######## timer_cfg ########
Fig. 1: timer_cfg, gate families picked out
Scale: 8 px per um.
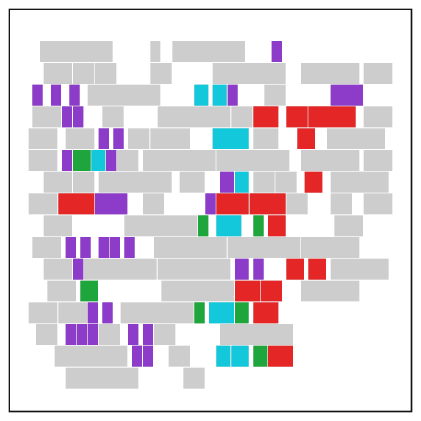

$ cat src/rtl/timer_cfg.sv
// timer_cfg: decodes CPU port writes into timer threshold/time base and
// keeps a sticky, read-to-clear expiry status for the CPU.
module timer_cfg #(
  parameter int unsigned          ADDR_W     = 3,
  parameter logic [ADDR_W-1:0]    TIMER_PORT = 3'd4
) (
  input  logic              clk,
  input  logic              reset,
  input  logic              we_out,
  input  logic [ADDR_W-1:0] dir_out,
  input  logic [7:0]        dato_out,
  input  logic              re_in,
  input  logic [ADDR_W-1:0] dir_in,
  output logic [7:0]        dato_in,
  input  logic              timer_end,
  output logic [5:0]        umbral,
  output logic [1:0]        basetiempo,
  output logic              timer_rst,
  output logic              irq
);

  typedef enum logic [1:0] {
    IDLE,
    RUNNING,
    EXPIRED
  } state_e;

  state_e      state_q, state_d;
  logic [5:0]  umb_q, umb_d;
  logic [1:0]  base_q, base_d;
  logic        trst_q, trst_d;
  logic        irq_q, irq_d;
  logic        ovf_q, ovf_d;
  logic [3:0]  cnt_q, cnt_d;
  logic        te_q;

  logic wr_hit;
  logic rd_hit;
  logic expiry;

  assign wr_hit = we_out && (dir_out == TIMER_PORT);
  assign rd_hit = re_in && (dir_in == TIMER_PORT);
  assign expiry = timer_end && !te_q && (state_q != IDLE)
                  && !trst_q && !wr_hit;

  always_ff @(posedge clk or negedge reset) begin
    if (!reset) begin
      state_q <= IDLE;
      umb_q   <= '0;
      base_q  <= '0;
      trst_q  <= 1'b0;
      irq_q   <= 1'b0;
      ovf_q   <= 1'b0;
      cnt_q   <= '0;
      te_q    <= 1'b0;
    end else begin
      state_q <= state_d;
      umb_q   <= umb_d;
      base_q  <= base_d;
      trst_q  <= trst_d;
      irq_q   <= irq_d;
      ovf_q   <= ovf_d;
      cnt_q   <= cnt_d;
      te_q    <= timer_end;
    end
  end

  // Read clear is applied first so a same-cycle expiry lands on clean status.
  always_comb begin
    state_d = state_q;
    umb_d   = umb_q;
    base_d  = base_q;
    trst_d  = 1'b0;
    irq_d   = irq_q;
    ovf_d   = ovf_q;
    cnt_d   = cnt_q;
    if (wr_hit) begin
      irq_d = 1'b0;
      ovf_d = 1'b0;
      cnt_d = '0;
      if (dato_out != 8'h00) begin
        umb_d   = dato_out[7:2];
        base_d  = dato_out[1:0];
        trst_d  = 1'b1;
        state_d = RUNNING;
      end else begin
        umb_d   = '0;
        base_d  = '0;
        state_d = IDLE;
      end
    end else begin
      if (rd_hit) begin
        irq_d = 1'b0;
        ovf_d = 1'b0;
        cnt_d = '0;
        if (state_q == EXPIRED) state_d = RUNNING;
      end
      if (expiry) begin
        ovf_d   = ovf_d | irq_d;
        irq_d   = 1'b1;
        cnt_d   = (cnt_d == 4'hF) ? 4'hF : cnt_d + 4'd1;
        state_d = EXPIRED;
      end
    end
  end

  always_comb begin
    dato_in = 8'h00;
    if (rd_hit) begin
      dato_in = {irq_q, ovf_q, (state_q != IDLE), 1'b0, cnt_q};
    end
  end

  assign umbral     = umb_q;
  assign basetiempo = base_q;
  assign timer_rst  = trst_q;
  assign irq        = irq_q;

endmodule

$ cat config.mk
export PLATFORM = sky130hd
export DESIGN_NAME = timer_cfg
export DESIGN_NICKNAME = d
export VERILOG_FILES = /design/src/rtl/timer_cfg.sv
export SDC_FILE = /design/constraint.sdc
export NUM_CORES = 1
export LEC_CHECK = 0
export CORE_MARGIN = 2
export CORE_UTILIZATION = 41
export CTS_CLUSTER_DIAMETER = 30
export DETAILED_ROUTE_END_ITERATION = 12
export HOLD_SLACK_MARGIN = 0.03
export PLACE_DENSITY = 0.78
export SYNTH_ARGS = -nofsm -noshare
export SYNTH_HDL_FRONTEND = slang
export SYNTH_SLANG_ARGS = --single-unit
$ cat constraint.sdc
create_clock -name clk -period 1.6 [get_ports clk]
set_clock_uncertainty 0.1 [all_clocks]
set_input_delay 0.16 -clock clk [delete_from_list [all_inputs] [get_ports clk]]
set_output_delay 0.16 -clock clk [all_outputs]
set_load 0.05 [all_outputs]
######## mem_ctrl_flat ########
<file path="src/rtl/mem_ctrl_pkg.sv">
// Shared types and constants for the byte-serial memory controller.
// Latency: none (types, constants and one helper function only).
// Backpressure: not applicable.
package mem_ctrl_pkg;

  localparam int DAT_W = 32;

  // Controller phases; IDLE is where arbitration happens.
  typedef enum logic [1:0] {
    ST_IDLE   = 2'd0,
    ST_IFETCH = 2'd1,
    ST_LOAD   = 2'd2,
    ST_STORE  = 2'd3
  } state_e;

  // Access length codes on ls_len_i; code 3 behaves as a word.
  localparam logic [1:0] LEN_BYTE = 2'd0;
  localparam logic [1:0] LEN_HALF = 2'd1;
  localparam logic [1:0] LEN_WORD = 2'd2;

  // Address bits [17:16] value that selects the I/O region.
  localparam logic [1:0] IO_HI_DEF = 2'b11;

  // Which requester was served most recently.
  typedef enum logic {
    GNT_IC = 1'b0,
    GNT_LS = 1'b1
  } gnt_e;

  // One load/store request as captured from the load-store buffer.
  typedef struct packed {
    logic             wr;
    logic [1:0]       len;
    logic [DAT_W-1:0] addr;
    logic [DAT_W-1:0] data;
  } ls_req_t;

  // Number of bytes moved for a length code.
  function automatic logic [2:0] len_bytes(input logic [1:0] len);
    case (len)
      LEN_BYTE: return 3'd1;
      LEN_HALF: return 3'd2;
      LEN_WORD: return 3'd4;
      default:  return 3'd4;
    endcase
  endfunction

endpackage

</file>
<file path="src/rtl/mem_ctrl_if.sv">
// Request, response and byte-RAM signals of the memory controller.
// Latency: wires only.
// Backpressure: requesters wait for their completion pulse; io_buffer_full stalls I/O stores.
interface mem_ctrl_if;
  import mem_ctrl_pkg::*;

  logic             ic_en_i;
  logic [DAT_W-1:0] ic_pc_i;
  logic             ic_en_o;
  logic [DAT_W-1:0] ic_ins_o;

  logic             ls_en_i;
  logic             ls_wr_i;
  logic [1:0]       ls_len_i;
  logic [DAT_W-1:0] ls_addr_i;
  logic [DAT_W-1:0] ls_data_i;
  logic             ls_en_o;
  logic [DAT_W-1:0] ls_data_o;

  logic [7:0]       mem_din;
  logic [7:0]       mem_dout;
  logic [DAT_W-1:0] mem_a;
  logic             mem_wr;
  logic             io_buffer_full;

  // Controller side.
  modport slave (
    input  ic_en_i, ic_pc_i, ls_en_i, ls_wr_i, ls_len_i, ls_addr_i, ls_data_i,
           mem_din, io_buffer_full,
    output ic_en_o, ic_ins_o, ls_en_o, ls_data_o, mem_dout, mem_a, mem_wr
  );

  // Requesters plus RAM side.
  modport master (
    output ic_en_i, ic_pc_i, ls_en_i, ls_wr_i, ls_len_i, ls_addr_i, ls_data_i,
           mem_din, io_buffer_full,
    input  ic_en_o, ic_ins_o, ls_en_o, ls_data_o, mem_dout, mem_a, mem_wr
  );

endinterface

</file>
<file path="src/rtl/mem_ctrl.sv">
// Arbitrates I-cache fetches and load/stores onto a byte-wide RAM port.
// Latency: word fetch done 5 edges after grant, N-byte load N+1, N-byte store N.
// Backpressure: requests held pending until served; I/O stores stall on io_buffer_full; en low freezes all.
module mem_ctrl
  import mem_ctrl_pkg::*;
#(
  parameter logic [1:0] IO_HI = IO_HI_DEF
) (
  input logic        clk,
  input logic        rst_n,
  input logic        en,
  input logic        br_flag,
  mem_ctrl_if.slave  bus
);

  state_e           state_q, state_d;
  logic             ic_pend_q, ic_pend_d;
  logic [DAT_W-1:0] ic_pc_q, ic_pc_d;
  logic             ls_pend_q, ls_pend_d;
  ls_req_t          ls_req_q, ls_req_d;
  gnt_e             last_q, last_d;
  logic [2:0]       cnt_q, cnt_d;       // edges since grant (reads) / bytes written (stores)
  logic [2:0]       nbytes_q, nbytes_d;
  logic [DAT_W-1:0] base_q, base_d;
  logic [DAT_W-1:0] wdata_q, wdata_d;
  logic             io_q, io_d;
  logic [DAT_W-1:0] rdata_q, rdata_d;
  logic [DAT_W-1:0] mem_a_q, mem_a_d;
  logic [7:0]       mem_dout_q, mem_dout_d;
  logic             mem_wr_q, mem_wr_d;
  logic             ic_en_o_q, ic_en_o_d;
  logic [DAT_W-1:0] ic_ins_q, ic_ins_d;
  logic             ls_en_o_q, ls_en_o_d;
  logic [DAT_W-1:0] ls_data_q, ls_data_d;

  // A flush at the sampling edge kills both a pending fetch and a fresh fetch pulse.
  logic             ic_req, ls_req, gnt_ic, gnt_ls, io_cur;
  logic [DAT_W-1:0] ic_addr;
  ls_req_t          ls_in, ls_cur;
  logic [2:0]       ridx;
  logic [DAT_W-1:0] rd_merge;
  logic [7:0]       wbyte;

  assign ic_req  = !br_flag && (ic_pend_q || bus.ic_en_i);
  assign ic_addr = ic_pend_q ? ic_pc_q : bus.ic_pc_i;
  assign ls_req  = ls_pend_q || bus.ls_en_i;
  assign ls_in   = {bus.ls_wr_i, bus.ls_len_i, bus.ls_addr_i, bus.ls_data_i};
  assign ls_cur  = ls_pend_q ? ls_req_q : ls_in;
  assign io_cur  = (ls_cur.addr[17:16] == IO_HI);

  // Byte arriving now belongs to position cnt-2; rdata is cleared at grant so OR-in is safe.
  assign ridx     = cnt_q - 3'd2;
  assign rd_merge = rdata_q | ({24'd0, bus.mem_din} << {ridx[1:0], 3'b000});
  assign wbyte    = 8'(wdata_q >> {cnt_q[1:0], 3'b000});

  // Next-state, request capture, arbitration and RAM-port sequencing.
  always_comb begin
    state_d    = state_q;
    ic_pend_d  = ic_pend_q;
    ic_pc_d    = ic_pc_q;
    ls_pend_d  = ls_pend_q;
    ls_req_d   = ls_req_q;
    last_d     = last_q;
    cnt_d      = cnt_q;
    nbytes_d   = nbytes_q;
    base_d     = base_q;
    wdata_d    = wdata_q;
    io_d       = io_q;
    rdata_d    = rdata_q;
    mem_a_d    = mem_a_q;
    mem_dout_d = mem_dout_q;
    mem_wr_d   = 1'b0;
    ic_en_o_d  = 1'b0;
    ic_ins_d   = ic_ins_q;
    ls_en_o_d  = 1'b0;
    ls_data_d  = ls_data_q;
    gnt_ic     = 1'b0;
    gnt_ls     = 1'b0;

    if (br_flag) begin
      ic_pend_d = 1'b0;
    end else if (bus.ic_en_i && !ic_pend_q) begin
      ic_pend_d = 1'b1;
      ic_pc_d   = bus.ic_pc_i;
    end
    if (bus.ls_en_i && !ls_pend_q) begin
      ls_pend_d = 1'b1;
      ls_req_d  = ls_in;
    end

    case (state_q)
      ST_IDLE: begin
        gnt_ls = ls_req && (!ic_req || last_q == GNT_IC);
        gnt_ic = ic_req && !gnt_ls;
        if (gnt_ic) begin
          ic_pend_d = 1'b0;
          last_d    = GNT_IC;
          base_d    = ic_addr;
          nbytes_d  = 3'd4;
          rdata_d   = '0;
          mem_a_d   = ic_addr;
          cnt_d     = 3'd1;
          state_d   = ST_IFETCH;
        end else if (gnt_ls) begin
          ls_pend_d = 1'b0;
          last_d    = GNT_LS;
          base_d    = ls_cur.addr;
          nbytes_d  = len_bytes(ls_cur.len);
          wdata_d   = ls_cur.data;
          io_d      = io_cur;
          rdata_d   = '0;
          mem_a_d   = ls_cur.addr;
          if (ls_cur.wr) begin
            state_d = ST_STORE;
            if (io_cur && bus.io_buffer_full) begin
              cnt_d = 3'd0;
            end else begin
              mem_wr_d   = 1'b1;
              mem_dout_d = ls_cur.data[7:0];
              cnt_d      = 3'd1;
            end
          end else begin
            state_d = ST_LOAD;
            cnt_d   = 3'd1;
          end
        end
      end

      ST_IFETCH, ST_LOAD: begin
        if (state_q == ST_IFETCH && br_flag) begin
          state_d = ST_IDLE;
        end else begin
          cnt_d = cnt_q + 3'd1;
          if (cnt_q < nbytes_q) mem_a_d = base_q + {29'd0, cnt_q};
          if (cnt_q >= 3'd2) rdata_d = rd_merge;
          if (cnt_q == nbytes_q + 3'd1) begin
            state_d = ST_IDLE;
            cnt_d   = 3'd0;
            if (state_q == ST_IFETCH) begin
              ic_en_o_d = 1'b1;
              ic_ins_d  = rd_merge;
            end else begin
              ls_en_o_d = 1'b1;
              ls_data_d = rd_merge;
            end
          end
        end
      end

      ST_STORE: begin
        if (cnt_q < nbytes_q) begin
          // A full I/O buffer holds the byte counter; the write is retried later.
          if (!(io_q && bus.io_buffer_full)) begin
            mem_wr_d   = 1'b1;
            mem_a_d    = base_q + {29'd0, cnt_q};
            mem_dout_d = wbyte;
            cnt_d      = cnt_q + 3'd1;
          end
        end else begin
          ls_en_o_d = 1'b1;
          state_d   = ST_IDLE;
          cnt_d     = 3'd0;
        end
      end

      default: state_d = ST_IDLE;
    endcase
  end

  // State register; en low holds everything.
  always_ff @(posedge clk or negedge rst_n) begin
    if (!rst_n) begin
      state_q    <= ST_IDLE;
      ic_pend_q  <= 1'b0;
      ic_pc_q    <= '0;
      ls_pend_q  <= 1'b0;
      ls_req_q   <= '0;
      last_q     <= GNT_IC;
      cnt_q      <= '0;
      nbytes_q   <= '0;
      base_q     <= '0;
      wdata_q    <= '0;
      io_q       <= 1'b0;
      rdata_q    <= '0;
      mem_a_q    <= '0;
      mem_dout_q <= '0;
      mem_wr_q   <= 1'b0;
      ic_en_o_q  <= 1'b0;
      ic_ins_q   <= '0;
      ls_en_o_q  <= 1'b0;
      ls_data_q  <= '0;
    end else if (en) begin
      state_q    <= state_d;
      ic_pend_q  <= ic_pend_d;
      ic_pc_q    <= ic_pc_d;
      ls_pend_q  <= ls_pend_d;
      ls_req_q   <= ls_req_d;
      last_q     <= last_d;
      cnt_q      <= cnt_d;
      nbytes_q   <= nbytes_d;
      base_q     <= base_d;
      wdata_q    <= wdata_d;
      io_q       <= io_d;
      rdata_q    <= rdata_d;
      mem_a_q    <= mem_a_d;
      mem_dout_q <= mem_dout_d;
      mem_wr_q   <= mem_wr_d;
      ic_en_o_q  <= ic_en_o_d;
      ic_ins_q   <= ic_ins_d;
      ls_en_o_q  <= ls_en_o_d;
      ls_data_q  <= ls_data_d;
    end
  end

  // Write strobe is masked while frozen so a held byte is never written twice.
  assign bus.mem_wr    = mem_wr_q & en;
  assign bus.mem_a     = mem_a_q;
  assign bus.mem_dout  = mem_dout_q;
  assign bus.ic_en_o   = ic_en_o_q;
  assign bus.ic_ins_o  = ic_ins_q;
  assign bus.ls_en_o   = ls_en_o_q;
  assign bus.ls_data_o = ls_data_q;

endmodule

</file>
<file path="src/flat_wrapper.sv">
// flat-port wrapper written by rule: the top's interface ports become plain ports
module mem_ctrl_flat import mem_ctrl_pkg::*;
#(
  parameter logic [1:0] IO_HI = IO_HI_DEF
)
  (clk, rst_n, en, br_flag, bus_ic_en_i, bus_ic_pc_i, bus_ls_en_i, bus_ls_wr_i, bus_ls_len_i, bus_ls_addr_i, bus_ls_data_i, bus_mem_din, bus_io_buffer_full, bus_ic_en_o, bus_ic_ins_o, bus_ls_en_o, bus_ls_data_o, bus_mem_dout, bus_mem_a, bus_mem_wr);
  mem_ctrl_if bus_i ();
  input logic clk;
  input logic rst_n;
  input logic en;
  input logic br_flag;
  input wire logic [$bits(bus_i.ic_en_i)-1:0] bus_ic_en_i;
  input wire logic [$bits(bus_i.ic_pc_i)-1:0] bus_ic_pc_i;
  input wire logic [$bits(bus_i.ls_en_i)-1:0] bus_ls_en_i;
  input wire logic [$bits(bus_i.ls_wr_i)-1:0] bus_ls_wr_i;
  input wire logic [$bits(bus_i.ls_len_i)-1:0] bus_ls_len_i;
  input wire logic [$bits(bus_i.ls_addr_i)-1:0] bus_ls_addr_i;
  input wire logic [$bits(bus_i.ls_data_i)-1:0] bus_ls_data_i;
  input wire logic [$bits(bus_i.mem_din)-1:0] bus_mem_din;
  input wire logic [$bits(bus_i.io_buffer_full)-1:0] bus_io_buffer_full;
  output wire logic [$bits(bus_i.ic_en_o)-1:0] bus_ic_en_o;
  output wire logic [$bits(bus_i.ic_ins_o)-1:0] bus_ic_ins_o;
  output wire logic [$bits(bus_i.ls_en_o)-1:0] bus_ls_en_o;
  output wire logic [$bits(bus_i.ls_data_o)-1:0] bus_ls_data_o;
  output wire logic [$bits(bus_i.mem_dout)-1:0] bus_mem_dout;
  output wire logic [$bits(bus_i.mem_a)-1:0] bus_mem_a;
  output wire logic [$bits(bus_i.mem_wr)-1:0] bus_mem_wr;
  assign bus_i.ic_en_i = bus_ic_en_i;
  assign bus_i.ic_pc_i = bus_ic_pc_i;
  assign bus_i.ls_en_i = bus_ls_en_i;
  assign bus_i.ls_wr_i = bus_ls_wr_i;
  assign bus_i.ls_len_i = bus_ls_len_i;
  assign bus_i.ls_addr_i = bus_ls_addr_i;
  assign bus_i.ls_data_i = bus_ls_data_i;
  assign bus_i.mem_din = bus_mem_din;
  assign bus_i.io_buffer_full = bus_io_buffer_full;
  assign bus_ic_en_o = bus_i.ic_en_o;
  assign bus_ic_ins_o = bus_i.ic_ins_o;
  assign bus_ls_en_o = bus_i.ls_en_o;
  assign bus_ls_data_o = bus_i.ls_data_o;
  assign bus_mem_dout = bus_i.mem_dout;
  assign bus_mem_a = bus_i.mem_a;
  assign bus_mem_wr = bus_i.mem_wr;
  mem_ctrl #(.IO_HI(IO_HI)) u_core (.clk(clk), .rst_n(rst_n), .en(en), .br_flag(br_flag), .bus(bus_i));
endmodule
</file>
<file path="config.mk">
export PLATFORM = sky130hd
export DESIGN_NAME = mem_ctrl_flat
export DESIGN_NICKNAME = d
export VERILOG_FILES = /design/src/rtl/mem_ctrl_pkg.sv /design/src/rtl/mem_ctrl_if.sv /design/src/rtl/mem_ctrl.sv /design/src/flat_wrapper.sv
export SDC_FILE = /design/constraint.sdc
export NUM_CORES = 1
export LEC_CHECK = 0
export CAP_MARGIN = 20
export CORE_MARGIN = 2
export CORE_UTILIZATION = 49
export DETAILED_ROUTE_END_ITERATION = 10
export GPL_TIMING_DRIVEN = 0
export HOLD_SLACK_MARGIN = 0.08
export PLACE_DENSITY = 0.84
export SYNTH_ARGS = -nofsm -noshare
export SYNTH_HDL_FRONTEND = slang
export SYNTH_SLANG_ARGS = --single-unit
</file>
<file path="constraint.sdc">
create_clock -name clk -period 2.3 [get_ports clk]
set_input_delay 0.345 -clock clk [delete_from_list [all_inputs] [get_ports clk]]
set_output_delay 0.345 -clock clk [all_outputs]
set_load 0.02 [all_outputs]
</file>
######## keypad_scanner ########
File: config.mk
export PLATFORM = sky130hd
export DESIGN_NAME = keypad_scanner
export DESIGN_NICKNAME = d
export VERILOG_FILES = /design/src/rtl/keypad_pkg.sv /design/src/rtl/evt_fifo.sv /design/src/rtl/keypad_scanner.sv
export SDC_FILE = /design/constraint.sdc
export NUM_CORES = 1
export LEC_CHECK = 0
export CORE_MARGIN = 8
export CORE_UTILIZATION = 40
export CTS_CLUSTER_DIAMETER = 50
export DETAILED_ROUTE_END_ITERATION = 6
export GPL_ROUTABILITY_DRIVEN = 0
export PLACE_DENSITY = 0.54
export SETUP_SLACK_MARGIN = 0.2
export SYNTH_ARGS = -nofsm -noshare
export SYNTH_HDL_FRONTEND = slang
export SYNTH_SLANG_ARGS = --single-unit
export TNS_END_PERCENT = 10
File: constraint.sdc
create_clock -name clk -period 4.9 [get_ports clk]
set_input_delay 0.98 -clock clk [delete_from_list [all_inputs] [get_ports clk]]
set_output_delay 0.98 -clock clk [all_outputs]
set_load 0.1 [all_outputs]
File: src/rtl/keypad_pkg.sv
// keypad_pkg: shared scan-FSM state encoding and event payload for the keypad scanner.
`default_nettype none
package keypad_pkg;

  localparam int KEY_MAX_W = 8;

  typedef enum logic [1:0] {
    ST_SETTLE = 2'd0,
    ST_SAMPLE = 2'd1,
    ST_EMIT   = 2'd2
  } state_e;

  typedef struct packed {
    logic [KEY_MAX_W-1:0] key;
    logic                 press;
  } evt_t;

endpackage
`default_nettype wire

File: src/rtl/evt_fifo.sv
// evt_fifo: show-ahead event queue; a push while full is refused even if a pop happens.
`default_nettype none
module evt_fifo #(
  parameter int  DEPTH = 4,
  parameter type T     = logic,
  localparam int PW    = (DEPTH > 1) ? $clog2(DEPTH) : 1,
  localparam int CW    = $clog2(DEPTH + 1)
) (
  input  logic          clk,
  input  logic          rst,
  input  logic          push_i,
  input  T              data_i,
  input  logic          pop_i,
  output T              data_o,
  output logic          full_o,
  output logic          empty_o,
  output logic [CW-1:0] count_o
);

  T              mem_q [DEPTH];
  logic [PW-1:0] wr_q;
  logic [PW-1:0] rd_q;
  logic [CW-1:0] count_q;
  logic          do_push;
  logic          do_pop;

  assign full_o  = (count_q == CW'(DEPTH));
  assign empty_o = (count_q == '0);
  assign do_push = push_i && !full_o;
  assign do_pop  = pop_i && !empty_o;

  // Pointers wrap naturally since DEPTH is a power of two.
  always_ff @(posedge clk) begin
    if (rst) begin
      wr_q    <= '0;
      rd_q    <= '0;
      count_q <= '0;
    end else begin
      if (do_push) wr_q <= wr_q + PW'(1);
      if (do_pop)  rd_q <= rd_q + PW'(1);
      case ({do_push, do_pop})
        2'b10:   count_q <= count_q + CW'(1);
        2'b01:   count_q <= count_q - CW'(1);
        default: count_q <= count_q;
      endcase
    end
  end

  always_ff @(posedge clk) begin
    if (do_push) mem_q[wr_q] <= data_i;
  end

  assign data_o  = mem_q[rd_q];
  assign count_o = count_q;

endmodule
`default_nettype wire

File: src/rtl/keypad_scanner.sv
// keypad_scanner: column-scanned keypad with per-key debounce and a press/release event queue.
`default_nettype none
module keypad_scanner
  import keypad_pkg::*;
#(
  parameter int  ROWS       = 4,
  parameter int  COLS       = 4,
  parameter int  SETTLE     = 15,
  parameter int  DEBOUNCE   = 4,
  parameter int  FIFO_DEPTH = 4,
  localparam int KEYS       = ROWS * COLS,
  localparam int KW         = $clog2(KEYS)
) (
  input  logic            clk,
  input  logic            rst,
  input  logic [ROWS-1:0] row_i,
  output logic [COLS-1:0] col_o,
  output logic [KEYS-1:0] keys_o,
  output logic            evt_valid,
  input  logic            evt_ready,
  output logic [KW-1:0]   evt_key,
  output logic            evt_press,
  output logic            overflow,
  input  logic            clr_overflow
);

  localparam int RW  = (ROWS > 1) ? $clog2(ROWS) : 1;
  localparam int CIW = (COLS > 1) ? $clog2(COLS) : 1;
  localparam int SW  = $clog2(SETTLE + 1);
  localparam int DW  = $clog2(DEBOUNCE + 1);
  localparam int FCW = $clog2(FIFO_DEPTH + 1);

  state_e          state_q, state_d;
  logic [CIW-1:0]  c_q, c_d;
  logic [RW-1:0]   r_q, r_d;
  logic [SW-1:0]   settle_q, settle_d;
  logic [ROWS-1:0] sample_q, sample_d;
  logic [KEYS-1:0] keys_q, keys_d;
  logic [DW-1:0]   cnt_q [KEYS];
  logic [DW-1:0]   cnt_d [KEYS];
  logic            overflow_q, overflow_d;

  logic [KW-1:0]   key_idx;
  logic [DW-1:0]   cnt_inc;
  logic            push;
  evt_t            ev;
  evt_t            head;
  logic            full;
  logic            empty;
  logic            pop;
  logic [FCW-1:0]  unused_count;
  logic [KEY_MAX_W-KW-1:0] unused_key_hi;

  always_comb begin
    state_d    = state_q;
    c_d        = c_q;
    r_d        = r_q;
    settle_d   = settle_q;
    sample_d   = sample_q;
    keys_d     = keys_q;
    cnt_d      = cnt_q;
    overflow_d = overflow_q;
    push       = 1'b0;
    ev         = '0;
    cnt_inc    = '0;
    key_idx    = KW'(int'(r_q) * COLS + int'(c_q));

    case (state_q)
      ST_SETTLE: begin
        if (settle_q == SW'(SETTLE - 1)) begin
          settle_d = '0;
          state_d  = ST_SAMPLE;
        end else begin
          settle_d = settle_q + SW'(1);
        end
      end
      ST_SAMPLE: begin
        sample_d = ~row_i;
        r_d      = '0;
        state_d  = ST_EMIT;
      end
      ST_EMIT: begin
        // One key per cycle, so at most one event can be generated here.
        if (sample_q[r_q] == keys_q[key_idx]) begin
          cnt_d[key_idx] = '0;
        end else begin
          cnt_inc = cnt_q[key_idx] + DW'(1);
          if (cnt_inc == DW'(DEBOUNCE)) begin
            keys_d[key_idx] = ~keys_q[key_idx];
            cnt_d[key_idx]  = '0;
            push            = 1'b1;
            ev.key          = KEY_MAX_W'(key_idx);
            ev.press        = ~keys_q[key_idx];
          end else begin
            cnt_d[key_idx] = cnt_inc;
          end
        end
        if (r_q == RW'(ROWS - 1)) begin
          r_d     = '0;
          c_d     = (c_q == CIW'(COLS - 1)) ? '0 : c_q + CIW'(1);
          state_d = ST_SETTLE;
        end else begin
          r_d = r_q + RW'(1);
        end
      end
      default: state_d = ST_SETTLE;
    endcase

    // A drop in the same cycle as a clear request keeps the flag set.
    if (push && full)      overflow_d = 1'b1;
    else if (clr_overflow) overflow_d = 1'b0;
  end

  always_ff @(posedge clk) begin
    if (rst) begin
      state_q    <= ST_SETTLE;
      c_q        <= '0;
      r_q        <= '0;
      settle_q   <= '0;
      sample_q   <= '0;
      keys_q     <= '0;
      cnt_q      <= '{default: '0};
      overflow_q <= 1'b0;
    end else begin
      state_q    <= state_d;
      c_q        <= c_d;
      r_q        <= r_d;
      settle_q   <= settle_d;
      sample_q   <= sample_d;
      keys_q     <= keys_d;
      cnt_q      <= cnt_d;
      overflow_q <= overflow_d;
    end
  end

  evt_fifo #(
    .DEPTH (FIFO_DEPTH),
    .T     (evt_t)
  ) u_fifo (
    .clk     (clk),
    .rst     (rst),
    .push_i  (push),
    .data_i  (ev),
    .pop_i   (pop),
    .data_o  (head),
    .full_o  (full),
    .empty_o (empty),
    .count_o (unused_count)
  );

  assign pop           = evt_valid && evt_ready;
  assign evt_valid     = ~empty;
  assign evt_key       = head.key[KW-1:0];
  assign evt_press     = head.press;
  assign unused_key_hi = head.key[KEY_MAX_W-1:KW];
  assign keys_o        = keys_q;
  assign overflow      = overflow_q;
  assign col_o         = rst ? '1 : ~(COLS'(1) << c_q);

endmodule
`default_nettype wire

######## stack_mem_arbiter ########
--- src/rtl/stack_mem_pkg.sv ---
// Shared constants for the stack RAM arbiter: FSM encoding, default
// RAM geometry and the port index assignment.
package stack_mem_pkg;

    // Default geometry of the calculator's 128x8 stack RAM.
    localparam int STACK_ADDR_W = 7;
    localparam int STACK_DATA_W = 8;

    // Read-latency counter width; RD_LAT never exceeds 3.
    localparam int CNT_W = 2;

    // Arbiter FSM encoding.
    localparam logic [1:0] ST_IDLE  = 2'd0;
    localparam logic [1:0] ST_ISSUE = 2'd1;
    localparam logic [1:0] ST_WAIT  = 2'd2;

    // Port index assignment.
    localparam logic PORT_CTRL = 1'b0;  // stack-control sequencer
    localparam logic PORT_DISP = 1'b1;  // display / debug read-out

endpackage

--- src/rtl/stack_mem_arbiter_rr_pick2.sv ---
// Two-way round-robin picker: a lone requester always wins, and on a
// tie the port that was not served last wins.
module rr_pick2
    import stack_mem_pkg::*;
(
    input  logic [1:0] req,
    input  logic       last,
    output logic       valid,
    output logic       sel
);

    // Pick the winning port from the current requests and the last grant.
    always_comb begin
        valid = |req;
        if (req == 2'b11) begin
            sel = (last == PORT_CTRL) ? PORT_DISP : PORT_CTRL;
        end else if (req[1]) begin
            sel = PORT_DISP;
        end else begin
            sel = PORT_CTRL;
        end
    end

endmodule

--- src/rtl/stack_mem_arbiter.sv ---
// Shares the single-port stack RAM between the control sequencer (port 0)
// and the display read-out engine (port 1). One RAM cycle per access,
// round-robin between ports, reads returned with a registered rvalid
// pulse RD_LAT+1 cycles after the grant.
module stack_mem_arbiter
    import stack_mem_pkg::*;
#(
    parameter int ADDR_W = STACK_ADDR_W,
    parameter int DATA_W = STACK_DATA_W,
    parameter int RD_LAT = 1
) (
    input  logic              clk,
    input  logic              rst,
    input  logic              req0,
    input  logic              req1,
    input  logic              we0,
    input  logic              we1,
    input  logic [ADDR_W-1:0] addr0,
    input  logic [ADDR_W-1:0] addr1,
    input  logic [DATA_W-1:0] wdata0,
    input  logic [DATA_W-1:0] wdata1,
    output logic              gnt0,
    output logic              gnt1,
    output logic              rvalid0,
    output logic              rvalid1,
    output logic [DATA_W-1:0] rdata0,
    output logic [DATA_W-1:0] rdata1,
    output logic              mem_cs,
    output logic              mem_we,
    output logic [ADDR_W-1:0] mem_addr,
    output logic [DATA_W-1:0] mem_wdata,
    input  logic [DATA_W-1:0] mem_rdata
);

    logic [1:0]        state_q,   state_d;
    logic              sel_q,     sel_d;
    logic              last_q,    last_d;
    logic [CNT_W-1:0]  cnt_q,     cnt_d;
    logic [DATA_W-1:0] rdata0_q,  rdata0_d;
    logic [DATA_W-1:0] rdata1_q,  rdata1_d;
    logic              rvalid0_q, rvalid0_d;
    logic              rvalid1_q, rvalid1_d;

    logic              pick_valid;
    logic              pick_sel;
    logic              issue_we;
    logic [ADDR_W-1:0] issue_addr;
    logic [DATA_W-1:0] issue_wdata;

    rr_pick2 u_pick (
        .req   ({req1, req0}),
        .last  (last_q),
        .valid (pick_valid),
        .sel   (pick_sel)
    );

    // Live fields of the port being served; only meaningful in ISSUE.
    assign issue_we    = (sel_q == PORT_DISP) ? we1    : we0;
    assign issue_addr  = (sel_q == PORT_DISP) ? addr1  : addr0;
    assign issue_wdata = (sel_q == PORT_DISP) ? wdata1 : wdata0;

    // FSM next state, RAM pin drive and read-data capture.
    always_comb begin
        // NOTE: every output of this block is given a default first, so no
        // path through the case statement can leave a latch behind.
        state_d   = state_q;
        sel_d     = sel_q;
        last_d    = last_q;
        cnt_d     = cnt_q;
        rdata0_d  = rdata0_q;
        rdata1_d  = rdata1_q;
        rvalid0_d = 1'b0;
        rvalid1_d = 1'b0;
        gnt0      = 1'b0;
        gnt1      = 1'b0;
        mem_cs    = 1'b0;
        mem_we    = 1'b0;
        mem_addr  = '0;
        mem_wdata = '0;

        case (state_q)
            ST_IDLE: begin
                if (pick_valid) begin
                    sel_d   = pick_sel;
                    state_d = ST_ISSUE;
                end
            end

            ST_ISSUE: begin
                mem_cs    = 1'b1;
                mem_we    = issue_we;
                mem_addr  = issue_addr;
                mem_wdata = issue_wdata;
                gnt0      = (sel_q == PORT_CTRL);
                gnt1      = (sel_q == PORT_DISP);
                last_d    = sel_q;
                if (issue_we) begin
                    state_d = ST_IDLE;
                end else begin
                    cnt_d   = CNT_W'(RD_LAT);
                    state_d = ST_WAIT;
                end
            end

            ST_WAIT: begin
                cnt_d = cnt_q - 1'b1;
                // mem_rdata is only valid in the last wait cycle.
                if (cnt_q == CNT_W'(1)) begin
                    if (sel_q == PORT_DISP) begin
                        rdata1_d  = mem_rdata;
                        rvalid1_d = 1'b1;
                    end else begin
                        rdata0_d  = mem_rdata;
                        rvalid0_d = 1'b1;
                    end
                    state_d = ST_IDLE;
                end
            end

            default: state_d = ST_IDLE;
        endcase
    end

    // State registers; a reset abandons any access in flight.
    always_ff @(posedge clk or posedge rst) begin
        if (rst) begin
            state_q   <= ST_IDLE;
            sel_q     <= PORT_CTRL;
            last_q    <= PORT_DISP;  // port 0 wins the first tie
            cnt_q     <= '0;
            rdata0_q  <= '0;
            rdata1_q  <= '0;
            rvalid0_q <= 1'b0;
            rvalid1_q <= 1'b0;
        end else begin
            // NOTE: non-blocking updates so every register samples the
            // pre-edge value of every other register.
            state_q   <= state_d;
            sel_q     <= sel_d;
            last_q    <= last_d;
            cnt_q     <= cnt_d;
            rdata0_q  <= rdata0_d;
            rdata1_q  <= rdata1_d;
            rvalid0_q <= rvalid0_d;
            rvalid1_q <= rvalid1_d;
        end
    end

    assign rdata0  = rdata0_q;
    assign rdata1  = rdata1_q;
    assign rvalid0 = rvalid0_q;
    assign rvalid1 = rvalid1_q;

endmodule

--- config.mk ---
export PLATFORM = sky130hd
export DESIGN_NAME = stack_mem_arbiter
export DESIGN_NICKNAME = d
export VERILOG_FILES = /design/src/rtl/stack_mem_pkg.sv /design/src/rtl/stack_mem_arbiter_rr_pick2.sv /design/src/rtl/stack_mem_arbiter.sv
export SDC_FILE = /design/constraint.sdc
export NUM_CORES = 1
export LEC_CHECK = 0
export CAP_MARGIN = 20
export CORE_AREA = 2 2 67 69
export CTS_BUF_LIST = sky130_fd_sc_hd__clkbuf_4 sky130_fd_sc_hd__clkbuf_8
export DETAILED_ROUTE_END_ITERATION = 10
export DIE_AREA = 0 0 69 71
export PLACE_DENSITY = 0.71
export SLEW_MARGIN = 20
export SYNTH_ARGS = -nofsm -noshare
export SYNTH_HDL_FRONTEND = slang
export SYNTH_HIERARCHICAL = 1
export SYNTH_SLANG_ARGS = --single-unit
--- constraint.sdc ---
create_clock -name clk -period 2 [get_ports clk]
set_clock_uncertainty 0.2 [all_clocks]
set_input_delay 0.5 -clock clk [delete_from_list [all_inputs] [get_ports clk]]
set_output_delay 0.5 -clock clk [all_outputs]
set_load 0.02 [all_outputs]
Fig. 2: stack_mem_arbiter, metal layers overlaid
Scale: 6 px per um. Two of the layers only.
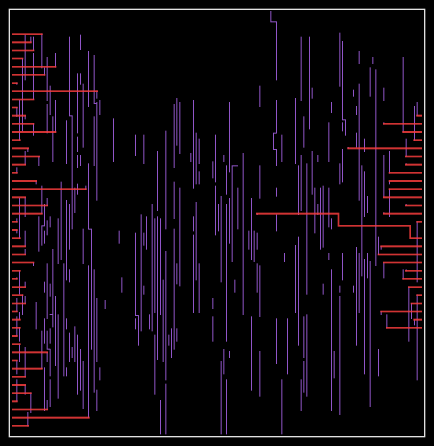
red -> M3  # wire length 294 um
purple -> M2  # wire length 1800 um

==> Table 3: Implementation characteristics, stack_mem_arbiter <==
Implementation parameters

Parameter                              Value

Floorplan
  Vertical die size    71 um

Setup path
  Critical Path Sink Type    primary output
  Data arrival time at the worst-slack endpoint    1.33 ns
  Number of buffer and inverter instances along the worst setup path    2
  RR Endpoint    state_q[0]$_DFFE_PP0P_
  Depth of the most critical reg-to-reg path    6

Final timing
  Final count of negative-setup-slack endpoints    3
  Post-layout min period    2.03 ns
  Pins Over Slew Limit    0
  Final hold violations    0
  Worst path setup slack after routing    -0.0331 ns

Clock tree
  Post-CTS Setup Repair Bufs    0
  Clock tree buffer depth    2
  Clock latency on the worst-skew pair    0.26 ns

Job
  OpenROAD warnings    34
  Count of maximum capacitance violations    0

Synthesis
  Summed instance area of the synthesized netlist    1330 um^2
  Largest type area fraction    0.433
  Number of flops mapped to enable cells by yosys    0
  Count of instantiated cells in the yosys netlist    112
  Cell types with the highest counts after synthesis    sky130_fd_sc_hd__dfrtp_1, sky130_fd_sc_hd__nor2_1, sky130_fd_sc_hd__mux2_1, sky130_fd_sc_hd__mux2i_1, sky130_fd_sc_hd__ha_1

Run status
  Result of the run    complete, but fails checks
  Violated checks    setup timing

Worst hold path
  Cells on Worst Hold Path    1

GRT
  GR Overflow Total    0

Detailed routing
  Wire length on met2    1800 um

Cells and area
  Tally of filler cells in the layout    366

Placed design
  Worst Setup Slack post-DPL    -0.496 ns
## stack_mem_arbiter: area by class of cell
cell class | count | area [um^2] | share of cell area
Multi-Input combinational cell | 77 | 717 | 0.307
Tap cell | 52 | 65.1 | 0.0279
Inverter | 7 | 31.3 | 0.0134
Timing Repair Buffer | 91 | 861 | 0.369
Clock buffer | 4 | 55.1 | 0.0236
Sequential cell | 24 | 603 | 0.259
## stack_mem_arbiter: power by group
group / internal, uW / switching, uW / total [uW] / leakage, uW
registers: 719 / 131 / 850 / 0.000284
logic: 1210 / 1170 / 2380 / 0.000734
clock network: 175 / 142 / 318 / 0.0000288
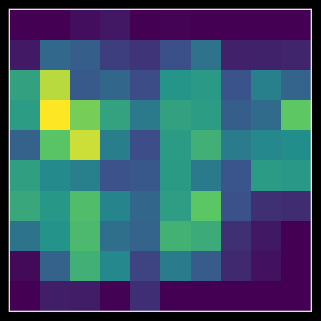
Fig. 3. Signal metal coverage by tile (timer_cfg).
Scale: 6 px per um. The die is cut into 10 by 10 equal tiles; dark purple is low, yellow is high, scaled to the fullest tile. Values are wire area over tile area, all layers added.
tiles over half the peak = 29%
nearly empty tiles = 17%
densest ninth of the die = left middle
emptiest ninth of the die = bottom right

About Fig. 1:
purple -> nand cells  # cells 32
red -> and/or cells  # cells 15
green -> nor cells  # cells 7
cyan -> aoi and oai cells  # cells 9

==> Table 3: Implementation characteristics, timer_cfg <==
Implementation parameters

Parameter                              Value

Cells and area
  Fraction of layout cells with a size suffix above 1    0.287
  Seq cells    18
  Cell class with the largest area share    flip-flops and latches
  Number of non-clock buffers in the layout    41

Synthesis
  Chip area estimate from yosys synthesis    871 um^2
  Top flip-flop cell by instance count after synthesis    sky130_fd_sc_hd__dfrtp_1
  Main area contributors after synthesis    sky130_fd_sc_hd__dfrtp_1, sky130_fd_sc_hd__nand2_1, sky130_fd_sc_hd__and2_1
  Summed instance area of the synthesized netlist    871 um^2

Power and ir drop
  Static leakage power    0.000636 uW
  Power spent charging and discharging nets    578 uW
  Combinational gate power    613 uW
  Clk pwr    271 uW

Run status
  Result of the run    complete, no violations

Detailed routing
  First-pass iteration count of the detailed router    4

Floorplan
  Horizontal extent of the die    50.1 um

Clock tree
  Clock latency on the worst-skew pair    0.28 ns
  Clock slew at reported path FFs    0.10 ns

GRT
  Met2 usage    0.305

Setup path
  Number of cells on the critical path    4
[timer_cfg: metrics by stage]
stage / cell area, um^2 / instances / total power (uW) / setup slack (ns) / hold slack, ns
CTS: 1350 / 156 / 1550 / 0.0342 / 0.0790
floorplan: 871 / 88 / 1030 / 0.129 / -0.236
finish: 1350 / 156 / 1540 / 0.0592 / 0.0846
detailed placement: 1280 / 149 / 1240 / 0.0401 / 0.368
global placement: 1280 / 149 / 1220 / 0.0725 / 0.359
global route: 1350 / 156 / 1640 / -0.00750 / 0.111
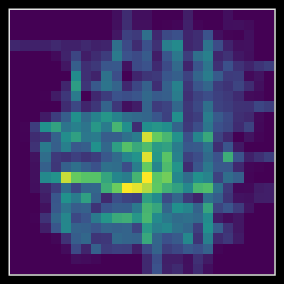
Fig. 4. Signal metal coverage by tile (keypad_scanner).
Scale: 2 px per um. The die is cut into 26 by 26 equal tiles; dark purple is low, yellow is high, scaled to the fullest tile. Values are wire area over tile area, all layers added.
densest ninth of the die = middle
fullest tile = 0.60
nearly empty tiles = 29%

==> Table 3: Implementation characteristics, keypad_scanner <==
Implementation parameters

Parameter                              Value

Cells and area
  Clock network area share    0.0468
  Most frequent standard cell in the layout excluding fill and tap cells    sky130_fd_sc_hd__dfxtp_1
  Fraction of layout cells with a size suffix above 1    0.118
  Non-Filler Cell Area, Final    6100 um^2
  Inverter count    30
  Comb_multi_in    361
  Cell class with the largest area share    logic gates

Setup path
  RR Endpoint    u_fifo.count_o[2]$_SDFFE_PP0P_
  Number of buffer and inverter instances along the worst setup path    4
  Worst setup startpoint    c_q[0]$_SDFFE_PP0P_

Job
  Count of maximum capacitance violations    0

Final timing
  Worst slew margin relative to its limit    0.340

Synthesis
  XOR Share, Synth    0.0130
  YS warnings    0

Run status
  Result of the run    complete, no violations

Floorplan
  # IOs    35

Clock tree
  Clock slew at reported path FFs    0.08 ns

GRT
  Number of global-route vias before repair    3924
[keypad_scanner: per-layer routing]
| metal | part of all wire | GRT usage |
|---|---|---|
| met2 | 0.46 | 0.236 |
| met4 | 0.016 | 0.0651 |
| met5 | 0 | 0 |
| met1 | 0.47 | 0.209 |
| met3 | 0.053 | 0.0351 |
[keypad_scanner: where the power goes]
| part | total [uW] | internal (uW) | leakage (uW) | switching (uW) |
|---|---|---|---|---|
| combinational | 140 | 50.3 | 0.00113 | 89.6 |
| sequential | 934 | 918 | 0.000927 | 16.0 |
| clock | 715 | 352 | 0.000124 | 363 |
| total | 1790 | 1320 | 0.00218 | 469 |
Fig. 5: mem_ctrl_flat, a small window of the routed layout
Window x 74 to 104, y 74 to 104 um. Cells in grey, sequential cells in the stronger grey; small squares are vias.
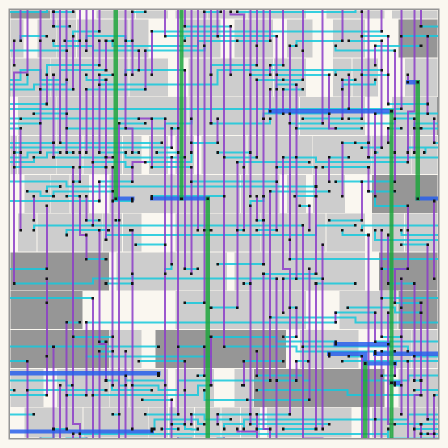
blue -> M3
green -> M4
purple -> M2
cyan -> M1
most frequent = nand2_1 (10), inv_1 (7)
sequential cells in the window = 6
netlist names of flops here include = u_core.ic_pc_q (2), u_core.state_q (2)
cells with their middle in the window = 76

==> Table 3: Implementation characteristics, mem_ctrl_flat <==
Implementation parameters

Parameter                              Value

Final timing
  Worst path setup slack after routing    -0.0194 ns
  RSZ-0062 raised after global routing    yes
  Transition time at the pin with the least slew margin    0.869 ns
  Final count of negative-setup-slack endpoints    6
  TNS Setup    -0.0654 ns
  Part of the cycle the worst path needs    1.01
  Post-layout min period    2.32 ns

GRT
  Largest net degree at the start of global routing    114

Synthesis
  Post-synthesis register bit count    314
  Mux share    0.180
  Dominant cell by count in the synthesized netlist    sky130_fd_sc_hd__dfrtp_1
  XOR Share, Synth    0.0117
  Chip area estimate from yosys synthesis    14800 um^2
  Count of instantiated cells in the yosys netlist    1366
  Top flip-flop cell by instance count after synthesis    sky130_fd_sc_hd__dfrtp_1
  Distinct lib cells    65
  Largest non-sequential cell family by area    multiplexers
  Number of instances in the synthesized netlist    1366

Cells and area
  Fraction of layout cells with a size suffix above 1    0.216
  Multi-input logic portion of the cell area    0.353
  Flip-flop count of the largest register after layout    67
  Most frequent standard cell in the layout excluding fill and tap cells    sky130_fd_sc_hd__dfrtp_1
  Number of non-clock buffers in the layout    334
  Area delta synth->final    30.7%

Power and ir drop
  Total design power    27000 uW
  Combinational gate power    12200 uW
  Power per unit of standard cell area    1400 nW/um^2

Floorplan
  Core outline area    29600 um^2

Clock tree
  Clock slew at reported path FFs    0.06 ns
  H-tree lvl count    2

Detailed routing
  Total via count after detailed routing    12200
  Remaining antenna violation count    0

Setup path
  Number of buffer and inverter instances along the worst setup path    4
  Number of cells on the critical path    10
  Req. time, crit path    2.70 ns
  Max stage delay cell, worst path    sky130_fd_sc_hd__or3_4
  Reg-to-reg critical path startpoint    u_core.cnt_q[0]$_DFFE_PN0P_

Worst hold path
  Hold path startpoint    bus_ls_en_i
  Cells on Worst Hold Path    3

Placed design
  Final weighted congestion in routability-driven placement    0.904
  Detailed-placement wirelength estimate    31300 um

Run status
  Result of the run    complete, but fails checks
  Violated checks    setup timing
mem_ctrl_flat: repair_timing:
item	4_1_cts	5_1_grt
cloned	1	3
hold buffers	1	0
pin swaps	12	13
hold endpoints to repair	112	0
setup endpoints to repair	235	184
gates resized	90	77
setup buffers	18	7
mem_ctrl_flat: routing by layer:
metal | part of all wire | global-route usage | vias up
li1 | - | - | 5428
met1 | 0.40 | 0.378 | 6121
met2 | 0.48 | 0.453 | 575
met3 | 0.082 | 0.0529 | 111
met4 | 0.035 | 0.113 | 2
met5 | 0.00029 | 0 | -

######## logic_issue ########
[src/rtl/logic_issue.sv]
// logic_issue: command-issue and result-capture stage around a combinational
// logic_unit. Commands arrive over a valid/ready handshake and are queued in
// a DEPTH-entry FIFO. One command per cycle moves from the FIFO into a
// registered issue slot that drives the logic_unit operand ports. The
// logic_unit results Y1/Y2 are captured into a result register and returned
// over a second valid/ready handshake. Backpressure propagates end to end.
//
// Ports:
//   clk, rst_n                      clock, asynchronous active-low reset
//   in_valid / in_ready             command handshake (ready = FIFO not full)
//   in_neg, in_select, in_op        command control fields
//   in_a, in_b, in_c, in_d          command operands
//   logic_neg/select/op, A..D       issue-slot fields to logic_unit
//   Y1, Y2                          combinational results from logic_unit
//   res_valid / res_ready           result handshake
//   res_y1, res_y2                  captured results
//   count                           FIFO occupancy, 0..DEPTH
//   busy                            anything held in FIFO, slot or result reg
module logic_issue #(
  parameter int DEPTH = 4,
  parameter int WIDTH = 32
) (
  input  logic                     clk,
  input  logic                     rst_n,
  input  logic                     in_valid,
  output logic                     in_ready,
  input  logic                     in_neg,
  input  logic [3:0]               in_select,
  input  logic [2:0]               in_op,
  input  logic [WIDTH-1:0]         in_a,
  input  logic [WIDTH-1:0]         in_b,
  input  logic [WIDTH-1:0]         in_c,
  input  logic [WIDTH-1:0]         in_d,
  output logic                     logic_neg,
  output logic [3:0]               logic_select,
  output logic [2:0]               logic_op,
  output logic [WIDTH-1:0]         A,
  output logic [WIDTH-1:0]         B,
  output logic [WIDTH-1:0]         C,
  output logic [WIDTH-1:0]         D,
  input  logic [WIDTH-1:0]         Y1,
  input  logic [WIDTH-1:0]         Y2,
  output logic                     res_valid,
  input  logic                     res_ready,
  output logic [WIDTH-1:0]         res_y1,
  output logic [WIDTH-1:0]         res_y2,
  output logic [$clog2(DEPTH):0]   count,
  output logic                     busy
);

  localparam int AW    = $clog2(DEPTH);
  localparam int CMD_W = 8 + 4 * WIDTH;
  localparam logic [AW:0] FULL = (AW + 1)'(DEPTH);

  // Command FIFO
  logic [CMD_W-1:0] mem_p0 [DEPTH];
  logic [AW-1:0]    wr_ptr_p0;
  logic [AW-1:0]    rd_ptr_p0;
  logic [AW:0]      count_p0;

  // Issue slot
  logic [CMD_W-1:0] cmd_p1;
  logic             vld_p1;

  // Result register
  logic [WIDTH-1:0] y1_p2;
  logic [WIDTH-1:0] y2_p2;
  logic             vld_p2;

  logic push;
  logic pop;
  logic adv;
  logic capture;
  logic res_free;
  logic fifo_empty;

  assign in_ready   = (count_p0 != FULL);
  assign fifo_empty = (count_p0 == '0);
  assign push       = in_valid && in_ready;
  assign res_free   = !vld_p2 || res_ready;
  // The slot may be refilled when empty or when its current command is
  // being captured this cycle.
  assign adv        = !vld_p1 || res_free;
  assign pop        = adv && !fifo_empty;
  assign capture    = vld_p1 && res_free;

  // ---- stage p0: FIFO storage and occupancy ----
  // Pointer arithmetic wraps naturally because DEPTH is a power of two.
  always_ff @(posedge clk) begin
    if (push) begin
      mem_p0[wr_ptr_p0] <= {in_neg, in_select, in_op, in_a, in_b, in_c, in_d};
    end
  end

  always_ff @(posedge clk or negedge rst_n) begin
    if (!rst_n) begin
      wr_ptr_p0 <= '0;
      rd_ptr_p0 <= '0;
      count_p0  <= '0;
    end else begin
      if (push) wr_ptr_p0 <= wr_ptr_p0 + 1'b1;
      if (pop)  rd_ptr_p0 <= rd_ptr_p0 + 1'b1;
      case ({push, pop})
        2'b10:   count_p0 <= count_p0 + 1'b1;
        2'b01:   count_p0 <= count_p0 - 1'b1;
        default: count_p0 <= count_p0;
      endcase
    end
  end

  // ---- stage p1: issue slot presented to logic_unit ----
  // When the FIFO is empty on an advance only the valid bit clears; the
  // fields keep their last values so logic_unit inputs do not toggle.
  always_ff @(posedge clk or negedge rst_n) begin
    if (!rst_n) begin
      cmd_p1 <= '0;
      vld_p1 <= 1'b0;
    end else if (adv) begin
      if (pop) begin
        cmd_p1 <= mem_p0[rd_ptr_p0];
        vld_p1 <= 1'b1;
      end else begin
        vld_p1 <= 1'b0;
      end
    end
  end

  // ---- stage p2: result capture ----
  always_ff @(posedge clk or negedge rst_n) begin
    if (!rst_n) begin
      y1_p2  <= '0;
      y2_p2  <= '0;
      vld_p2 <= 1'b0;
    end else if (capture) begin
      y1_p2  <= Y1;
      y2_p2  <= Y2;
      vld_p2 <= 1'b1;
    end else if (vld_p2 && res_ready) begin
      vld_p2 <= 1'b0;
    end
  end

  assign {logic_neg, logic_select, logic_op, A, B, C, D} = cmd_p1;

  assign res_valid = vld_p2;
  assign res_y1    = y1_p2;
  assign res_y2    = y2_p2;
  assign count     = count_p0;
  assign busy      = !fifo_empty || vld_p1 || vld_p2;

endmodule

[config.mk]
export PLATFORM = sky130hd
export DESIGN_NAME = logic_issue
export DESIGN_NICKNAME = d
export VERILOG_FILES = /design/src/rtl/logic_issue.sv
export SDC_FILE = /design/constraint.sdc
export NUM_CORES = 1
export LEC_CHECK = 0
export ABC_AREA = 1
export CAP_MARGIN = 40
export CORE_ASPECT_RATIO = 0.75
export CORE_MARGIN = 2
export CORE_UTILIZATION = 50
export DETAILED_ROUTE_END_ITERATION = 16
export PLACE_DENSITY = 0.75
export SLEW_MARGIN = 20
export SYNTH_ARGS = -nofsm -noshare
export SYNTH_HDL_FRONTEND = slang
export SYNTH_SLANG_ARGS = --single-unit
[constraint.sdc]
create_clock -name clk -period 11 [get_ports clk]
set_clock_uncertainty 0.05 [all_clocks]
set_input_delay 2.2 -clock clk [delete_from_list [all_inputs] [get_ports clk]]
set_output_delay 2.2 -clock clk [all_outputs]
set_load 0.03 [all_outputs]
######## spi_flash_ctrl ########
==> src/rtl/spi_flash_defs.sv <==
// Shared constants, state type and command/byte-order helpers for the
// EN25F80 read-only SPI flash controller.
package spi_flash_defs;

  localparam logic [7:0]  SPI_OP_READ   = 8'h03;
  localparam int unsigned SPI_XFER_BITS = 64;
  localparam int unsigned SPI_DATA_BITS = 32;
  localparam int unsigned BIT_CNT_W     = 6;

  typedef enum logic [1:0] {
    ST_IDLE,
    ST_SHIFT,
    ST_DONE,
    ST_GAP
  } state_t;

  // Opcode + 24-bit flash byte address, sent MSB first.
  typedef struct packed {
    logic [7:0]  opcode;
    logic [3:0]  pad;
    logic [17:0] word_addr;
    logic [1:0]  byte_sel;
  } spi_cmd_t;

  function automatic logic [SPI_XFER_BITS-1:0] build_read_cmd(input logic [17:0] word_addr);
    spi_cmd_t cmd;
    cmd.opcode    = SPI_OP_READ;
    cmd.pad       = 4'h0;
    cmd.word_addr = word_addr;
    cmd.byte_sel  = 2'b00;
    return {cmd, {SPI_DATA_BITS{1'b0}}};
  endfunction

  // First byte received sits in the MSBs; the CPU wants it in the LSBs.
  function automatic logic [SPI_DATA_BITS-1:0] le_word(input logic [SPI_DATA_BITS-1:0] rx);
    return {rx[7:0], rx[15:8], rx[23:16], rx[31:24]};
  endfunction

endpackage

==> src/rtl/spi_shifter.sv <==
// SPI mode-0 bit engine: SCK phase generation, 64-bit TX shift-out and
// 32-bit RX shift-in, controlled by a start/abort/done handshake.
module spi_shifter
  import spi_flash_defs::*;
#(
  parameter int unsigned CLK_DIV = 2
) (
  input  logic                     clk,
  input  logic                     rst,
  input  logic                     i_start,
  input  logic                     i_abort,
  input  logic [SPI_XFER_BITS-1:0] i_tx,
  input  logic                     i_miso,
  output logic                     o_sck,
  output logic                     o_cs_n,
  output logic                     o_mosi,
  output logic [SPI_DATA_BITS-1:0] o_rx,
  output logic                     o_done_c
);

  localparam int unsigned          PH_W     = (CLK_DIV > 1) ? $clog2(CLK_DIV) : 1;
  localparam logic [PH_W-1:0]      PH_LAST  = PH_W'(CLK_DIV - 1);
  localparam logic [BIT_CNT_W-1:0] LAST_BIT = BIT_CNT_W'(SPI_XFER_BITS - 1);

  logic                     r_active;
  logic                     r_sck;
  logic                     r_cs_n;
  logic [PH_W-1:0]          r_phase;
  logic [BIT_CNT_W-1:0]     r_bit;
  logic [SPI_XFER_BITS-1:0] r_tx;
  logic [SPI_DATA_BITS-1:0] r_rx;
  logic                     w_edge;

  // w_edge marks the last clk of a half-period, where SCK toggles.
  assign w_edge   = r_active && (r_phase == PH_LAST);
  assign o_done_c = w_edge && r_sck && (r_bit == LAST_BIT);

  always_ff @(posedge clk) begin
    if (rst || i_abort) begin
      r_active <= 1'b0;
      r_sck    <= 1'b0;
      r_cs_n   <= 1'b1;
      r_phase  <= '0;
      r_bit    <= '0;
      r_tx     <= '0;
      if (rst) begin
        r_rx <= '0;
      end
    end else if (i_start) begin
      r_active <= 1'b1;
      r_sck    <= 1'b0;
      r_cs_n   <= 1'b0;
      r_phase  <= '0;
      r_bit    <= '0;
      r_tx     <= i_tx;
    end else if (r_active) begin
      r_phase <= w_edge ? '0 : r_phase + PH_W'(1);
      if (w_edge) begin
        r_sck <= ~r_sck;
        if (!r_sck) begin
          r_rx <= {r_rx[SPI_DATA_BITS-2:0], i_miso};
        end else begin
          // TX advances with the falling edge so MOSI holds a full low phase.
          r_tx <= r_tx << 1;
          if (r_bit == LAST_BIT) begin
            r_active <= 1'b0;
            r_cs_n   <= 1'b1;
          end else begin
            r_bit <= r_bit + BIT_CNT_W'(1);
          end
        end
      end
    end
  end

  assign o_sck  = r_sck;
  assign o_cs_n = r_cs_n;
  assign o_mosi = r_tx[SPI_XFER_BITS-1];
  assign o_rx   = r_rx;

endmodule

==> src/rtl/spi_flash_ctrl.sv <==
// CPU device-bus front end for the EN25F80: turns a word read into an SPI
// READ transaction and returns the little-endian word.
module spi_flash_ctrl
  import spi_flash_defs::*;
#(
  parameter int unsigned CLK_DIV = 2,
  parameter int unsigned CS_GAP  = 4
) (
  input  logic        clk,
  input  logic        rst,
  input  logic        devEnable_i,
  input  logic        readEnable_i,
  input  logic [31:0] addr_i,
  output logic [31:0] readData_o,
  output logic        busy_o,
  output logic        spiClk_o,
  output logic        spiCs_n_o,
  output logic        spiDi_o,
  input  logic        spiDo_i
);

  localparam int unsigned      GAP_W    = (CS_GAP > 1) ? $clog2(CS_GAP) : 1;
  localparam logic [GAP_W-1:0] GAP_LAST = GAP_W'(CS_GAP - 1);

  state_t                   r_state;
  state_t                   w_state_nxt;
  logic [GAP_W-1:0]         r_gap;
  logic [31:0]              r_rdata;
  logic                     w_req;
  logic                     w_start;
  logic                     w_abort;
  logic                     w_done;
  logic                     w_busy;
  logic [SPI_DATA_BITS-1:0] w_rx;
  logic                     w_unused_addr;

  assign w_req         = devEnable_i & readEnable_i;
  assign w_unused_addr = ^{addr_i[31:20], addr_i[1:0]};

  spi_shifter #(
    .CLK_DIV (CLK_DIV)
  ) u_shifter (
    .clk      (clk),
    .rst      (rst),
    .i_start  (w_start),
    .i_abort  (w_abort),
    .i_tx     (build_read_cmd(addr_i[19:2])),
    .i_miso   (spiDo_i),
    .o_sck    (spiClk_o),
    .o_cs_n   (spiCs_n_o),
    .o_mosi   (spiDi_o),
    .o_rx     (w_rx),
    .o_done_c (w_done)
  );

  always_ff @(posedge clk) begin
    if (rst) begin
      r_state <= ST_IDLE;
    end else begin
      r_state <= w_state_nxt;
    end
  end

  // Next state, shifter handshake and stall request.
  always_comb begin
    w_state_nxt = r_state;
    w_start     = 1'b0;
    w_abort     = 1'b0;
    w_busy      = 1'b0;
    case (r_state)
      ST_IDLE: begin
        w_busy = w_req;
        if (w_req) begin
          w_start     = 1'b1;
          w_state_nxt = ST_SHIFT;
        end
      end
      ST_SHIFT: begin
        w_busy = 1'b1;
        if (!devEnable_i) begin
          w_abort     = 1'b1;
          w_state_nxt = ST_GAP;
        end else if (w_done) begin
          w_state_nxt = ST_DONE;
        end
      end
      ST_DONE: begin
        w_state_nxt = ST_GAP;
      end
      ST_GAP: begin
        w_busy = w_req;
        if (r_gap == GAP_LAST) begin
          w_state_nxt = ST_IDLE;
        end
      end
      default: begin
        w_state_nxt = ST_IDLE;
      end
    endcase
  end

  always_ff @(posedge clk) begin
    if (rst || (r_state != ST_GAP)) begin
      r_gap <= '0;
    end else begin
      r_gap <= r_gap + GAP_W'(1);
    end
  end

  // Data is captured on the last SCK-high cycle so it is valid in DONE.
  always_ff @(posedge clk) begin
    if (rst) begin
      r_rdata <= '0;
    end else if ((r_state == ST_SHIFT) && devEnable_i && w_done) begin
      r_rdata <= le_word(w_rx);
    end
  end

  assign busy_o     = w_busy & ~rst;
  assign readData_o = r_rdata;

endmodule

==> config.mk <==
export PLATFORM = sky130hd
export DESIGN_NAME = spi_flash_ctrl
export DESIGN_NICKNAME = d
export VERILOG_FILES = /design/src/rtl/spi_flash_defs.sv /design/src/rtl/spi_shifter.sv /design/src/rtl/spi_flash_ctrl.sv
export SDC_FILE = /design/constraint.sdc
export NUM_CORES = 1
export LEC_CHECK = 0
export ABC_AREA = 1
export CAP_MARGIN = 20
export CORE_MARGIN = 4
export CORE_UTILIZATION = 25
export DETAILED_ROUTE_END_ITERATION = 8
export GPL_TIMING_DRIVEN = 0
export SLEW_MARGIN = 20
export SYNTH_ARGS = -nofsm -noshare
export SYNTH_HDL_FRONTEND = slang
export SYNTH_SLANG_ARGS = --single-unit
==> constraint.sdc <==
create_clock -name clk -period 9.1 [get_ports clk]
set_clock_uncertainty 0.15 [all_clocks]
set_input_delay 1.82 -clock clk [delete_from_list [all_inputs] [get_ports clk]]
set_output_delay 1.82 -clock clk [all_outputs]
set_load 0.05 [all_outputs]
######## frame_sequencer_flat ########
==> config.mk <==
export PLATFORM = sky130hd
export DESIGN_NAME = frame_sequencer_flat
export DESIGN_NICKNAME = d
export VERILOG_FILES = /design/src/rtl/frame_sequencer_if.sv /design/src/rtl/frame_sequencer.sv /design/src/flat_wrapper.sv
export SDC_FILE = /design/constraint.sdc
export NUM_CORES = 1
export LEC_CHECK = 0
export CORE_MARGIN = 3
export CORE_UTILIZATION = 40
export DETAILED_ROUTE_END_ITERATION = 16
export PLACE_DENSITY = 0.7
export SLEW_MARGIN = 10
export SYNTH_ARGS = -nofsm -noshare
export SYNTH_HDL_FRONTEND = slang
export SYNTH_SLANG_ARGS = --single-unit
export TNS_END_PERCENT = 50
==> constraint.sdc <==
create_clock -name clk -period 4.11 [get_ports clk]
set_input_delay 0.822 -clock clk [delete_from_list [all_inputs] [get_ports clk]]
set_output_delay 0.822 -clock clk [all_outputs]
set_load 0.005 [all_outputs]
==> src/rtl/frame_sequencer_if.sv <==
// Bus bundle between frame_sequencer, its frame-buffer memory and the pixel pipeline.
// Memory side is a read strobe with fixed 1-cycle data return; pixel side is a valid-only stream.
interface frame_sequencer_if #(
  parameter int ADDR_W  = 20,
  parameter int DIM_W   = 12,
  parameter int PIXEL_W = 24
);
  // Handshake: mem_data is valid exactly one cycle after mem_rd. en marks a valid pixel on
  // data/x/y/hsync/vsync; there is no ready. pause is the stall request: while it is high no new
  // read is issued, and a read issued the cycle before pause rose is still delivered (1-cycle skid).
  logic               mem_rd;
  logic [ADDR_W-1:0]  mem_addr;
  logic [PIXEL_W-1:0] mem_data;
  logic               pause;
  logic               en;
  logic [PIXEL_W-1:0] data;
  logic               hsync;
  logic               vsync;
  logic [DIM_W-1:0]   x;
  logic [DIM_W-1:0]   y;

  modport master (
    output mem_rd, mem_addr, en, data, hsync, vsync, x, y,
    input  mem_data, pause
  );

  modport slave (
    input  mem_rd, mem_addr, en, data, hsync, vsync, x, y,
    output mem_data, pause
  );
endinterface

==> src/rtl/frame_sequencer.sv <==
// Streams one frame from a byte-addressed frame buffer (rows padded to 4 bytes) to the pixel pipeline.
// Define SEQ_BOTTOM_UP_EN for bottom-up (BMP order) row storage; default reads rows in stored order.
module frame_sequencer #(
  parameter int ADDR_W  = 20,
  parameter int DIM_W   = 12,
  parameter int PIXEL_W = 24
) (
  input  logic              clk,
  input  logic              reset_n,
  input  logic              start,
  input  logic [DIM_W-1:0]  width,
  input  logic [DIM_W-1:0]  height,
  input  logic [ADDR_W-1:0] base_addr,
  output logic              busy,
  output logic              done,
  output logic [2:0]        dbg_state,
  frame_sequencer_if.master bus
);

  typedef enum logic [2:0] {
    S_IDLE     = 3'd0,
    S_PREFETCH = 3'd1,
    S_RUN      = 3'd2,
    S_DRAIN    = 3'd3,
    S_DONE     = 3'd4
  } state_t;

  state_t state, state_nx;

  logic [DIM_W-1:0]  w_q, h_q;
  logic [ADDR_W-1:0] stride_q;
  logic [ADDR_W-1:0] row_base;
  logic [ADDR_W-1:0] col_off;
  logic [DIM_W-1:0]  col, row;

  logic              en_q, hs_q, vs_q;
  logic [DIM_W-1:0]  x_q, y_q;

  logic [DIM_W+1:0]  width_x3;
  logic [DIM_W+1:0]  width_x3_up;
  logic [ADDR_W-1:0] stride_c;
  logic              zero_dim;
  logic              issue;
  logic              last_col, last_row;

`ifdef SEQ_BOTTOM_UP_EN
  logic [DIM_W-1:0]  pf_cnt;
`endif

  // Stride rounds 3*width up to a multiple of 4; the sum cannot overflow DIM_W+2 bits.
  always_comb begin
    width_x3    = ({2'b00, width} << 1) + {2'b00, width};
    width_x3_up = width_x3 + (DIM_W + 2)'(3);
    stride_c    = ADDR_W'({width_x3_up[DIM_W+1:2], 2'b00});
  end

  assign zero_dim = (width == '0) || (height == '0);
  assign issue    = (state == S_RUN) && !bus.pause;
  assign last_col = (col == w_q - DIM_W'(1));
  assign last_row = (row == h_q - DIM_W'(1));

  always_ff @(posedge clk or negedge reset_n) begin
    if (!reset_n) state <= S_IDLE;
    else          state <= state_nx;
  end

  always_comb begin
    state_nx = state;
    unique case (state)
      S_IDLE: begin
        // A zero-sized frame passes through DRAIN so done lands two cycles after start.
        if (start) begin
          if (zero_dim) begin
            state_nx = S_DRAIN;
          end else begin
`ifdef SEQ_BOTTOM_UP_EN
            state_nx = (height > DIM_W'(1)) ? S_PREFETCH : S_RUN;
`else
            state_nx = S_RUN;
`endif
          end
        end
      end
      S_PREFETCH: begin
`ifdef SEQ_BOTTOM_UP_EN
        if (pf_cnt == DIM_W'(1)) state_nx = S_RUN;
`else
        state_nx = S_IDLE;
`endif
      end
      S_RUN: begin
        if (issue && last_col && last_row) state_nx = S_DRAIN;
      end
      S_DRAIN: state_nx = S_DONE;
      S_DONE:  state_nx = S_IDLE;
      default: state_nx = S_IDLE;
    endcase
  end

  always_ff @(posedge clk or negedge reset_n) begin
    if (!reset_n) begin
      w_q      <= '0;
      h_q      <= '0;
      stride_q <= '0;
      row_base <= '0;
      col_off  <= '0;
      col      <= '0;
      row      <= '0;
`ifdef SEQ_BOTTOM_UP_EN
      pf_cnt   <= '0;
`endif
    end else begin
      if (state == S_IDLE && start) begin
        w_q      <= width;
        h_q      <= height;
        stride_q <= stride_c;
        row_base <= base_addr;
        col_off  <= '0;
        col      <= '0;
        row      <= '0;
`ifdef SEQ_BOTTOM_UP_EN
        pf_cnt   <= height - DIM_W'(1);
`endif
      end

`ifdef SEQ_BOTTOM_UP_EN
      // Walk row_base to the last stored row, which holds the top image row.
      if (state == S_PREFETCH) begin
        row_base <= row_base + stride_q;
        pf_cnt   <= pf_cnt - DIM_W'(1);
      end
`endif

      if (issue) begin
        if (last_col) begin
          col     <= '0;
          col_off <= '0;
          row     <= row + DIM_W'(1);
`ifdef SEQ_BOTTOM_UP_EN
          row_base <= row_base - stride_q;
`else
          row_base <= row_base + stride_q;
`endif
        end else begin
          col     <= col + DIM_W'(1);
          col_off <= col_off + ADDR_W'(3);
        end
      end
    end
  end

  // Output stage: tags travel one cycle behind the read so they line up with mem_data.
  always_ff @(posedge clk or negedge reset_n) begin
    if (!reset_n) begin
      en_q <= 1'b0;
      hs_q <= 1'b0;
      vs_q <= 1'b0;
      x_q  <= '0;
      y_q  <= '0;
    end else begin
      en_q <= issue;
      hs_q <= issue && (col == '0);
      vs_q <= issue && (col == '0) && (row == '0);
      x_q  <= issue ? col : '0;
      y_q  <= issue ? row : '0;
    end
  end

  assign bus.mem_rd   = issue;
  assign bus.mem_addr = issue ? (row_base + col_off) : '0;
  assign bus.en       = en_q;
  assign bus.data     = en_q ? bus.mem_data : '0;
  assign bus.hsync    = hs_q;
  assign bus.vsync    = vs_q;
  assign bus.x        = x_q;
  assign bus.y        = y_q;

  assign busy      = (state == S_PREFETCH) || (state == S_RUN) || (state == S_DRAIN);
  assign done      = (state == S_DONE);
  assign dbg_state = state;

endmodule

==> src/flat_wrapper.sv <==
// flat-port wrapper written by rule: the top's interface ports become plain ports
module frame_sequencer_flat 
#(
  parameter int ADDR_W  = 20,
  parameter int DIM_W   = 12,
  parameter int PIXEL_W = 24
)
  (clk, reset_n, start, width, height, base_addr, busy, done, dbg_state, bus_mem_rd, bus_mem_addr, bus_en, bus_data, bus_hsync, bus_vsync, bus_x, bus_y, bus_mem_data, bus_pause);
  frame_sequencer_if #(.ADDR_W(ADDR_W), .DIM_W(DIM_W), .PIXEL_W(PIXEL_W)) bus_i ();
  input  logic clk;
  input  logic reset_n;
  input  logic start;
  input  logic [DIM_W-1:0] width;
  input  logic [DIM_W-1:0] height;
  input  logic [ADDR_W-1:0] base_addr;
  output logic busy;
  output logic done;
  output logic [2:0] dbg_state;
  output wire logic [$bits(bus_i.mem_rd)-1:0] bus_mem_rd;
  output wire logic [$bits(bus_i.mem_addr)-1:0] bus_mem_addr;
  output wire logic [$bits(bus_i.en)-1:0] bus_en;
  output wire logic [$bits(bus_i.data)-1:0] bus_data;
  output wire logic [$bits(bus_i.hsync)-1:0] bus_hsync;
  output wire logic [$bits(bus_i.vsync)-1:0] bus_vsync;
  output wire logic [$bits(bus_i.x)-1:0] bus_x;
  output wire logic [$bits(bus_i.y)-1:0] bus_y;
  input wire logic [$bits(bus_i.mem_data)-1:0] bus_mem_data;
  input wire logic [$bits(bus_i.pause)-1:0] bus_pause;
  assign bus_mem_rd = bus_i.mem_rd;
  assign bus_mem_addr = bus_i.mem_addr;
  assign bus_en = bus_i.en;
  assign bus_data = bus_i.data;
  assign bus_hsync = bus_i.hsync;
  assign bus_vsync = bus_i.vsync;
  assign bus_x = bus_i.x;
  assign bus_y = bus_i.y;
  assign bus_i.mem_data = bus_mem_data;
  assign bus_i.pause = bus_pause;
  frame_sequencer #(.ADDR_W(ADDR_W), .DIM_W(DIM_W), .PIXEL_W(PIXEL_W)) u_core (.clk(clk), .reset_n(reset_n), .start(start), .width(width), .height(height), .base_addr(base_addr), .busy(busy), .done(done), .dbg_state(dbg_state), .bus(bus_i));
endmodule

==> layout pictures side by side <==
Signal metal coverage by tile.
(a)
Scale: 1 px per um. The die is cut into 29 by 22 equal tiles; dark purple is low, yellow is high, scaled to the fullest tile. Values are wire area over tile area, all layers added.
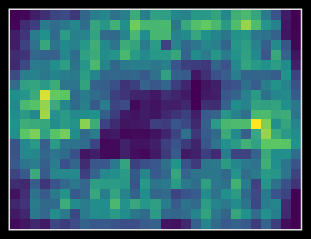
(b)
Scale: 2 px per um. The die is cut into 31 by 31 equal tiles; dark purple is low, yellow is high, scaled to the fullest tile. Values are wire area over tile area, all layers added.
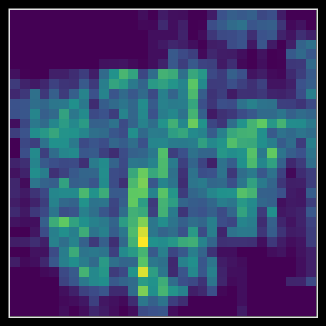
(c)
Scale: 2 px per um. The die is cut into 28 by 28 equal tiles; dark purple is low, yellow is high, scaled to the fullest tile. Values are wire area over tile area, all layers added.
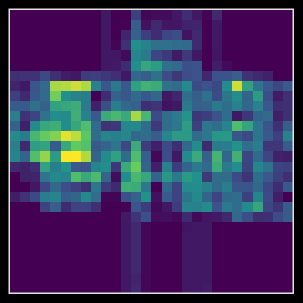
(b) comes from frame_sequencer_flat.
(a) comes from logic_issue.
(c) comes from spi_flash_ctrl.
Of these, smallest die: (c)
Of these, largest die: (a)

Key to (c):
densest ninth of the die = left middle
tiles over half the peak = 9.3%
fullest tile = 0.39
nearly empty tiles = 38%
mean over tiles = 0.075
emptiest ninth of the die = bottom left

Fig. 6: logic_issue, metal layers overlaid
Scale: 1 px per um. Two of the layers only.
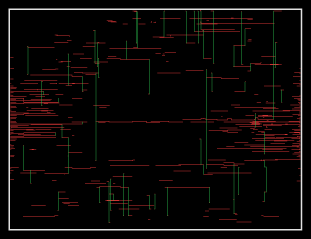
green -> M4  # wire length 1510 um
red -> M3  # wire length 4490 um

==> Table 3: Implementation characteristics, logic_issue <==
Implementation parameters

Parameter                              Value

GRT
  Antenna violations before repair    8
  Global-route wire length before repair    112000 um

Setup path
  Reg-to-reg critical path startpoint    vld_p1$_DFFE_PN0P_
  Maximum fanout count along the critical path    67
  Data arrival time at the worst-slack endpoint    2.44 ns
  Type of the worst setup path    reg -> out
  Number of buffer and inverter instances along the worst setup path    3
  Worst-case register-to-register setup slack    7.70 ns

Clock tree
  # clock sinks    753
  Clock tree buffer depth    3

Cells and area
  Area used by multi-input combinational logic    6530 um^2
  Biggest regs    mem_p0: 544 flops, cmd_p1: 136 flops
  Tally of filler cells in the layout    4727
  Sequential Area    21600 um^2
  Non-Filler Cell Area, Final    38200 um^2

Synthesis
  Number of instances in the synthesized netlist    3041
  Nets in the synthesized netlist    3251
  Main area contributors after synthesis    sky130_fd_sc_hd__edfxtp_1, sky130_fd_sc_hd__dfrtp_1, sky130_fd_sc_hd__nand2_1
  Post-synthesis register bit count    753
  Top flip-flop cell by instance count after synthesis    sky130_fd_sc_hd__edfxtp_1
  Distinct lib cells    18

Floorplan
  # IOs    410
  Horizontal extent of the die    291 um
  Number of placement rows    78

Final timing
  Post-layout min period    4.69 ns
  Maximum clock frequency    0.213 GHz
  Worst slew margin relative to its limit    0.327
  Final hold violations    0

Detailed routing
  Remaining routing DRC violations    0
  Drt wl/cell    16.9 um

Job
  Count of maximum capacitance violations    0
  OpenROAD warnings    35

Power and ir drop
  Net Sw Frac    0.392
  Seq. pwr    4290 uW
  Seq pwr share    0.382
  Power per unit of standard cell area    294 nW/um^2
  Power share of the clock group    0.222

Run status
  Result of the run    complete, no violations

Placed design
  Detailed-placement wirelength estimate    42200 um
-- logic_issue: layer usage --
metal	vias to the layer above	routed length (um)	track usage
met2	607	34800	0.371
li1	10200	-	-
met5	-	69	0
met1	9930	31400	0.308
met4	10	1510	0.0667
met3	126	4490	0.0450
-- logic_issue: layout make-up --
type	count	share of cell area
Sequential cell	753	0.564
Multi-Input combinational cell	1588	0.171
Timing Repair Buffer	443	0.120
Clock buffer	108	0.0563
Inverter	561	0.0554
Tap cell	800	0.0262
Clock inverter	28	0.00694
Antenna cell	3	0.000196
Fig. 7: frame_sequencer_flat, placed standard cells
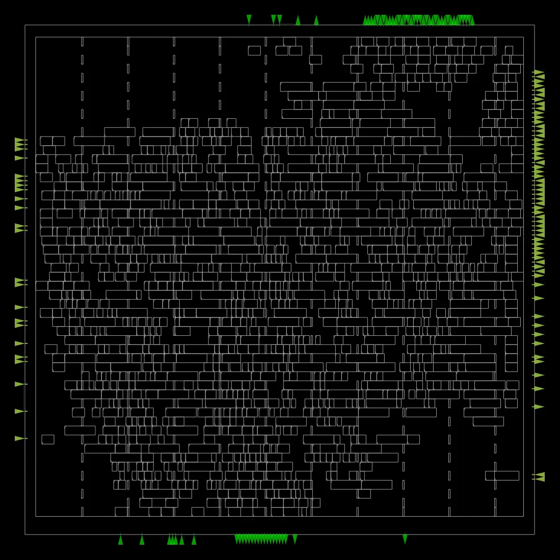
final cell utilization of the core: 0.530
count of inserted tapcells: 275

==> Table 3: Implementation characteristics, frame_sequencer_flat <==
Implementation parameters

Parameter                              Value

Job
  Count of maximum capacitance violations    0

Final timing
  Pins Over Slew Limit    0

Synthesis
  Distinct lib cells    72
  Top flip-flop cell by instance count after synthesis    sky130_fd_sc_hd__dfrtp_1
  Top cell type by total area after synthesis    sky130_fd_sc_hd__dfrtp_1
  Post-synth seq share    0.375
  Number of instances in the synthesized netlist    1007

Floorplan
  Initial Util    0.410

Detailed routing
  Remaining antenna violation count    0
  DR WL met3    1370 um

Cells and area
  Area used by multi-input combinational logic    5160 um^2
  Inverter count    36
  Seq cells    130
  Non-Filler Cell Area, Final    11200 um^2
  Tally of filler cells in the layout    1927

Power and ir drop
  Seq pwr share    0.303
  Seq. pwr    2060 uW
  Biggest consumer    combinational cells

Clock tree
  Clock latency on the worst-skew pair    0.43 ns

Setup path
  Largest delay contributor family on the critical path    AND-OR/OR-AND gates
  Worst setup startpoint    u_core.col_off[2]$_DFFE_PN0P_
  Critical Path Start Type    register
  CP max stage delay    0.45 ns
  Max stage delay cell, worst path    sky130_fd_sc_hd__clkdlybuf4s50_1
  Critical path destination    bus_mem_addr[8]
  Req. time, crit path    3.29 ns

Run status
  Result of the run    complete, no violations

GRT
  Total global routing track utilization    0.197

Placed design
  Final weighted congestion in routability-driven placement    0.909
  Number of instances in the placed design    1404
[frame_sequencer_flat: kinds of logic (layout without fill, tap and decap cells)]
family	count (synthesis)	after routing	share of synthesized area
AOI/OAI and AO/OA	248	248	0.183
xor gates and xnor gates	58	58	0.0586
adders and majority gates	66	66	0.0969
buffers and inverters	78	243	0.0372
DFF	130	130	0.375
muxes	3	3	0.00361
and+or+nand+nor	424	424	0.246
[frame_sequencer_flat: repair_timing]
action	CTS	global route
setup buffers	5	7
endpoints found under the setup margin	8	8
resized	12	12
hold buffers	0	0
pin swaps	7	4
Fig. 8: spi_flash_ctrl, a small window of the routed layout
Window x 56 to 86, y 56 to 86 um. Cells in grey, sequential cells in the stronger grey; small squares are vias.
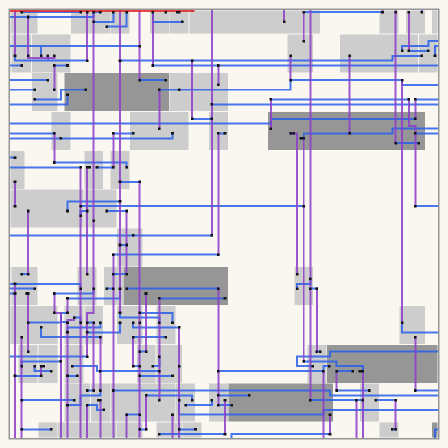
red -> M3
blue -> M1
purple -> M2
most frequent = nand2_1 (10), nor2_1 (8), inv_1 (6)
sequential cells in the window = 5
cells with their middle in the window = 50
netlist names of flops here include = r_state (2), u_shifter.o_rx (2)

==> Table 3: Implementation characteristics, spi_flash_ctrl <==
Implementation parameters

Parameter                              Value

Run status
  Result of the run    complete, no violations

Clock tree
  Post-cts sizing count    0
  Cell at the root of the clock tree    sky130_fd_sc_hd__clkbuf_16

Cells and area
  Area delta synth->final    26.7%
  Seq cells    108
  Area used by multi-input combinational logic    1530 um^2
  Comb_multi_in    339
  Fraction of layout cells with a size suffix above 1    0.0697
  Sequential Area    2480 um^2

Detailed routing
  Remaining routing DRC violations    0
  DR WL met3    520 um
  First-pass iteration count of the detailed router    4

Synthesis
  YS warnings    0
  Chip area estimate from yosys synthesis    4440 um^2
  Number of flops mapped to enable cells by yosys    32
  Post-synthesis register bit count    108
  Largest non-sequential cell family by area    simple AND/OR/NAND/NOR gates

Power and ir drop
  Power share of the clock group    0.358

Final timing
  Pins Over Slew Limit    0
  Transition time at the pin with the least slew margin    0.673 ns
  Final count of negative-setup-slack endpoints    0

Placed design
  Final weighted congestion in routability-driven placement    0.738
  Detailed-placement wirelength estimate    6650 um
  Quantity of I/O buffers inserted on ports    58

Setup path
  Data arrival time at the worst-slack endpoint    3.51 ns
  Worst setup startpoint    devEnable_i
  Critical Path Sink Type    primary output
  Largest delay contributor family on the critical path    buffers and inverters
  Critical Path Start Type    input pin

GRT
  Met2 usage    0.156
  Total global routing track utilization    0.0993

Floorplan
  Core outline area    17400 um^2

Job
  Count of maximum capacitance violations    0
spi_flash_ctrl: power by group through the flow:
stage                     sequential [uW]  clock (uW)  combinational, uW
after floorplan                       560           0               96.9
after global placement                562           0                141
after detailed placement              561           0                145
after CTS                             550         397                146
after global routing                  554         419                165
final                                 550         387                144
spi_flash_ctrl: per-stage QoR:
stage                     cells  utilization  cell area [um^2]
final                       856        0.324              5620
after global routing        856        0.324              5620
after floorplan             556            -              4440
after global placement      839        0.305              5300
after CTS                   856        0.324              5620
after detailed placement    840        0.307              5330

######## lookup_fib_flat ########
Fig. 9: lookup_fib_flat, signal metal coverage by tile
Scale: 2 px per um. The die is cut into 28 by 29 equal tiles; dark purple is low, yellow is high, scaled to the fullest tile. Values are wire area over tile area, all layers added.
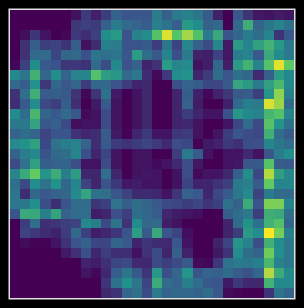

`src/rtl/lookup_fib_if.sv`:
```
// ============================================================================
//  Module   : lookup_fib_if
//  Purpose  : Request/response bundle for the IPv4 FIB lookup block, including
//             the per-interface MAC addresses used to build src_mac.
//  Revision : 1.0 - initial release
// ============================================================================
`default_nettype none

interface lookup_fib_if;
   logic        req;
   logic [31:0] search_ip;
   logic [47:0] int_0_mac_addr;
   logic [47:0] int_1_mac_addr;
   logic [47:0] int_2_mac_addr;
   logic [47:0] int_3_mac_addr;
   logic        ack;
   logic [31:0] dest_ip;
   logic [47:0] src_mac;
   logic [47:0] dest_mac;
   logic [3:0]  forward_port;

   // Requester side: issues lookups and supplies interface MACs.
   modport master (
      output req, search_ip,
      output int_0_mac_addr, int_1_mac_addr, int_2_mac_addr, int_3_mac_addr,
      input  ack, dest_ip, src_mac, dest_mac, forward_port
   );

   // Lookup engine side.
   modport slave (
      input  req, search_ip,
      input  int_0_mac_addr, int_1_mac_addr, int_2_mac_addr, int_3_mac_addr,
      output ack, dest_ip, src_mac, dest_mac, forward_port
   );
endinterface

`default_nettype wire

```
`src/rtl/lookup_fib.sv`:
```
// ============================================================================
//  Module   : lookup_fib
//  Purpose  : Two-stage pipelined IPv4 FIB lookup against a fixed ROM. Stage 1
//             captures the address and a per-entry match vector; stage 2
//             priority-encodes it, masks out-of-range ports and registers the
//             egress bitmap, source/next-hop MACs and echoed address.
//  Revision : 1.0 - initial release
// ============================================================================
`default_nettype none

module lookup_fib #(
   parameter logic [3:0] MAX_PORT = 4'h3
) (
   input  wire logic      sys_clk_i,
   input  wire logic      sys_rst_i,
   lookup_fib_if.slave    bus
);

   localparam int C_NUM_ENTRIES = 5;

   // ROM contents, index order is priority order (longest prefixes first).
   function automatic logic [31:0] entry_prefix(input int idx);
      case (idx)
         0:       entry_prefix = 32'h0A00_1469;   // 10.0.20.105
         1:       entry_prefix = 32'h0A00_146A;   // 10.0.20.106
         2:       entry_prefix = 32'h0A00_1569;   // 10.0.21.105
         3:       entry_prefix = 32'h0A00_1400;   // 10.0.20.0
         default: entry_prefix = 32'h0A00_1500;   // 10.0.21.0
      endcase
   endfunction

   function automatic int entry_len(input int idx);
      entry_len = (idx < 3) ? 32 : 24;
   endfunction

   function automatic logic [3:0] entry_port(input int idx);
      case (idx)
         0, 1, 3: entry_port = 4'b0001;
         default: entry_port = 4'b0010;
      endcase
   endfunction

   function automatic logic [47:0] entry_mac(input int idx);
      case (idx)
         0:       entry_mac = 48'h00_11_22_33_44_55;
         1:       entry_mac = 48'h00_11_22_33_44_66;
         2:       entry_mac = 48'h00_11_22_33_44_aa;
         default: entry_mac = 48'hff_ff_ff_ff_ff_ff;
      endcase
   endfunction

   // Only interfaces 0..MAX_PORT exist; higher route bits are dropped.
   function automatic logic [3:0] port_mask();
      logic [3:0] m;
      m = '0;
      for (int i = 0; i < 4; i++) begin
         if (i <= int'(MAX_PORT)) m[i] = 1'b1;
      end
      return m;
   endfunction

   localparam logic [3:0] C_PORT_MASK = port_mask();

   logic [C_NUM_ENTRIES-1:0] match_w;

   logic                     s1_valid_q, s1_valid_d;
   logic [31:0]              s1_ip_q,    s1_ip_d;
   logic [C_NUM_ENTRIES-1:0] s1_match_q, s1_match_d;

   logic        ack_q,      ack_d;
   logic [31:0] dest_ip_q,  dest_ip_d;
   logic [47:0] src_mac_q,  src_mac_d;
   logic [47:0] dest_mac_q, dest_mac_d;
   logic [3:0]  port_q,     port_d;

   logic [3:0]  raw_port_w;
   logic [47:0] raw_mac_w;
   logic [3:0]  port_w;

   // Per-entry prefix compare, evaluated in parallel on the incoming address.
   for (genvar e = 0; e < C_NUM_ENTRIES; e++) begin : g_entry
      localparam logic [31:0] C_MASK = ~(32'hFFFF_FFFF >> entry_len(e));
      assign match_w[e] = ((bus.search_ip & C_MASK) == (entry_prefix(e) & C_MASK));
   end

   // Stage 1 next state: capture address and match vector only with req.
   always_comb begin
      s1_valid_d = bus.req;
      s1_ip_d    = s1_ip_q;
      s1_match_d = s1_match_q;
      if (bus.req) begin
         s1_ip_d    = bus.search_ip;
         s1_match_d = match_w;
      end
   end

   // Stage 1 registers.
   always_ff @(posedge sys_clk_i or posedge sys_rst_i) begin
      if (sys_rst_i) begin
         s1_valid_q <= 1'b0;
         s1_ip_q    <= '0;
         s1_match_q <= '0;
      end else begin
         s1_valid_q <= s1_valid_d;
         s1_ip_q    <= s1_ip_d;
         s1_match_q <= s1_match_d;
      end
   end

   // Priority encode: iterate from lowest priority upward so entry 0 wins.
   always_comb begin
      raw_port_w = '0;
      raw_mac_w  = '0;
      for (int e = C_NUM_ENTRIES - 1; e >= 0; e--) begin
         if (s1_match_q[e]) begin
            raw_port_w = entry_port(e);
            raw_mac_w  = entry_mac(e);
         end
      end
   end

   assign port_w = raw_port_w & C_PORT_MASK;

   // Stage 2 next state: outputs move only when a result is delivered; a
   // bitmap emptied by masking is reported as a miss.
   always_comb begin
      ack_d      = s1_valid_q;
      dest_ip_d  = dest_ip_q;
      src_mac_d  = src_mac_q;
      dest_mac_d = dest_mac_q;
      port_d     = port_q;
      if (s1_valid_q) begin
         dest_ip_d  = s1_ip_q;
         port_d     = port_w;
         dest_mac_d = (port_w == 4'b0000) ? 48'h0 : raw_mac_w;
         if      (port_w[0]) src_mac_d = bus.int_0_mac_addr;
         else if (port_w[1]) src_mac_d = bus.int_1_mac_addr;
         else if (port_w[2]) src_mac_d = bus.int_2_mac_addr;
         else if (port_w[3]) src_mac_d = bus.int_3_mac_addr;
         else                src_mac_d = 48'h0;
      end
   end

   // Stage 2 / output registers.
   always_ff @(posedge sys_clk_i or posedge sys_rst_i) begin
      if (sys_rst_i) begin
         ack_q      <= 1'b0;
         dest_ip_q  <= '0;
         src_mac_q  <= '0;
         dest_mac_q <= '0;
         port_q     <= '0;
      end else begin
         ack_q      <= ack_d;
         dest_ip_q  <= dest_ip_d;
         src_mac_q  <= src_mac_d;
         dest_mac_q <= dest_mac_d;
         port_q     <= port_d;
      end
   end

   assign bus.ack          = ack_q;
   assign bus.dest_ip      = dest_ip_q;
   assign bus.src_mac      = src_mac_q;
   assign bus.dest_mac     = dest_mac_q;
   assign bus.forward_port = port_q;

endmodule

`default_nettype wire

```
`src/flat_wrapper.sv`:
```
// flat-port wrapper written by rule: the top's interface ports become plain ports
module lookup_fib_flat 
#(
   parameter logic [3:0] MAX_PORT = 4'h3
)
  (sys_clk_i, sys_rst_i, bus_req, bus_search_ip, bus_int_0_mac_addr, bus_int_1_mac_addr, bus_int_2_mac_addr, bus_int_3_mac_addr, bus_ack, bus_dest_ip, bus_src_mac, bus_dest_mac, bus_forward_port);
  lookup_fib_if bus_i ();
  input  wire logic sys_clk_i;
  input  wire logic sys_rst_i;
  input wire logic [$bits(bus_i.req)-1:0] bus_req;
  input wire logic [$bits(bus_i.search_ip)-1:0] bus_search_ip;
  input wire logic [$bits(bus_i.int_0_mac_addr)-1:0] bus_int_0_mac_addr;
  input wire logic [$bits(bus_i.int_1_mac_addr)-1:0] bus_int_1_mac_addr;
  input wire logic [$bits(bus_i.int_2_mac_addr)-1:0] bus_int_2_mac_addr;
  input wire logic [$bits(bus_i.int_3_mac_addr)-1:0] bus_int_3_mac_addr;
  output wire logic [$bits(bus_i.ack)-1:0] bus_ack;
  output wire logic [$bits(bus_i.dest_ip)-1:0] bus_dest_ip;
  output wire logic [$bits(bus_i.src_mac)-1:0] bus_src_mac;
  output wire logic [$bits(bus_i.dest_mac)-1:0] bus_dest_mac;
  output wire logic [$bits(bus_i.forward_port)-1:0] bus_forward_port;
  assign bus_i.req = bus_req;
  assign bus_i.search_ip = bus_search_ip;
  assign bus_i.int_0_mac_addr = bus_int_0_mac_addr;
  assign bus_i.int_1_mac_addr = bus_int_1_mac_addr;
  assign bus_i.int_2_mac_addr = bus_int_2_mac_addr;
  assign bus_i.int_3_mac_addr = bus_int_3_mac_addr;
  assign bus_ack = bus_i.ack;
  assign bus_dest_ip = bus_i.dest_ip;
  assign bus_src_mac = bus_i.src_mac;
  assign bus_dest_mac = bus_i.dest_mac;
  assign bus_forward_port = bus_i.forward_port;
  lookup_fib #(.MAX_PORT(MAX_PORT)) u_core (.sys_clk_i(sys_clk_i), .sys_rst_i(sys_rst_i), .bus(bus_i));
endmodule
```
`config.mk`:
```
export PLATFORM = sky130hd
export DESIGN_NAME = lookup_fib_flat
export DESIGN_NICKNAME = d
export VERILOG_FILES = /design/src/rtl/lookup_fib_if.sv /design/src/rtl/lookup_fib.sv /design/src/flat_wrapper.sv
export SDC_FILE = /design/constraint.sdc
export NUM_CORES = 1
export LEC_CHECK = 0
export CORE_AREA = 2 2 140 142
export DETAILED_ROUTE_END_ITERATION = 10
export DIE_AREA = 0 0 142 144
export GPL_TIMING_DRIVEN = 0
export MAX_ROUTING_LAYER = met4
export PLACE_DENSITY = 0.67
export SLEW_MARGIN = 20
export SYNTH_ARGS = -nofsm -noshare
export SYNTH_HDL_FRONTEND = slang
export SYNTH_SLANG_ARGS = --single-unit
export TNS_END_PERCENT = 1
```
`constraint.sdc`:
```
create_clock -name sys_clk_i -period 8.87 [get_ports sys_clk_i]
set_input_delay 0.887 -clock sys_clk_i [delete_from_list [all_inputs] [get_ports sys_clk_i]]
set_output_delay 0.887 -clock sys_clk_i [all_outputs]
set_load 0.005 [all_outputs]
```
######## serial_deserializer ########
## config.mk

```make
export PLATFORM = sky130hd
export DESIGN_NAME = serial_deserializer
export DESIGN_NICKNAME = d
export VERILOG_FILES = /design/src/rtl/serial_deserializer.sv
export SDC_FILE = /design/constraint.sdc
export NUM_CORES = 1
export LEC_CHECK = 0
export CAP_MARGIN = 30
export CORE_MARGIN = 5
export CORE_UTILIZATION = 53
export CTS_CLUSTER_SIZE = 24
export DETAILED_ROUTE_END_ITERATION = 12
export PLACE_DENSITY = 0.85
export SETUP_SLACK_MARGIN = 0.02
export SLEW_MARGIN = 5
export SYNTH_ARGS = -nofsm -noshare
export SYNTH_HDL_FRONTEND = slang
export SYNTH_SLANG_ARGS = --single-unit
```

## constraint.sdc

```tcl
create_clock -name clk -period 5.3 [get_ports clk]
set_input_delay 1.06 -clock clk [delete_from_list [all_inputs] [get_ports clk]]
set_output_delay 1.06 -clock clk [all_outputs]
set_load 0.005 [all_outputs]
```

## src/rtl/serial_deserializer.sv

```systemverilog
// Serial-to-parallel deserializer: shifts a 1-bit stream into WIDTH-bit words
// under valid/ready, with an output register plus one held word behind it.
module serial_deserializer #(
  parameter int WIDTH     = 8,
  parameter bit MSB_FIRST = 1'b1
) (
  input  logic                     clk,
  input  logic                     reset,
  input  logic                     clr,
  input  logic                     ser_in,
  input  logic                     ser_valid,
  output logic                     ser_ready,
  output logic [WIDTH-1:0]         par_out,
  output logic                     par_valid,
  input  logic                     par_ready,
  output logic [$clog2(WIDTH)-1:0] bit_cnt
);

  localparam int CW = $clog2(WIDTH);

  typedef enum logic {SHIFT, FULL} state_t;

  state_t           r_state, w_state_nxt;
  logic [WIDTH-1:0] r_shift, w_shift_nxt;
  logic [CW-1:0]    r_cnt,   w_cnt_nxt;
  logic [WIDTH-1:0] r_par,   w_par_nxt;
  logic             r_pval,  w_pval_nxt;

  logic             w_accept;
  logic             w_pop;
  logic             w_last;
  logic [WIDTH-1:0] w_shifted;

  assign ser_ready = reset & (r_state != FULL);
  assign w_accept  = ser_valid & ser_ready;
  assign w_pop     = r_pval & par_ready;
  assign w_last    = (r_cnt == CW'(WIDTH - 1));
  assign w_shifted = MSB_FIRST ? {r_shift[WIDTH-2:0], ser_in}
                               : {ser_in, r_shift[WIDTH-1:1]};

  assign par_out   = r_par;
  assign par_valid = r_pval;
  assign bit_cnt   = r_cnt;

  always_ff @(posedge clk or negedge reset) begin
    if (!reset) begin
      r_state <= SHIFT;
      r_shift <= '0;
      r_cnt   <= '0;
      r_par   <= '0;
      r_pval  <= 1'b0;
    end else begin
      r_state <= w_state_nxt;
      r_shift <= w_shift_nxt;
      r_cnt   <= w_cnt_nxt;
      r_par   <= w_par_nxt;
      r_pval  <= w_pval_nxt;
    end
  end

  always_comb begin
    w_state_nxt = r_state;
    w_shift_nxt = r_shift;
    w_cnt_nxt   = r_cnt;
    w_par_nxt   = r_par;
    w_pval_nxt  = r_pval;

    // A pop empties the slot unless a word is loaded into it below.
    if (w_pop) begin
      w_pval_nxt = 1'b0;
    end

    if (clr) begin
      w_shift_nxt = '0;
      w_cnt_nxt   = '0;
      w_state_nxt = SHIFT;
    end else begin
      case (r_state)
        SHIFT: begin
          if (w_accept) begin
            w_shift_nxt = w_shifted;
            if (!w_last) begin
              w_cnt_nxt = r_cnt + 1'b1;
            end else begin
              w_cnt_nxt = '0;
              if (!r_pval || w_pop) begin
                w_par_nxt  = w_shifted;
                w_pval_nxt = 1'b1;
              end else begin
                w_state_nxt = FULL;
              end
            end
          end
        end
        FULL: begin
          if (w_pop) begin
            w_par_nxt   = r_shift;
            w_pval_nxt  = 1'b1;
            w_state_nxt = SHIFT;
          end
        end
        default: w_state_nxt = SHIFT;
      endcase
    end
  end

endmodule

```

######## cmd_phy_flat ########
`config.mk`:
```
export PLATFORM = sky130hd
export DESIGN_NAME = cmd_phy_flat
export DESIGN_NICKNAME = d
export VERILOG_FILES = /design/src/rtl/cmd_phy_if.sv /design/src/rtl/cmd_phy.sv /design/src/flat_wrapper.sv
export SDC_FILE = /design/constraint.sdc
export NUM_CORES = 1
export LEC_CHECK = 0
export ABC_AREA = 1
export CORE_UTILIZATION = 56
export CTS_CLUSTER_SIZE = 24
export DETAILED_ROUTE_END_ITERATION = 8
export GPL_ROUTABILITY_DRIVEN = 1
export MAX_ROUTING_LAYER = met4
export PLACE_DENSITY = 0.8
export SLEW_MARGIN = 10
export SYNTH_ARGS = -nofsm -noshare
export SYNTH_HDL_FRONTEND = slang
export SYNTH_SLANG_ARGS = --single-unit
```
`constraint.sdc`:
```
create_clock -name clock -period 2.2 [get_ports clock]
set_input_delay 0.33 -clock clock [delete_from_list [all_inputs] [get_ports clock]]
set_output_delay 0.33 -clock clock [all_outputs]
set_load 0.1 [all_outputs]
```
`src/rtl/cmd_phy_if.sv`:
```
// Control-side handshake between the SD command controller (master) and cmd_phy (slave).
interface cmd_phy_if;
   logic         start;
   logic [5:0]   cmd_index;
   logic [31:0]  cmd_argument;
   logic [1:0]   response_type;
   logic         crc_check_en;
   logic         index_check_en;
   logic [127:0] response;
   logic         busy;
   logic         done;
   logic         ack;
   logic         err_timeout;
   logic         err_crc;
   logic         err_end;
   logic         err_index;

   modport master (
      output start, cmd_index, cmd_argument, response_type, crc_check_en, index_check_en, ack,
      input  response, busy, done, err_timeout, err_crc, err_end, err_index
   );

   modport slave (
      input  start, cmd_index, cmd_argument, response_type, crc_check_en, index_check_en, ack,
      output response, busy, done, err_timeout, err_crc, err_end, err_index
   );
endinterface

```
`src/rtl/cmd_phy.sv`:
```
// SD host CMD-line PHY: serialises a 48-bit command with CRC7, turns the line around,
// waits for the card's start bit and deserialises/checks a 48- or 136-bit response.
module cmd_phy #(
   parameter int TIMEOUT_CYCLES = 64
) (
   input  logic     clock,
   input  logic     reset,
   input  logic     sd_clk_en,
   input  logic     cmd_pin_in,
   output logic     cmd_pin_out,
   output logic     cmd_oe,
   cmd_phy_if.slave host
);
   localparam int TO_W = $clog2(TIMEOUT_CYCLES + 1);

   typedef enum logic [2:0] {
      S_IDLE,
      S_SEND,
      S_TURN,
      S_RECV,
      S_DONE
   } state_t;

   state_t state, state_nxt;

   logic [47:0]     tx_sr;
   logic [5:0]      tx_cnt;
   logic [5:0]      idx_q;
   logic [1:0]      type_q;
   logic            crc_en_q;
   logic            idx_en_q;
   logic [TO_W-1:0] to_cnt;
   logic [7:0]      rx_cnt;
   logic [126:0]    rx_sr;
   logic [6:0]      rx_crc;
   logic [127:0]    response_q;
   logic            err_timeout_q, err_crc_q, err_end_q, err_index_q;
   logic            busy_c, done_c;

   logic [39:0]     cmd_body;
   logic [127:0]    rx_nxt;
   logic            accept, is_long, tx_last, to_expire, rx_last, rx_covered;

   function automatic logic [6:0] crc7_step(input logic [6:0] crc, input logic bit_in);
      logic fb;
      fb = crc[6] ^ bit_in;
      return {crc[5:0], 1'b0} ^ (fb ? 7'h09 : 7'h00);
   endfunction

   function automatic logic [6:0] crc7_of(input logic [39:0] data);
      logic [6:0] crc;
      crc = '0;
      for (int i = 39; i >= 0; i--) crc = crc7_step(crc, data[i]);
      return crc;
   endfunction

   assign cmd_body   = {2'b01, host.cmd_index, host.cmd_argument};
   assign accept     = (state == S_IDLE) && host.start;
   assign is_long    = (type_q == 2'b01);
   assign tx_last    = (tx_cnt == 6'd47);
   assign to_expire  = (to_cnt == TO_W'(TIMEOUT_CYCLES - 1));
   assign rx_last    = (rx_cnt == (is_long ? 8'd135 : 8'd47));
   // The 136-bit CRC skips the start/transmission/reserved byte; the 48-bit CRC starts at bit 0.
   assign rx_covered = is_long ? (rx_cnt >= 8'd8 && rx_cnt <= 8'd127) : (rx_cnt <= 8'd39);
   assign rx_nxt     = {rx_sr, cmd_pin_in};

   // NOTE: sequential state uses non-blocking assignments so every register samples pre-edge values.
   always_ff @(posedge clock or negedge reset) begin
      if (!reset) state <= S_IDLE;
      else        state <= state_nxt;
   end

   // NOTE: the default assignment up front keeps this combinational block from inferring a latch.
   always_comb begin
      state_nxt = state;
      case (state)
         S_IDLE: if (host.start) state_nxt = S_SEND;
         S_SEND: if (sd_clk_en && tx_last) state_nxt = (type_q == 2'b00) ? S_DONE : S_TURN;
         S_TURN: begin
            if (sd_clk_en) begin
               if (!cmd_pin_in)    state_nxt = S_RECV;
               else if (to_expire) state_nxt = S_DONE;
            end
         end
         S_RECV: if (sd_clk_en && rx_last) state_nxt = S_DONE;
         S_DONE: if (host.ack) state_nxt = S_IDLE;
         default: state_nxt = S_IDLE;
      endcase
   end

   always_comb begin
      cmd_oe      = 1'b0;
      cmd_pin_out = 1'b1;
      busy_c      = 1'b0;
      done_c      = 1'b0;
      case (state)
         S_SEND: begin
            cmd_oe      = 1'b1;
            cmd_pin_out = tx_sr[47];
            busy_c      = 1'b1;
         end
         S_TURN, S_RECV: busy_c = 1'b1;
         S_DONE:         done_c = 1'b1;
         default: ;
      endcase
   end

   always_ff @(posedge clock or negedge reset) begin
      if (!reset) begin
         tx_sr         <= '1;
         tx_cnt        <= '0;
         idx_q         <= '0;
         type_q        <= '0;
         crc_en_q      <= 1'b0;
         idx_en_q      <= 1'b0;
         to_cnt        <= '0;
         rx_cnt        <= '0;
         rx_sr         <= '0;
         rx_crc        <= '0;
         response_q    <= '0;
         err_timeout_q <= 1'b0;
         err_crc_q     <= 1'b0;
         err_end_q     <= 1'b0;
         err_index_q   <= 1'b0;
      end else if (accept) begin
         tx_sr         <= {cmd_body, crc7_of(cmd_body), 1'b1};
         tx_cnt        <= '0;
         idx_q         <= host.cmd_index;
         type_q        <= host.response_type;
         crc_en_q      <= host.crc_check_en;
         idx_en_q      <= host.index_check_en;
         to_cnt        <= '0;
         response_q    <= '0;
         err_timeout_q <= 1'b0;
         err_crc_q     <= 1'b0;
         err_end_q     <= 1'b0;
         err_index_q   <= 1'b0;
      end else if (sd_clk_en) begin
         case (state)
            S_SEND: begin
               tx_sr  <= {tx_sr[46:0], 1'b1};
               tx_cnt <= tx_cnt + 6'd1;
            end
            S_TURN: begin
               if (!cmd_pin_in) begin
                  // Start bit is response bit 0; a leading 0 leaves a zero CRC register unchanged.
                  rx_sr  <= rx_nxt[126:0];
                  rx_cnt <= 8'd1;
                  rx_crc <= '0;
               end else begin
                  to_cnt <= to_cnt + 1'b1;
                  if (to_expire) err_timeout_q <= 1'b1;
               end
            end
            S_RECV: begin
               rx_sr  <= rx_nxt[126:0];
               rx_cnt <= rx_cnt + 8'd1;
               if (rx_covered) rx_crc <= crc7_step(rx_crc, cmd_pin_in);
               if (rx_last) begin
                  response_q  <= is_long ? {8'h00, rx_nxt[127:8]} : {96'h0, rx_nxt[39:8]};
                  err_end_q   <= ~rx_nxt[0];
                  err_crc_q   <= crc_en_q && (rx_nxt[7:1] != rx_crc);
                  err_index_q <= idx_en_q && !is_long && (rx_nxt[45:40] != idx_q);
               end
            end
            default: ;
         endcase
      end
   end

   assign host.busy        = busy_c;
   assign host.done        = done_c;
   assign host.response    = response_q;
   assign host.err_timeout = err_timeout_q;
   assign host.err_crc     = err_crc_q;
   assign host.err_end     = err_end_q;
   assign host.err_index   = err_index_q;

endmodule

```
`src/flat_wrapper.sv`:
```
// flat-port wrapper written by rule: the top's interface ports become plain ports
module cmd_phy_flat 
#(
   parameter int TIMEOUT_CYCLES = 64
)
  (clock, reset, sd_clk_en, cmd_pin_in, cmd_pin_out, cmd_oe, host_start, host_cmd_index, host_cmd_argument, host_response_type, host_crc_check_en, host_index_check_en, host_ack, host_response, host_busy, host_done, host_err_timeout, host_err_crc, host_err_end, host_err_index);
  cmd_phy_if host_i ();
  input  logic clock;
  input  logic reset;
  input  logic sd_clk_en;
  input  logic cmd_pin_in;
  output logic cmd_pin_out;
  output logic cmd_oe;
  input wire logic [$bits(host_i.start)-1:0] host_start;
  input wire logic [$bits(host_i.cmd_index)-1:0] host_cmd_index;
  input wire logic [$bits(host_i.cmd_argument)-1:0] host_cmd_argument;
  input wire logic [$bits(host_i.response_type)-1:0] host_response_type;
  input wire logic [$bits(host_i.crc_check_en)-1:0] host_crc_check_en;
  input wire logic [$bits(host_i.index_check_en)-1:0] host_index_check_en;
  input wire logic [$bits(host_i.ack)-1:0] host_ack;
  output wire logic [$bits(host_i.response)-1:0] host_response;
  output wire logic [$bits(host_i.busy)-1:0] host_busy;
  output wire logic [$bits(host_i.done)-1:0] host_done;
  output wire logic [$bits(host_i.err_timeout)-1:0] host_err_timeout;
  output wire logic [$bits(host_i.err_crc)-1:0] host_err_crc;
  output wire logic [$bits(host_i.err_end)-1:0] host_err_end;
  output wire logic [$bits(host_i.err_index)-1:0] host_err_index;
  assign host_i.start = host_start;
  assign host_i.cmd_index = host_cmd_index;
  assign host_i.cmd_argument = host_cmd_argument;
  assign host_i.response_type = host_response_type;
  assign host_i.crc_check_en = host_crc_check_en;
  assign host_i.index_check_en = host_index_check_en;
  assign host_i.ack = host_ack;
  assign host_response = host_i.response;
  assign host_busy = host_i.busy;
  assign host_done = host_i.done;
  assign host_err_timeout = host_i.err_timeout;
  assign host_err_crc = host_i.err_crc;
  assign host_err_end = host_i.err_end;
  assign host_err_index = host_i.err_index;
  cmd_phy #(.TIMEOUT_CYCLES(TIMEOUT_CYCLES)) u_core (.clock(clock), .reset(reset), .sd_clk_en(sd_clk_en), .cmd_pin_in(cmd_pin_in), .cmd_pin_out(cmd_pin_out), .cmd_oe(cmd_oe), .host(host_i));
endmodule
```
Fig. 10: serial_deserializer, placed standard cells
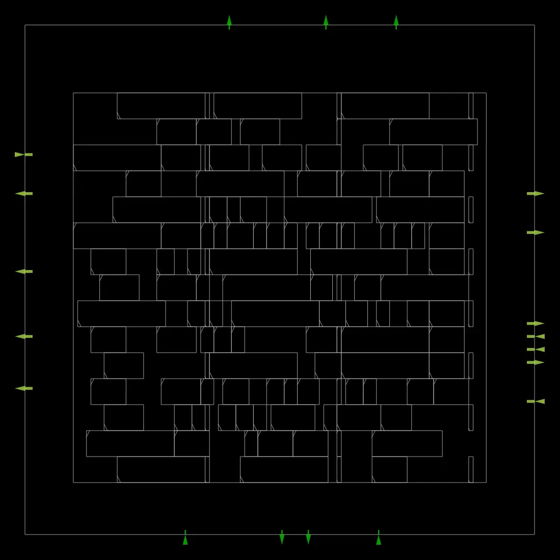
Seq cells: 21
core outline area: 1760 um^2

==> Table 3: Implementation characteristics, serial_deserializer <==
Implementation parameters

Parameter                              Value

Synthesis
  Count of instantiated cells in the yosys netlist    87
  Chip area estimate from yosys synthesis    996 um^2
  Cell types with the highest counts after synthesis    sky130_fd_sc_hd__dfrtp_1, sky130_fd_sc_hd__nand2_1, sky130_fd_sc_hd__mux2_2, sky130_fd_sc_hd__a21oi_1, sky130_fd_sc_hd__clkbuf_1
  Fraction of registers with async set or reset after synthesis    1.00
  Nets in the synthesized netlist    95
  XOR Share, Synth    0
  Synth Area in Simple Gates    0.136
  Post-synthesis register bit count    21

GRT
  Global-route wire length before repair    3030 um
  GR Overflow Total    0
  Most crowded layer after global routing    met2

Final timing
  Post-layout min period    3.56 ns
  Pins Over Slew Limit    0
  Final hold violations    0
  Part of the cycle the worst path needs    0.672

Floorplan
  Vertical die size    53.4 um
  Horizontal extent of the die    53.4 um

Cells and area
  Fraction of layout cells with a size suffix above 1    0.217
  Count of placed standard cells in the final layout, fillers left out    131

Power and ir drop
  Biggest consumer    registers
  Power spent charging and discharging nets    59.0 uW
  Max rail drop VDD    0.000131 V
  Clk pwr    74.8 uW

Detailed routing
  Avg Vias per Cell    5.21

Setup path
  Critical Path Sink Type    primary output
  Critical Path Start Type    input pin
  Data arrival time at the worst-slack endpoint    2.50 ns

Placed design
  Final weighted congestion in routability-driven placement    0.729
  Quantity of I/O buffers inserted on ports    18

Worst hold path
  Hold-critical path endpoint    par_out[6]$_DFFE_PN0P_

Clock tree
  Clock slew at reported path FFs    0.11 ns
  # clock sinks    21
  Post-CTS Setup Repair Bufs    0

Run status
  Result of the run    complete, no violations
serial_deserializer: layer usage:
layer / part of all wire / wire (um)
met2: 0.46 / 821
met5: 0 / 0
met3: 0.060 / 106
met1: 0.47 / 830
met4: 0.0045 / 8
serial_deserializer: critical path: cells and delay by family:
kind / cells / cell delay, ns
buffers and inverters: 3 / 1.26
and+or+nand+nor: 1 / 0.18
serial_deserializer: area by class of cell:
type / count / area share
multi-input cells: 61 / 0.368
repair buffers: 19 / 0.153
inverters: 1 / 0.00306
clock buffers: 3 / 0.0183
flip-flops and latches: 21 / 0.428
clock inverters: 1 / 0.00408
well taps: 25 / 0.0255
Fig. 11: lookup_fib_flat, placed standard cells
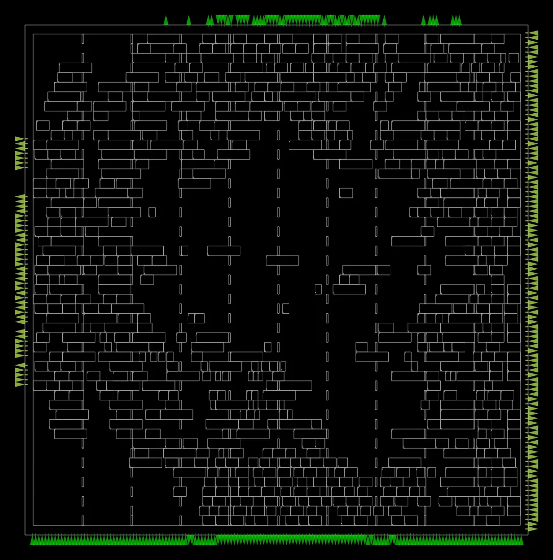
count of placed standard cells in the final layout, fillers left out: 937
register share of the cell area: 0.355

Fig. 12: lookup_fib_flat, cells by drive strength
Scale: 2 px per um.
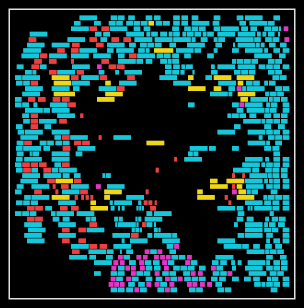
magenta -> x3 and x4  # cells 49, share 7.0%, most used buf_4
cyan -> x1 and smaller  # cells 532, share 76%, most used clkdlybuf4s50_1
red -> x2  # cells 87, share 12%, most used mux2_2
yellow -> x6 and larger  # cells 31, share 4.4%, most used clkbuf_16

About Fig. 9:
fullest tile = 0.49
nearly empty tiles = 14%
mean over tiles = 0.13

==> Table 3: Implementation characteristics, lookup_fib_flat <==
Implementation parameters

Parameter                              Value

GRT
  Antenna violations before repair    0
  Largest net degree at the start of global routing    79
  Total global routing track utilization    0.158

Synthesis
  Mux share    0.134
  Number of instances in the synthesized netlist    404

Clock tree
  Post-cts sizing count    0
  H-tree lvl count    4

Cells and area
  Most frequent standard cell in the layout excluding fill and tap cells    sky130_fd_sc_hd__clkdlybuf4s50_1
  Seq cells    127

Run status
  Result of the run    complete, no violations

Setup path
  Depth of the most critical reg-to-reg path    5
  Req. time, crit path    7.98 ns

Floorplan
  Horizontal extent of the die    142 um

Placed design
  Quantity of I/O buffers inserted on ports    261
  Detailed-placement wirelength estimate    12000 um

Final timing
  Maximum clock frequency    0.342 GHz
  Worst clock skew    0.00982 ns
  Final hold violations    0
lookup_fib_flat: cell usage after synthesis, drive strengths merged, types with 2 or more instances:
master  count  area share
nor4bb      2      0.0037
nor4        4      0.0046
a221o      48       0.088
a21oi       4      0.0044
clkbuf      4      0.0028
mux2       65        0.13
nor2b      48       0.055
o22ai       3      0.0034
o21ai       2      0.0018
a21o        3      0.0041
inv         7      0.0048
nand2       3      0.0025
nor2        7      0.0057
buf        63       0.081
dfrtp     127        0.58
nand3b      3      0.0041
Fig. 13: cmd_phy_flat, a small window of the routed layout
Window x 67 to 97, y 67 to 97 um. Cells in grey, sequential cells in the stronger grey; small squares are vias.
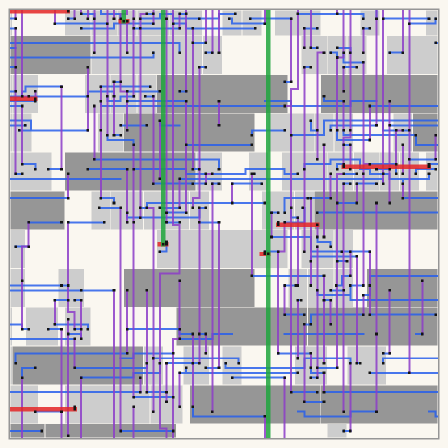
blue -> M1
green -> M4
red -> M3
purple -> M2
netlist names of flops here include = u_core.rx_crc (6), u_core.rx_sr (4)
sequential cells in the window = 13
cells with their middle in the window = 70
most frequent = nand2_1 (14), dfrtp_1 (13), inv_1 (9)

==> Table 3: Implementation characteristics, cmd_phy_flat <==
Implementation parameters

Parameter                              Value

Run status
  Result of the run    complete, no violations

Cells and area
  Area delta synth->final    26.5%
  Comb_multi_in    1047
  Cell class with the largest area share    flip-flops and latches
  Tally of filler cells in the layout    1920
  Register share of the cell area    0.457
  Non-clock buffer share of cell area    0.117
  Non-Filler Cell Area, Final    18700 um^2

Final timing
  Hold Slack    0.227 ns
  RSZ-0062 raised after global routing    yes
  Maximum clock frequency    0.479 GHz

Synthesis
  Cell types with the highest counts after synthesis    sky130_fd_sc_hd__nand2_1, sky130_fd_sc_hd__dfrtp_1, sky130_fd_sc_hd__o21ai_0, sky130_fd_sc_hd__inv_1, sky130_fd_sc_hd__clkbuf_1
  Summed instance area of the synthesized netlist    14800 um^2

GRT
  Total global routing track utilization    0.261
  Met2 usage    0.417

Worst hold path
  Hold path startpoint    host_cmd_index[1]

Job
  Count of maximum capacitance violations    0

Setup path
  Maximum fanout count along the critical path    4
  Worst-case register-to-register setup slack    0.19 ns

Detailed routing
  Drt wl/cell    15.2 um
  First-pass iteration count of the detailed router    5

Clock tree
  Post-CTS Setup Repair Bufs    0

Floorplan
  Core outline area    26000 um^2
## cmd_phy_flat: cells by family (layout without fill, tap and decap cells)
family	Yosys count	after routing	share of synthesized area
adder cells (fa/ha/maj)	4	4	0.00339
other	1	8	0.000254
AND-OR/OR-AND	352	352	0.131
AND/OR/NAND/NOR	664	664	0.187
buffers and inverters	338	573	0.0880
flip-flops	339	339	0.578
XOR/XNOR	19	19	0.0123
## cmd_phy_flat: power breakdown
group	switching (uW)	internal, uW	total, uW
sequential	746	7830	8580
combinational	4040	2140	6180
clock	2480	3820	6300

######## fft_input_loader ########
File: src/rtl/fft_input_loader.sv
// Loads one N-point complex frame into the FFT sample RAM two samples per beat,
// scattering writes to bit-reversed addresses so the butterflies can run in place.
module fft_input_loader #(
    parameter  int word_size     = 16,
    parameter  int N             = 32,
    localparam int address_width = $clog2(N)
) (
    input  logic                     clk,
    input  logic                     reset,
    input  logic                     start,
    input  logic                     abort,
    input  logic                     in_valid,
    output logic                     in_ready,
    input  logic [2*word_size-1:0]   sample1,
    input  logic [2*word_size-1:0]   sample2,
    output logic [2*word_size-1:0]   comp1,
    output logic [2*word_size-1:0]   comp2,
    output logic [address_width-1:0] addr1,
    output logic [address_width-1:0] addr2,
    output logic                     wr_en,
    output logic                     busy,
    output logic                     done,
    output logic                     overrun
);

    localparam int                 k_width = address_width - 1;
    localparam logic [k_width-1:0] k_last  = k_width'(N / 2 - 1);

    typedef enum logic [1:0] {
        IDLE,
        LOAD,
        DONE
    } state_t;

    state_t             state;
    state_t             state_next;
    logic [k_width-1:0] k;
    logic               accept;
    logic               frame_start;
    logic               overrun_set;

    function automatic logic [address_width-1:0] bitrev(input logic [address_width-1:0] v);
        logic [address_width-1:0] r;
        r = '0;
        for (int i = 0; i < address_width; i++) begin
            r[i] = v[address_width-1-i];
        end
        return r;
    endfunction

    always_comb begin
        // NOTE: every output of this block gets a default first, so no path can infer a latch.
        state_next  = state;
        in_ready    = 1'b0;
        busy        = 1'b0;
        done        = 1'b0;
        accept      = 1'b0;
        frame_start = 1'b0;
        overrun_set = 1'b0;

        unique case (state)
            IDLE: begin
                // abort outranks a simultaneous start
                if (start && !abort) begin
                    state_next  = LOAD;
                    frame_start = 1'b1;
                end
            end
            LOAD: begin
                in_ready = 1'b1;
                busy     = 1'b1;
                accept   = in_valid;
                if (abort) begin
                    state_next = IDLE;
                end else if (accept && k == k_last) begin
                    state_next = DONE;
                end
            end
            DONE: begin
                busy        = 1'b1;
                done        = 1'b1;
                overrun_set = in_valid;
                state_next  = IDLE;
            end
            default: state_next = IDLE;
        endcase
    end

    // NOTE: sequential state uses non-blocking assignments so every flop samples pre-edge values.
    always_ff @(posedge clk or negedge reset) begin
        if (!reset) begin
            state <= IDLE;
        end else begin
            state <= state_next;
        end
    end

    always_ff @(posedge clk or negedge reset) begin
        if (!reset) begin
            k <= '0;
        end else if (frame_start || (state == LOAD && abort)) begin
            k <= '0;
        end else if (accept) begin
            k <= k + 1'b1;
        end
    end

    // NOTE: the write-port registers are reset because their values are visible on the RAM port.
    always_ff @(posedge clk or negedge reset) begin
        if (!reset) begin
            wr_en <= 1'b0;
            addr1 <= '0;
            addr2 <= '0;
            comp1 <= '0;
            comp2 <= '0;
        end else begin
            wr_en <= accept;
            if (accept) begin
                addr1 <= bitrev({k, 1'b0});
                addr2 <= bitrev({k, 1'b1});
                comp1 <= sample1;
                comp2 <= sample2;
            end
        end
    end

    // set and clear live in different states, so they never collide
    always_ff @(posedge clk or negedge reset) begin
        if (!reset) begin
            overrun <= 1'b0;
        end else if (frame_start) begin
            overrun <= 1'b0;
        end else if (overrun_set) begin
            overrun <= 1'b1;
        end
    end

endmodule

File: config.mk
export PLATFORM = sky130hd
export DESIGN_NAME = fft_input_loader
export DESIGN_NICKNAME = d
export VERILOG_FILES = /design/src/rtl/fft_input_loader.sv
export SDC_FILE = /design/constraint.sdc
export NUM_CORES = 1
export LEC_CHECK = 0
export CAP_MARGIN = 40
export CORE_MARGIN = 8
export CORE_UTILIZATION = 38
export CTS_CLUSTER_DIAMETER = 200
export CTS_CLUSTER_SIZE = 28
export DETAILED_ROUTE_END_ITERATION = 8
export PLACE_DENSITY = 0.75
export SLEW_MARGIN = 20
export SYNTH_ARGS = -nofsm -noshare
export SYNTH_HDL_FRONTEND = slang
export SYNTH_SLANG_ARGS = --single-unit
File: constraint.sdc
create_clock -name clk -period 1.8 [get_ports clk]
set_input_delay 0.27 -clock clk [delete_from_list [all_inputs] [get_ports clk]]
set_output_delay 0.27 -clock clk [all_outputs]
set_load 0.02 [all_outputs]
Fig. 14: fft_input_loader, placed standard cells
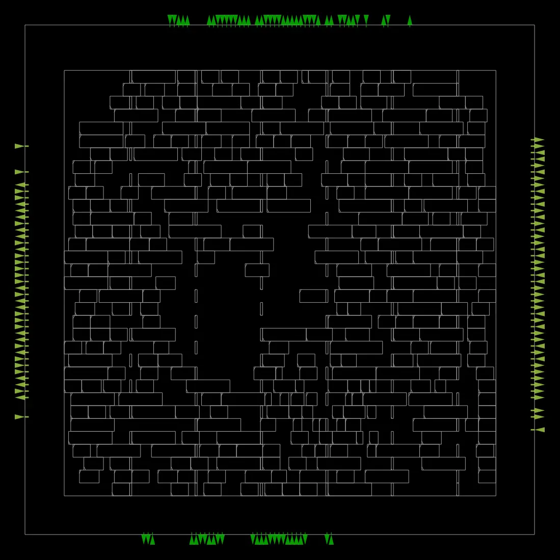
register share of the cell area: 0.388
Seq cells: 77
count of placed standard cells in the final layout, fillers left out: 454

Fig. 15: fft_input_loader, metal layers overlaid
Scale: 3 px per um. Two of the layers only.
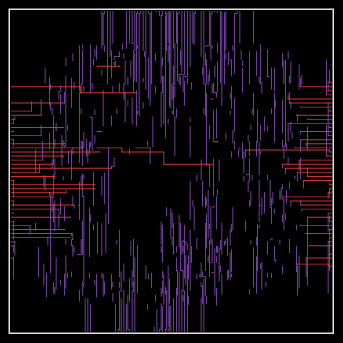
purple -> M2  # wire length 3620 um
red -> M3  # wire length 894 um

==> Table 3: Implementation characteristics <==
Implementation parameters

Parameter                              Value

Detailed routing
  Drt initial violations    53
  Remaining routing DRC violations    0
  DR WL met3    894 um

Synthesis
  XOR Share, Synth    0.00551
  Chip area estimate from yosys synthesis    3180 um^2
  Top flip-flop cell by instance count after synthesis    sky130_fd_sc_hd__dfrtp_1
  Synth Area in Simple Gates    0.0287
  AO/OA Area Share    0.0149
  Nets in the synthesized netlist    267

Job
  OpenROAD warnings    29

Cells and area
  Clock network area share    0.0498
  Multi-input logic portion of the cell area    0.222
  Non-Filler Cell Area, Final    4970 um^2
  Fraction of layout cells with a size suffix above 1    0.269
  Nets    418

Setup path
  Number of cells on the critical path    3
  CP max stage delay    0.38 ns
  Critical Path Sink Type    primary output
  Type of the worst setup path    reg -> out
  RR Endpoint    comp1[4]$_DFFE_PN0P_
  Max stage delay cell, worst path    sky130_fd_sc_hd__dfrtp_1
  Maximum fanout count along the critical path    3

Power and ir drop
  Static leakage power    0.00214 uW
  Power per unit of standard cell area    1820 nW/um^2

Floorplan
  Horizontal extent of the die    108 um
  # IOs    148

Clock tree
  H-tree lvl count    3
  Clock tree buffer depth    2
  Cell at the root of the clock tree    sky130_fd_sc_hd__clkbuf_8
  Clock latency on the worst-skew pair    0.34 ns

GRT
  Met2 usage    0.212
  Antenna violations before repair    0

Worst hold path
  Classification of the worst-slack hold path    in -> async

Run status
  Result of the run    complete, no violations
[registers in the layout, indices dropped and copies added (netlist names)]
signal / count
addr2: 5
comp1: 32
comp2: 32
k: 4
overrun: 1
state: 2
wr_en: 1
[power breakdown]
part           internal, uW  leakage, uW  switching, uW  total (uW)
clock network           964     0.000120            624        1590
logic                  2490      0.00110           2010        4500
registers              2530     0.000921            421        2950
[through the flow]
stage / setup slack [ns] / util
after floorplan: 0.0618 / -
after global placement: 0.0809 / 0.577
after detailed placement: 0.0575 / 0.577
after CTS: 0.00694 / 0.609
after global routing: 0.00896 / 0.608
final: 0.0989 / 0.608


==> layout pictures side by side <==
A small window of the routed layout.
picture 1
Window x 62 to 92, y 62 to 92 um. Cells in grey, sequential cells in the stronger grey; small squares are vias.
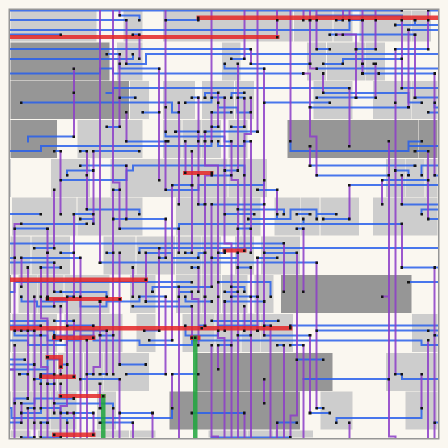
picture 2
Window x 39 to 69, y 39 to 69 um. Cells in grey, sequential cells in the stronger grey; small squares are vias.
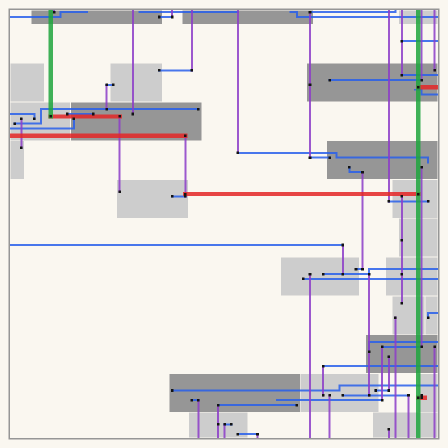
picture 3
Window x 20 to 50, y 20 to 50 um. Cells in grey, sequential cells in the stronger grey; small squares are vias.
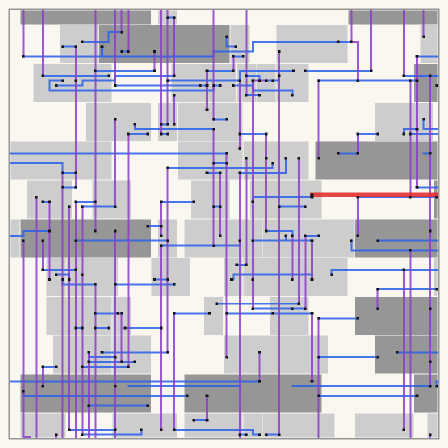
picture 4
Window x 51 to 81, y 51 to 81 um. Cells in grey, sequential cells in the stronger grey; small squares are vias.
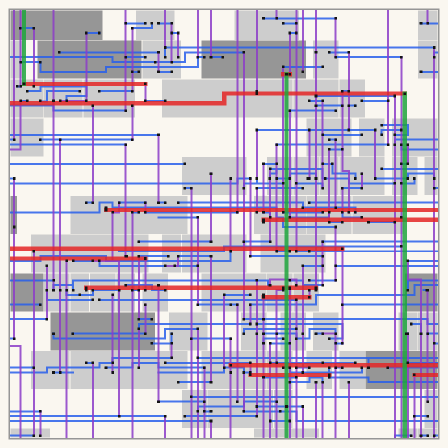
picture 5
Window x 12 to 42, y 12 to 42 um. Cells in grey, sequential cells in the stronger grey; small squares are vias.
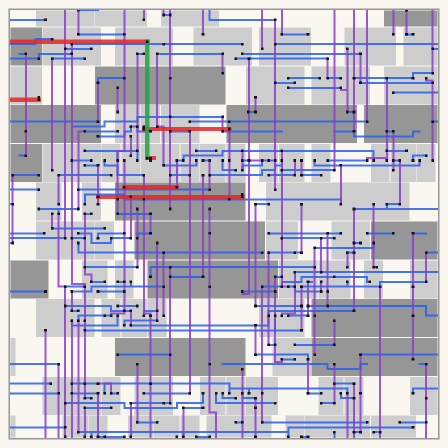
picture 6
Window x 10 to 40, y 10 to 40 um. Cells in grey, sequential cells in the stronger grey; small squares are vias.
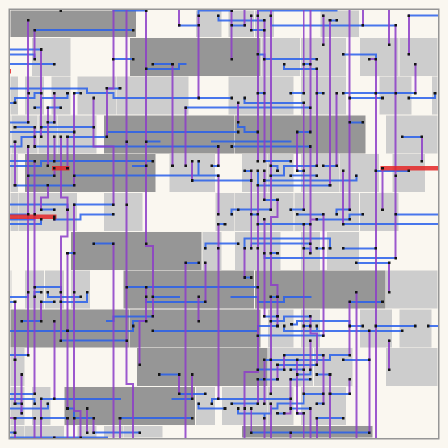
frame_sequencer_flat -> picture 1
timer_cfg -> picture 6
stack_mem_arbiter -> picture 3
fft_input_loader -> picture 2
serial_deserializer -> picture 5
keypad_scanner -> picture 4

Key to picture 4:
red -> M3
purple -> M2
green -> M4
blue -> M1
sequential cells in the window = 5
cells with their middle in the window = 59
netlist names of flops here include = cnt_q (3)
most frequent = nand3_1 (15), ha_1 (7)


==> layout pictures side by side <==
Placed standard cells.
panel A
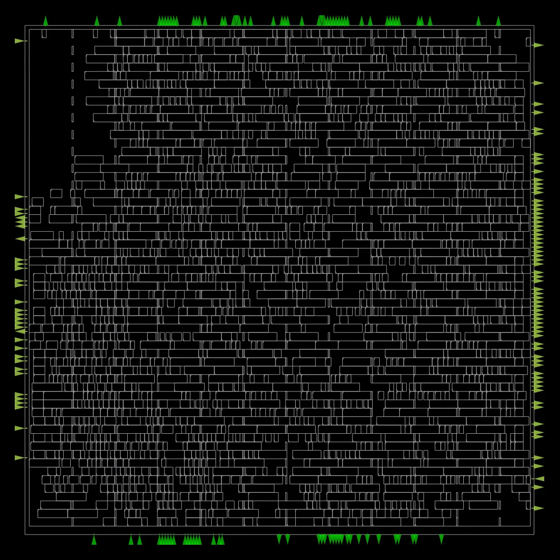
panel B
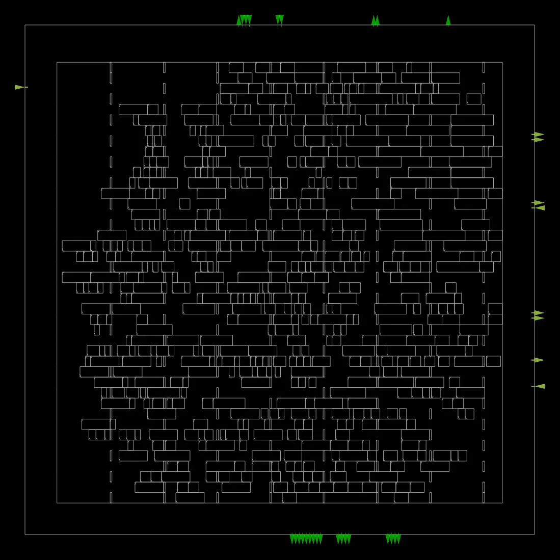
panel C
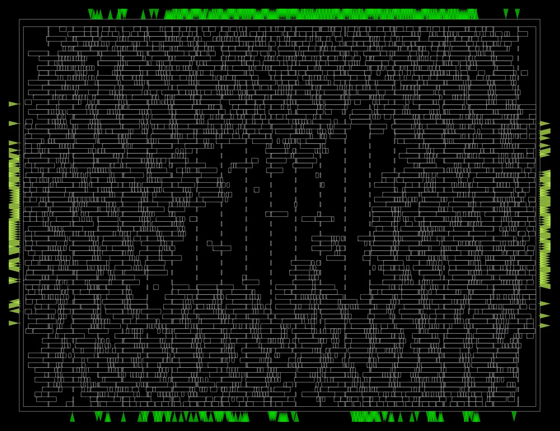
panel D
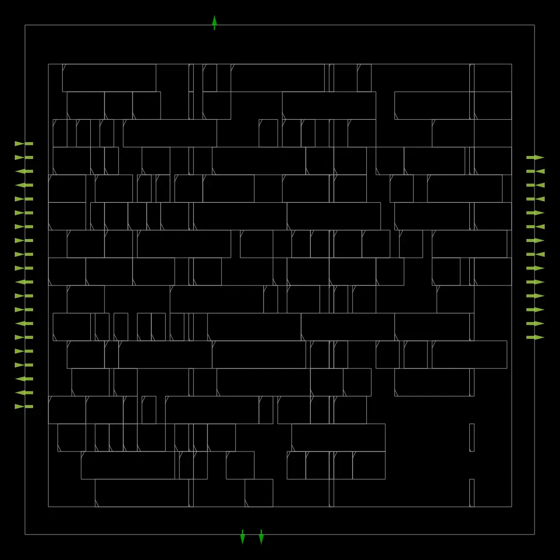
panel E
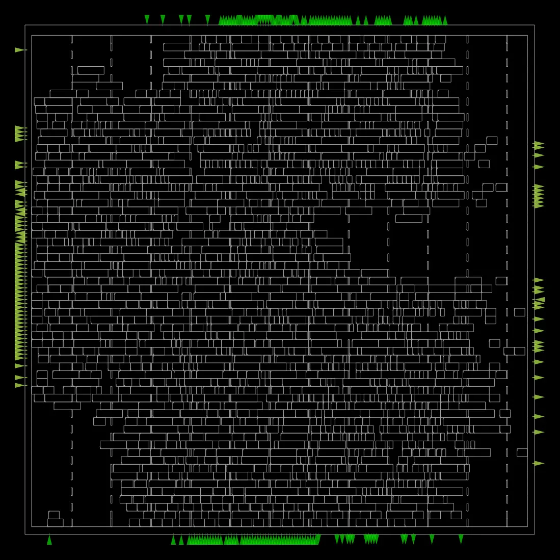
panel F
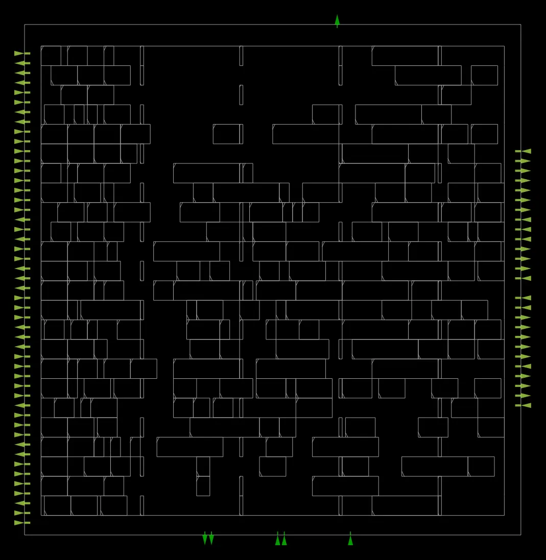
| from | picture |
|---|---|
| keypad_scanner | panel B |
| stack_mem_arbiter | panel F |
| timer_cfg | panel D |
| cmd_phy_flat | panel A |
| mem_ctrl_flat | panel E |
| logic_issue | panel C |

Power and IR drop assume default switching activity.
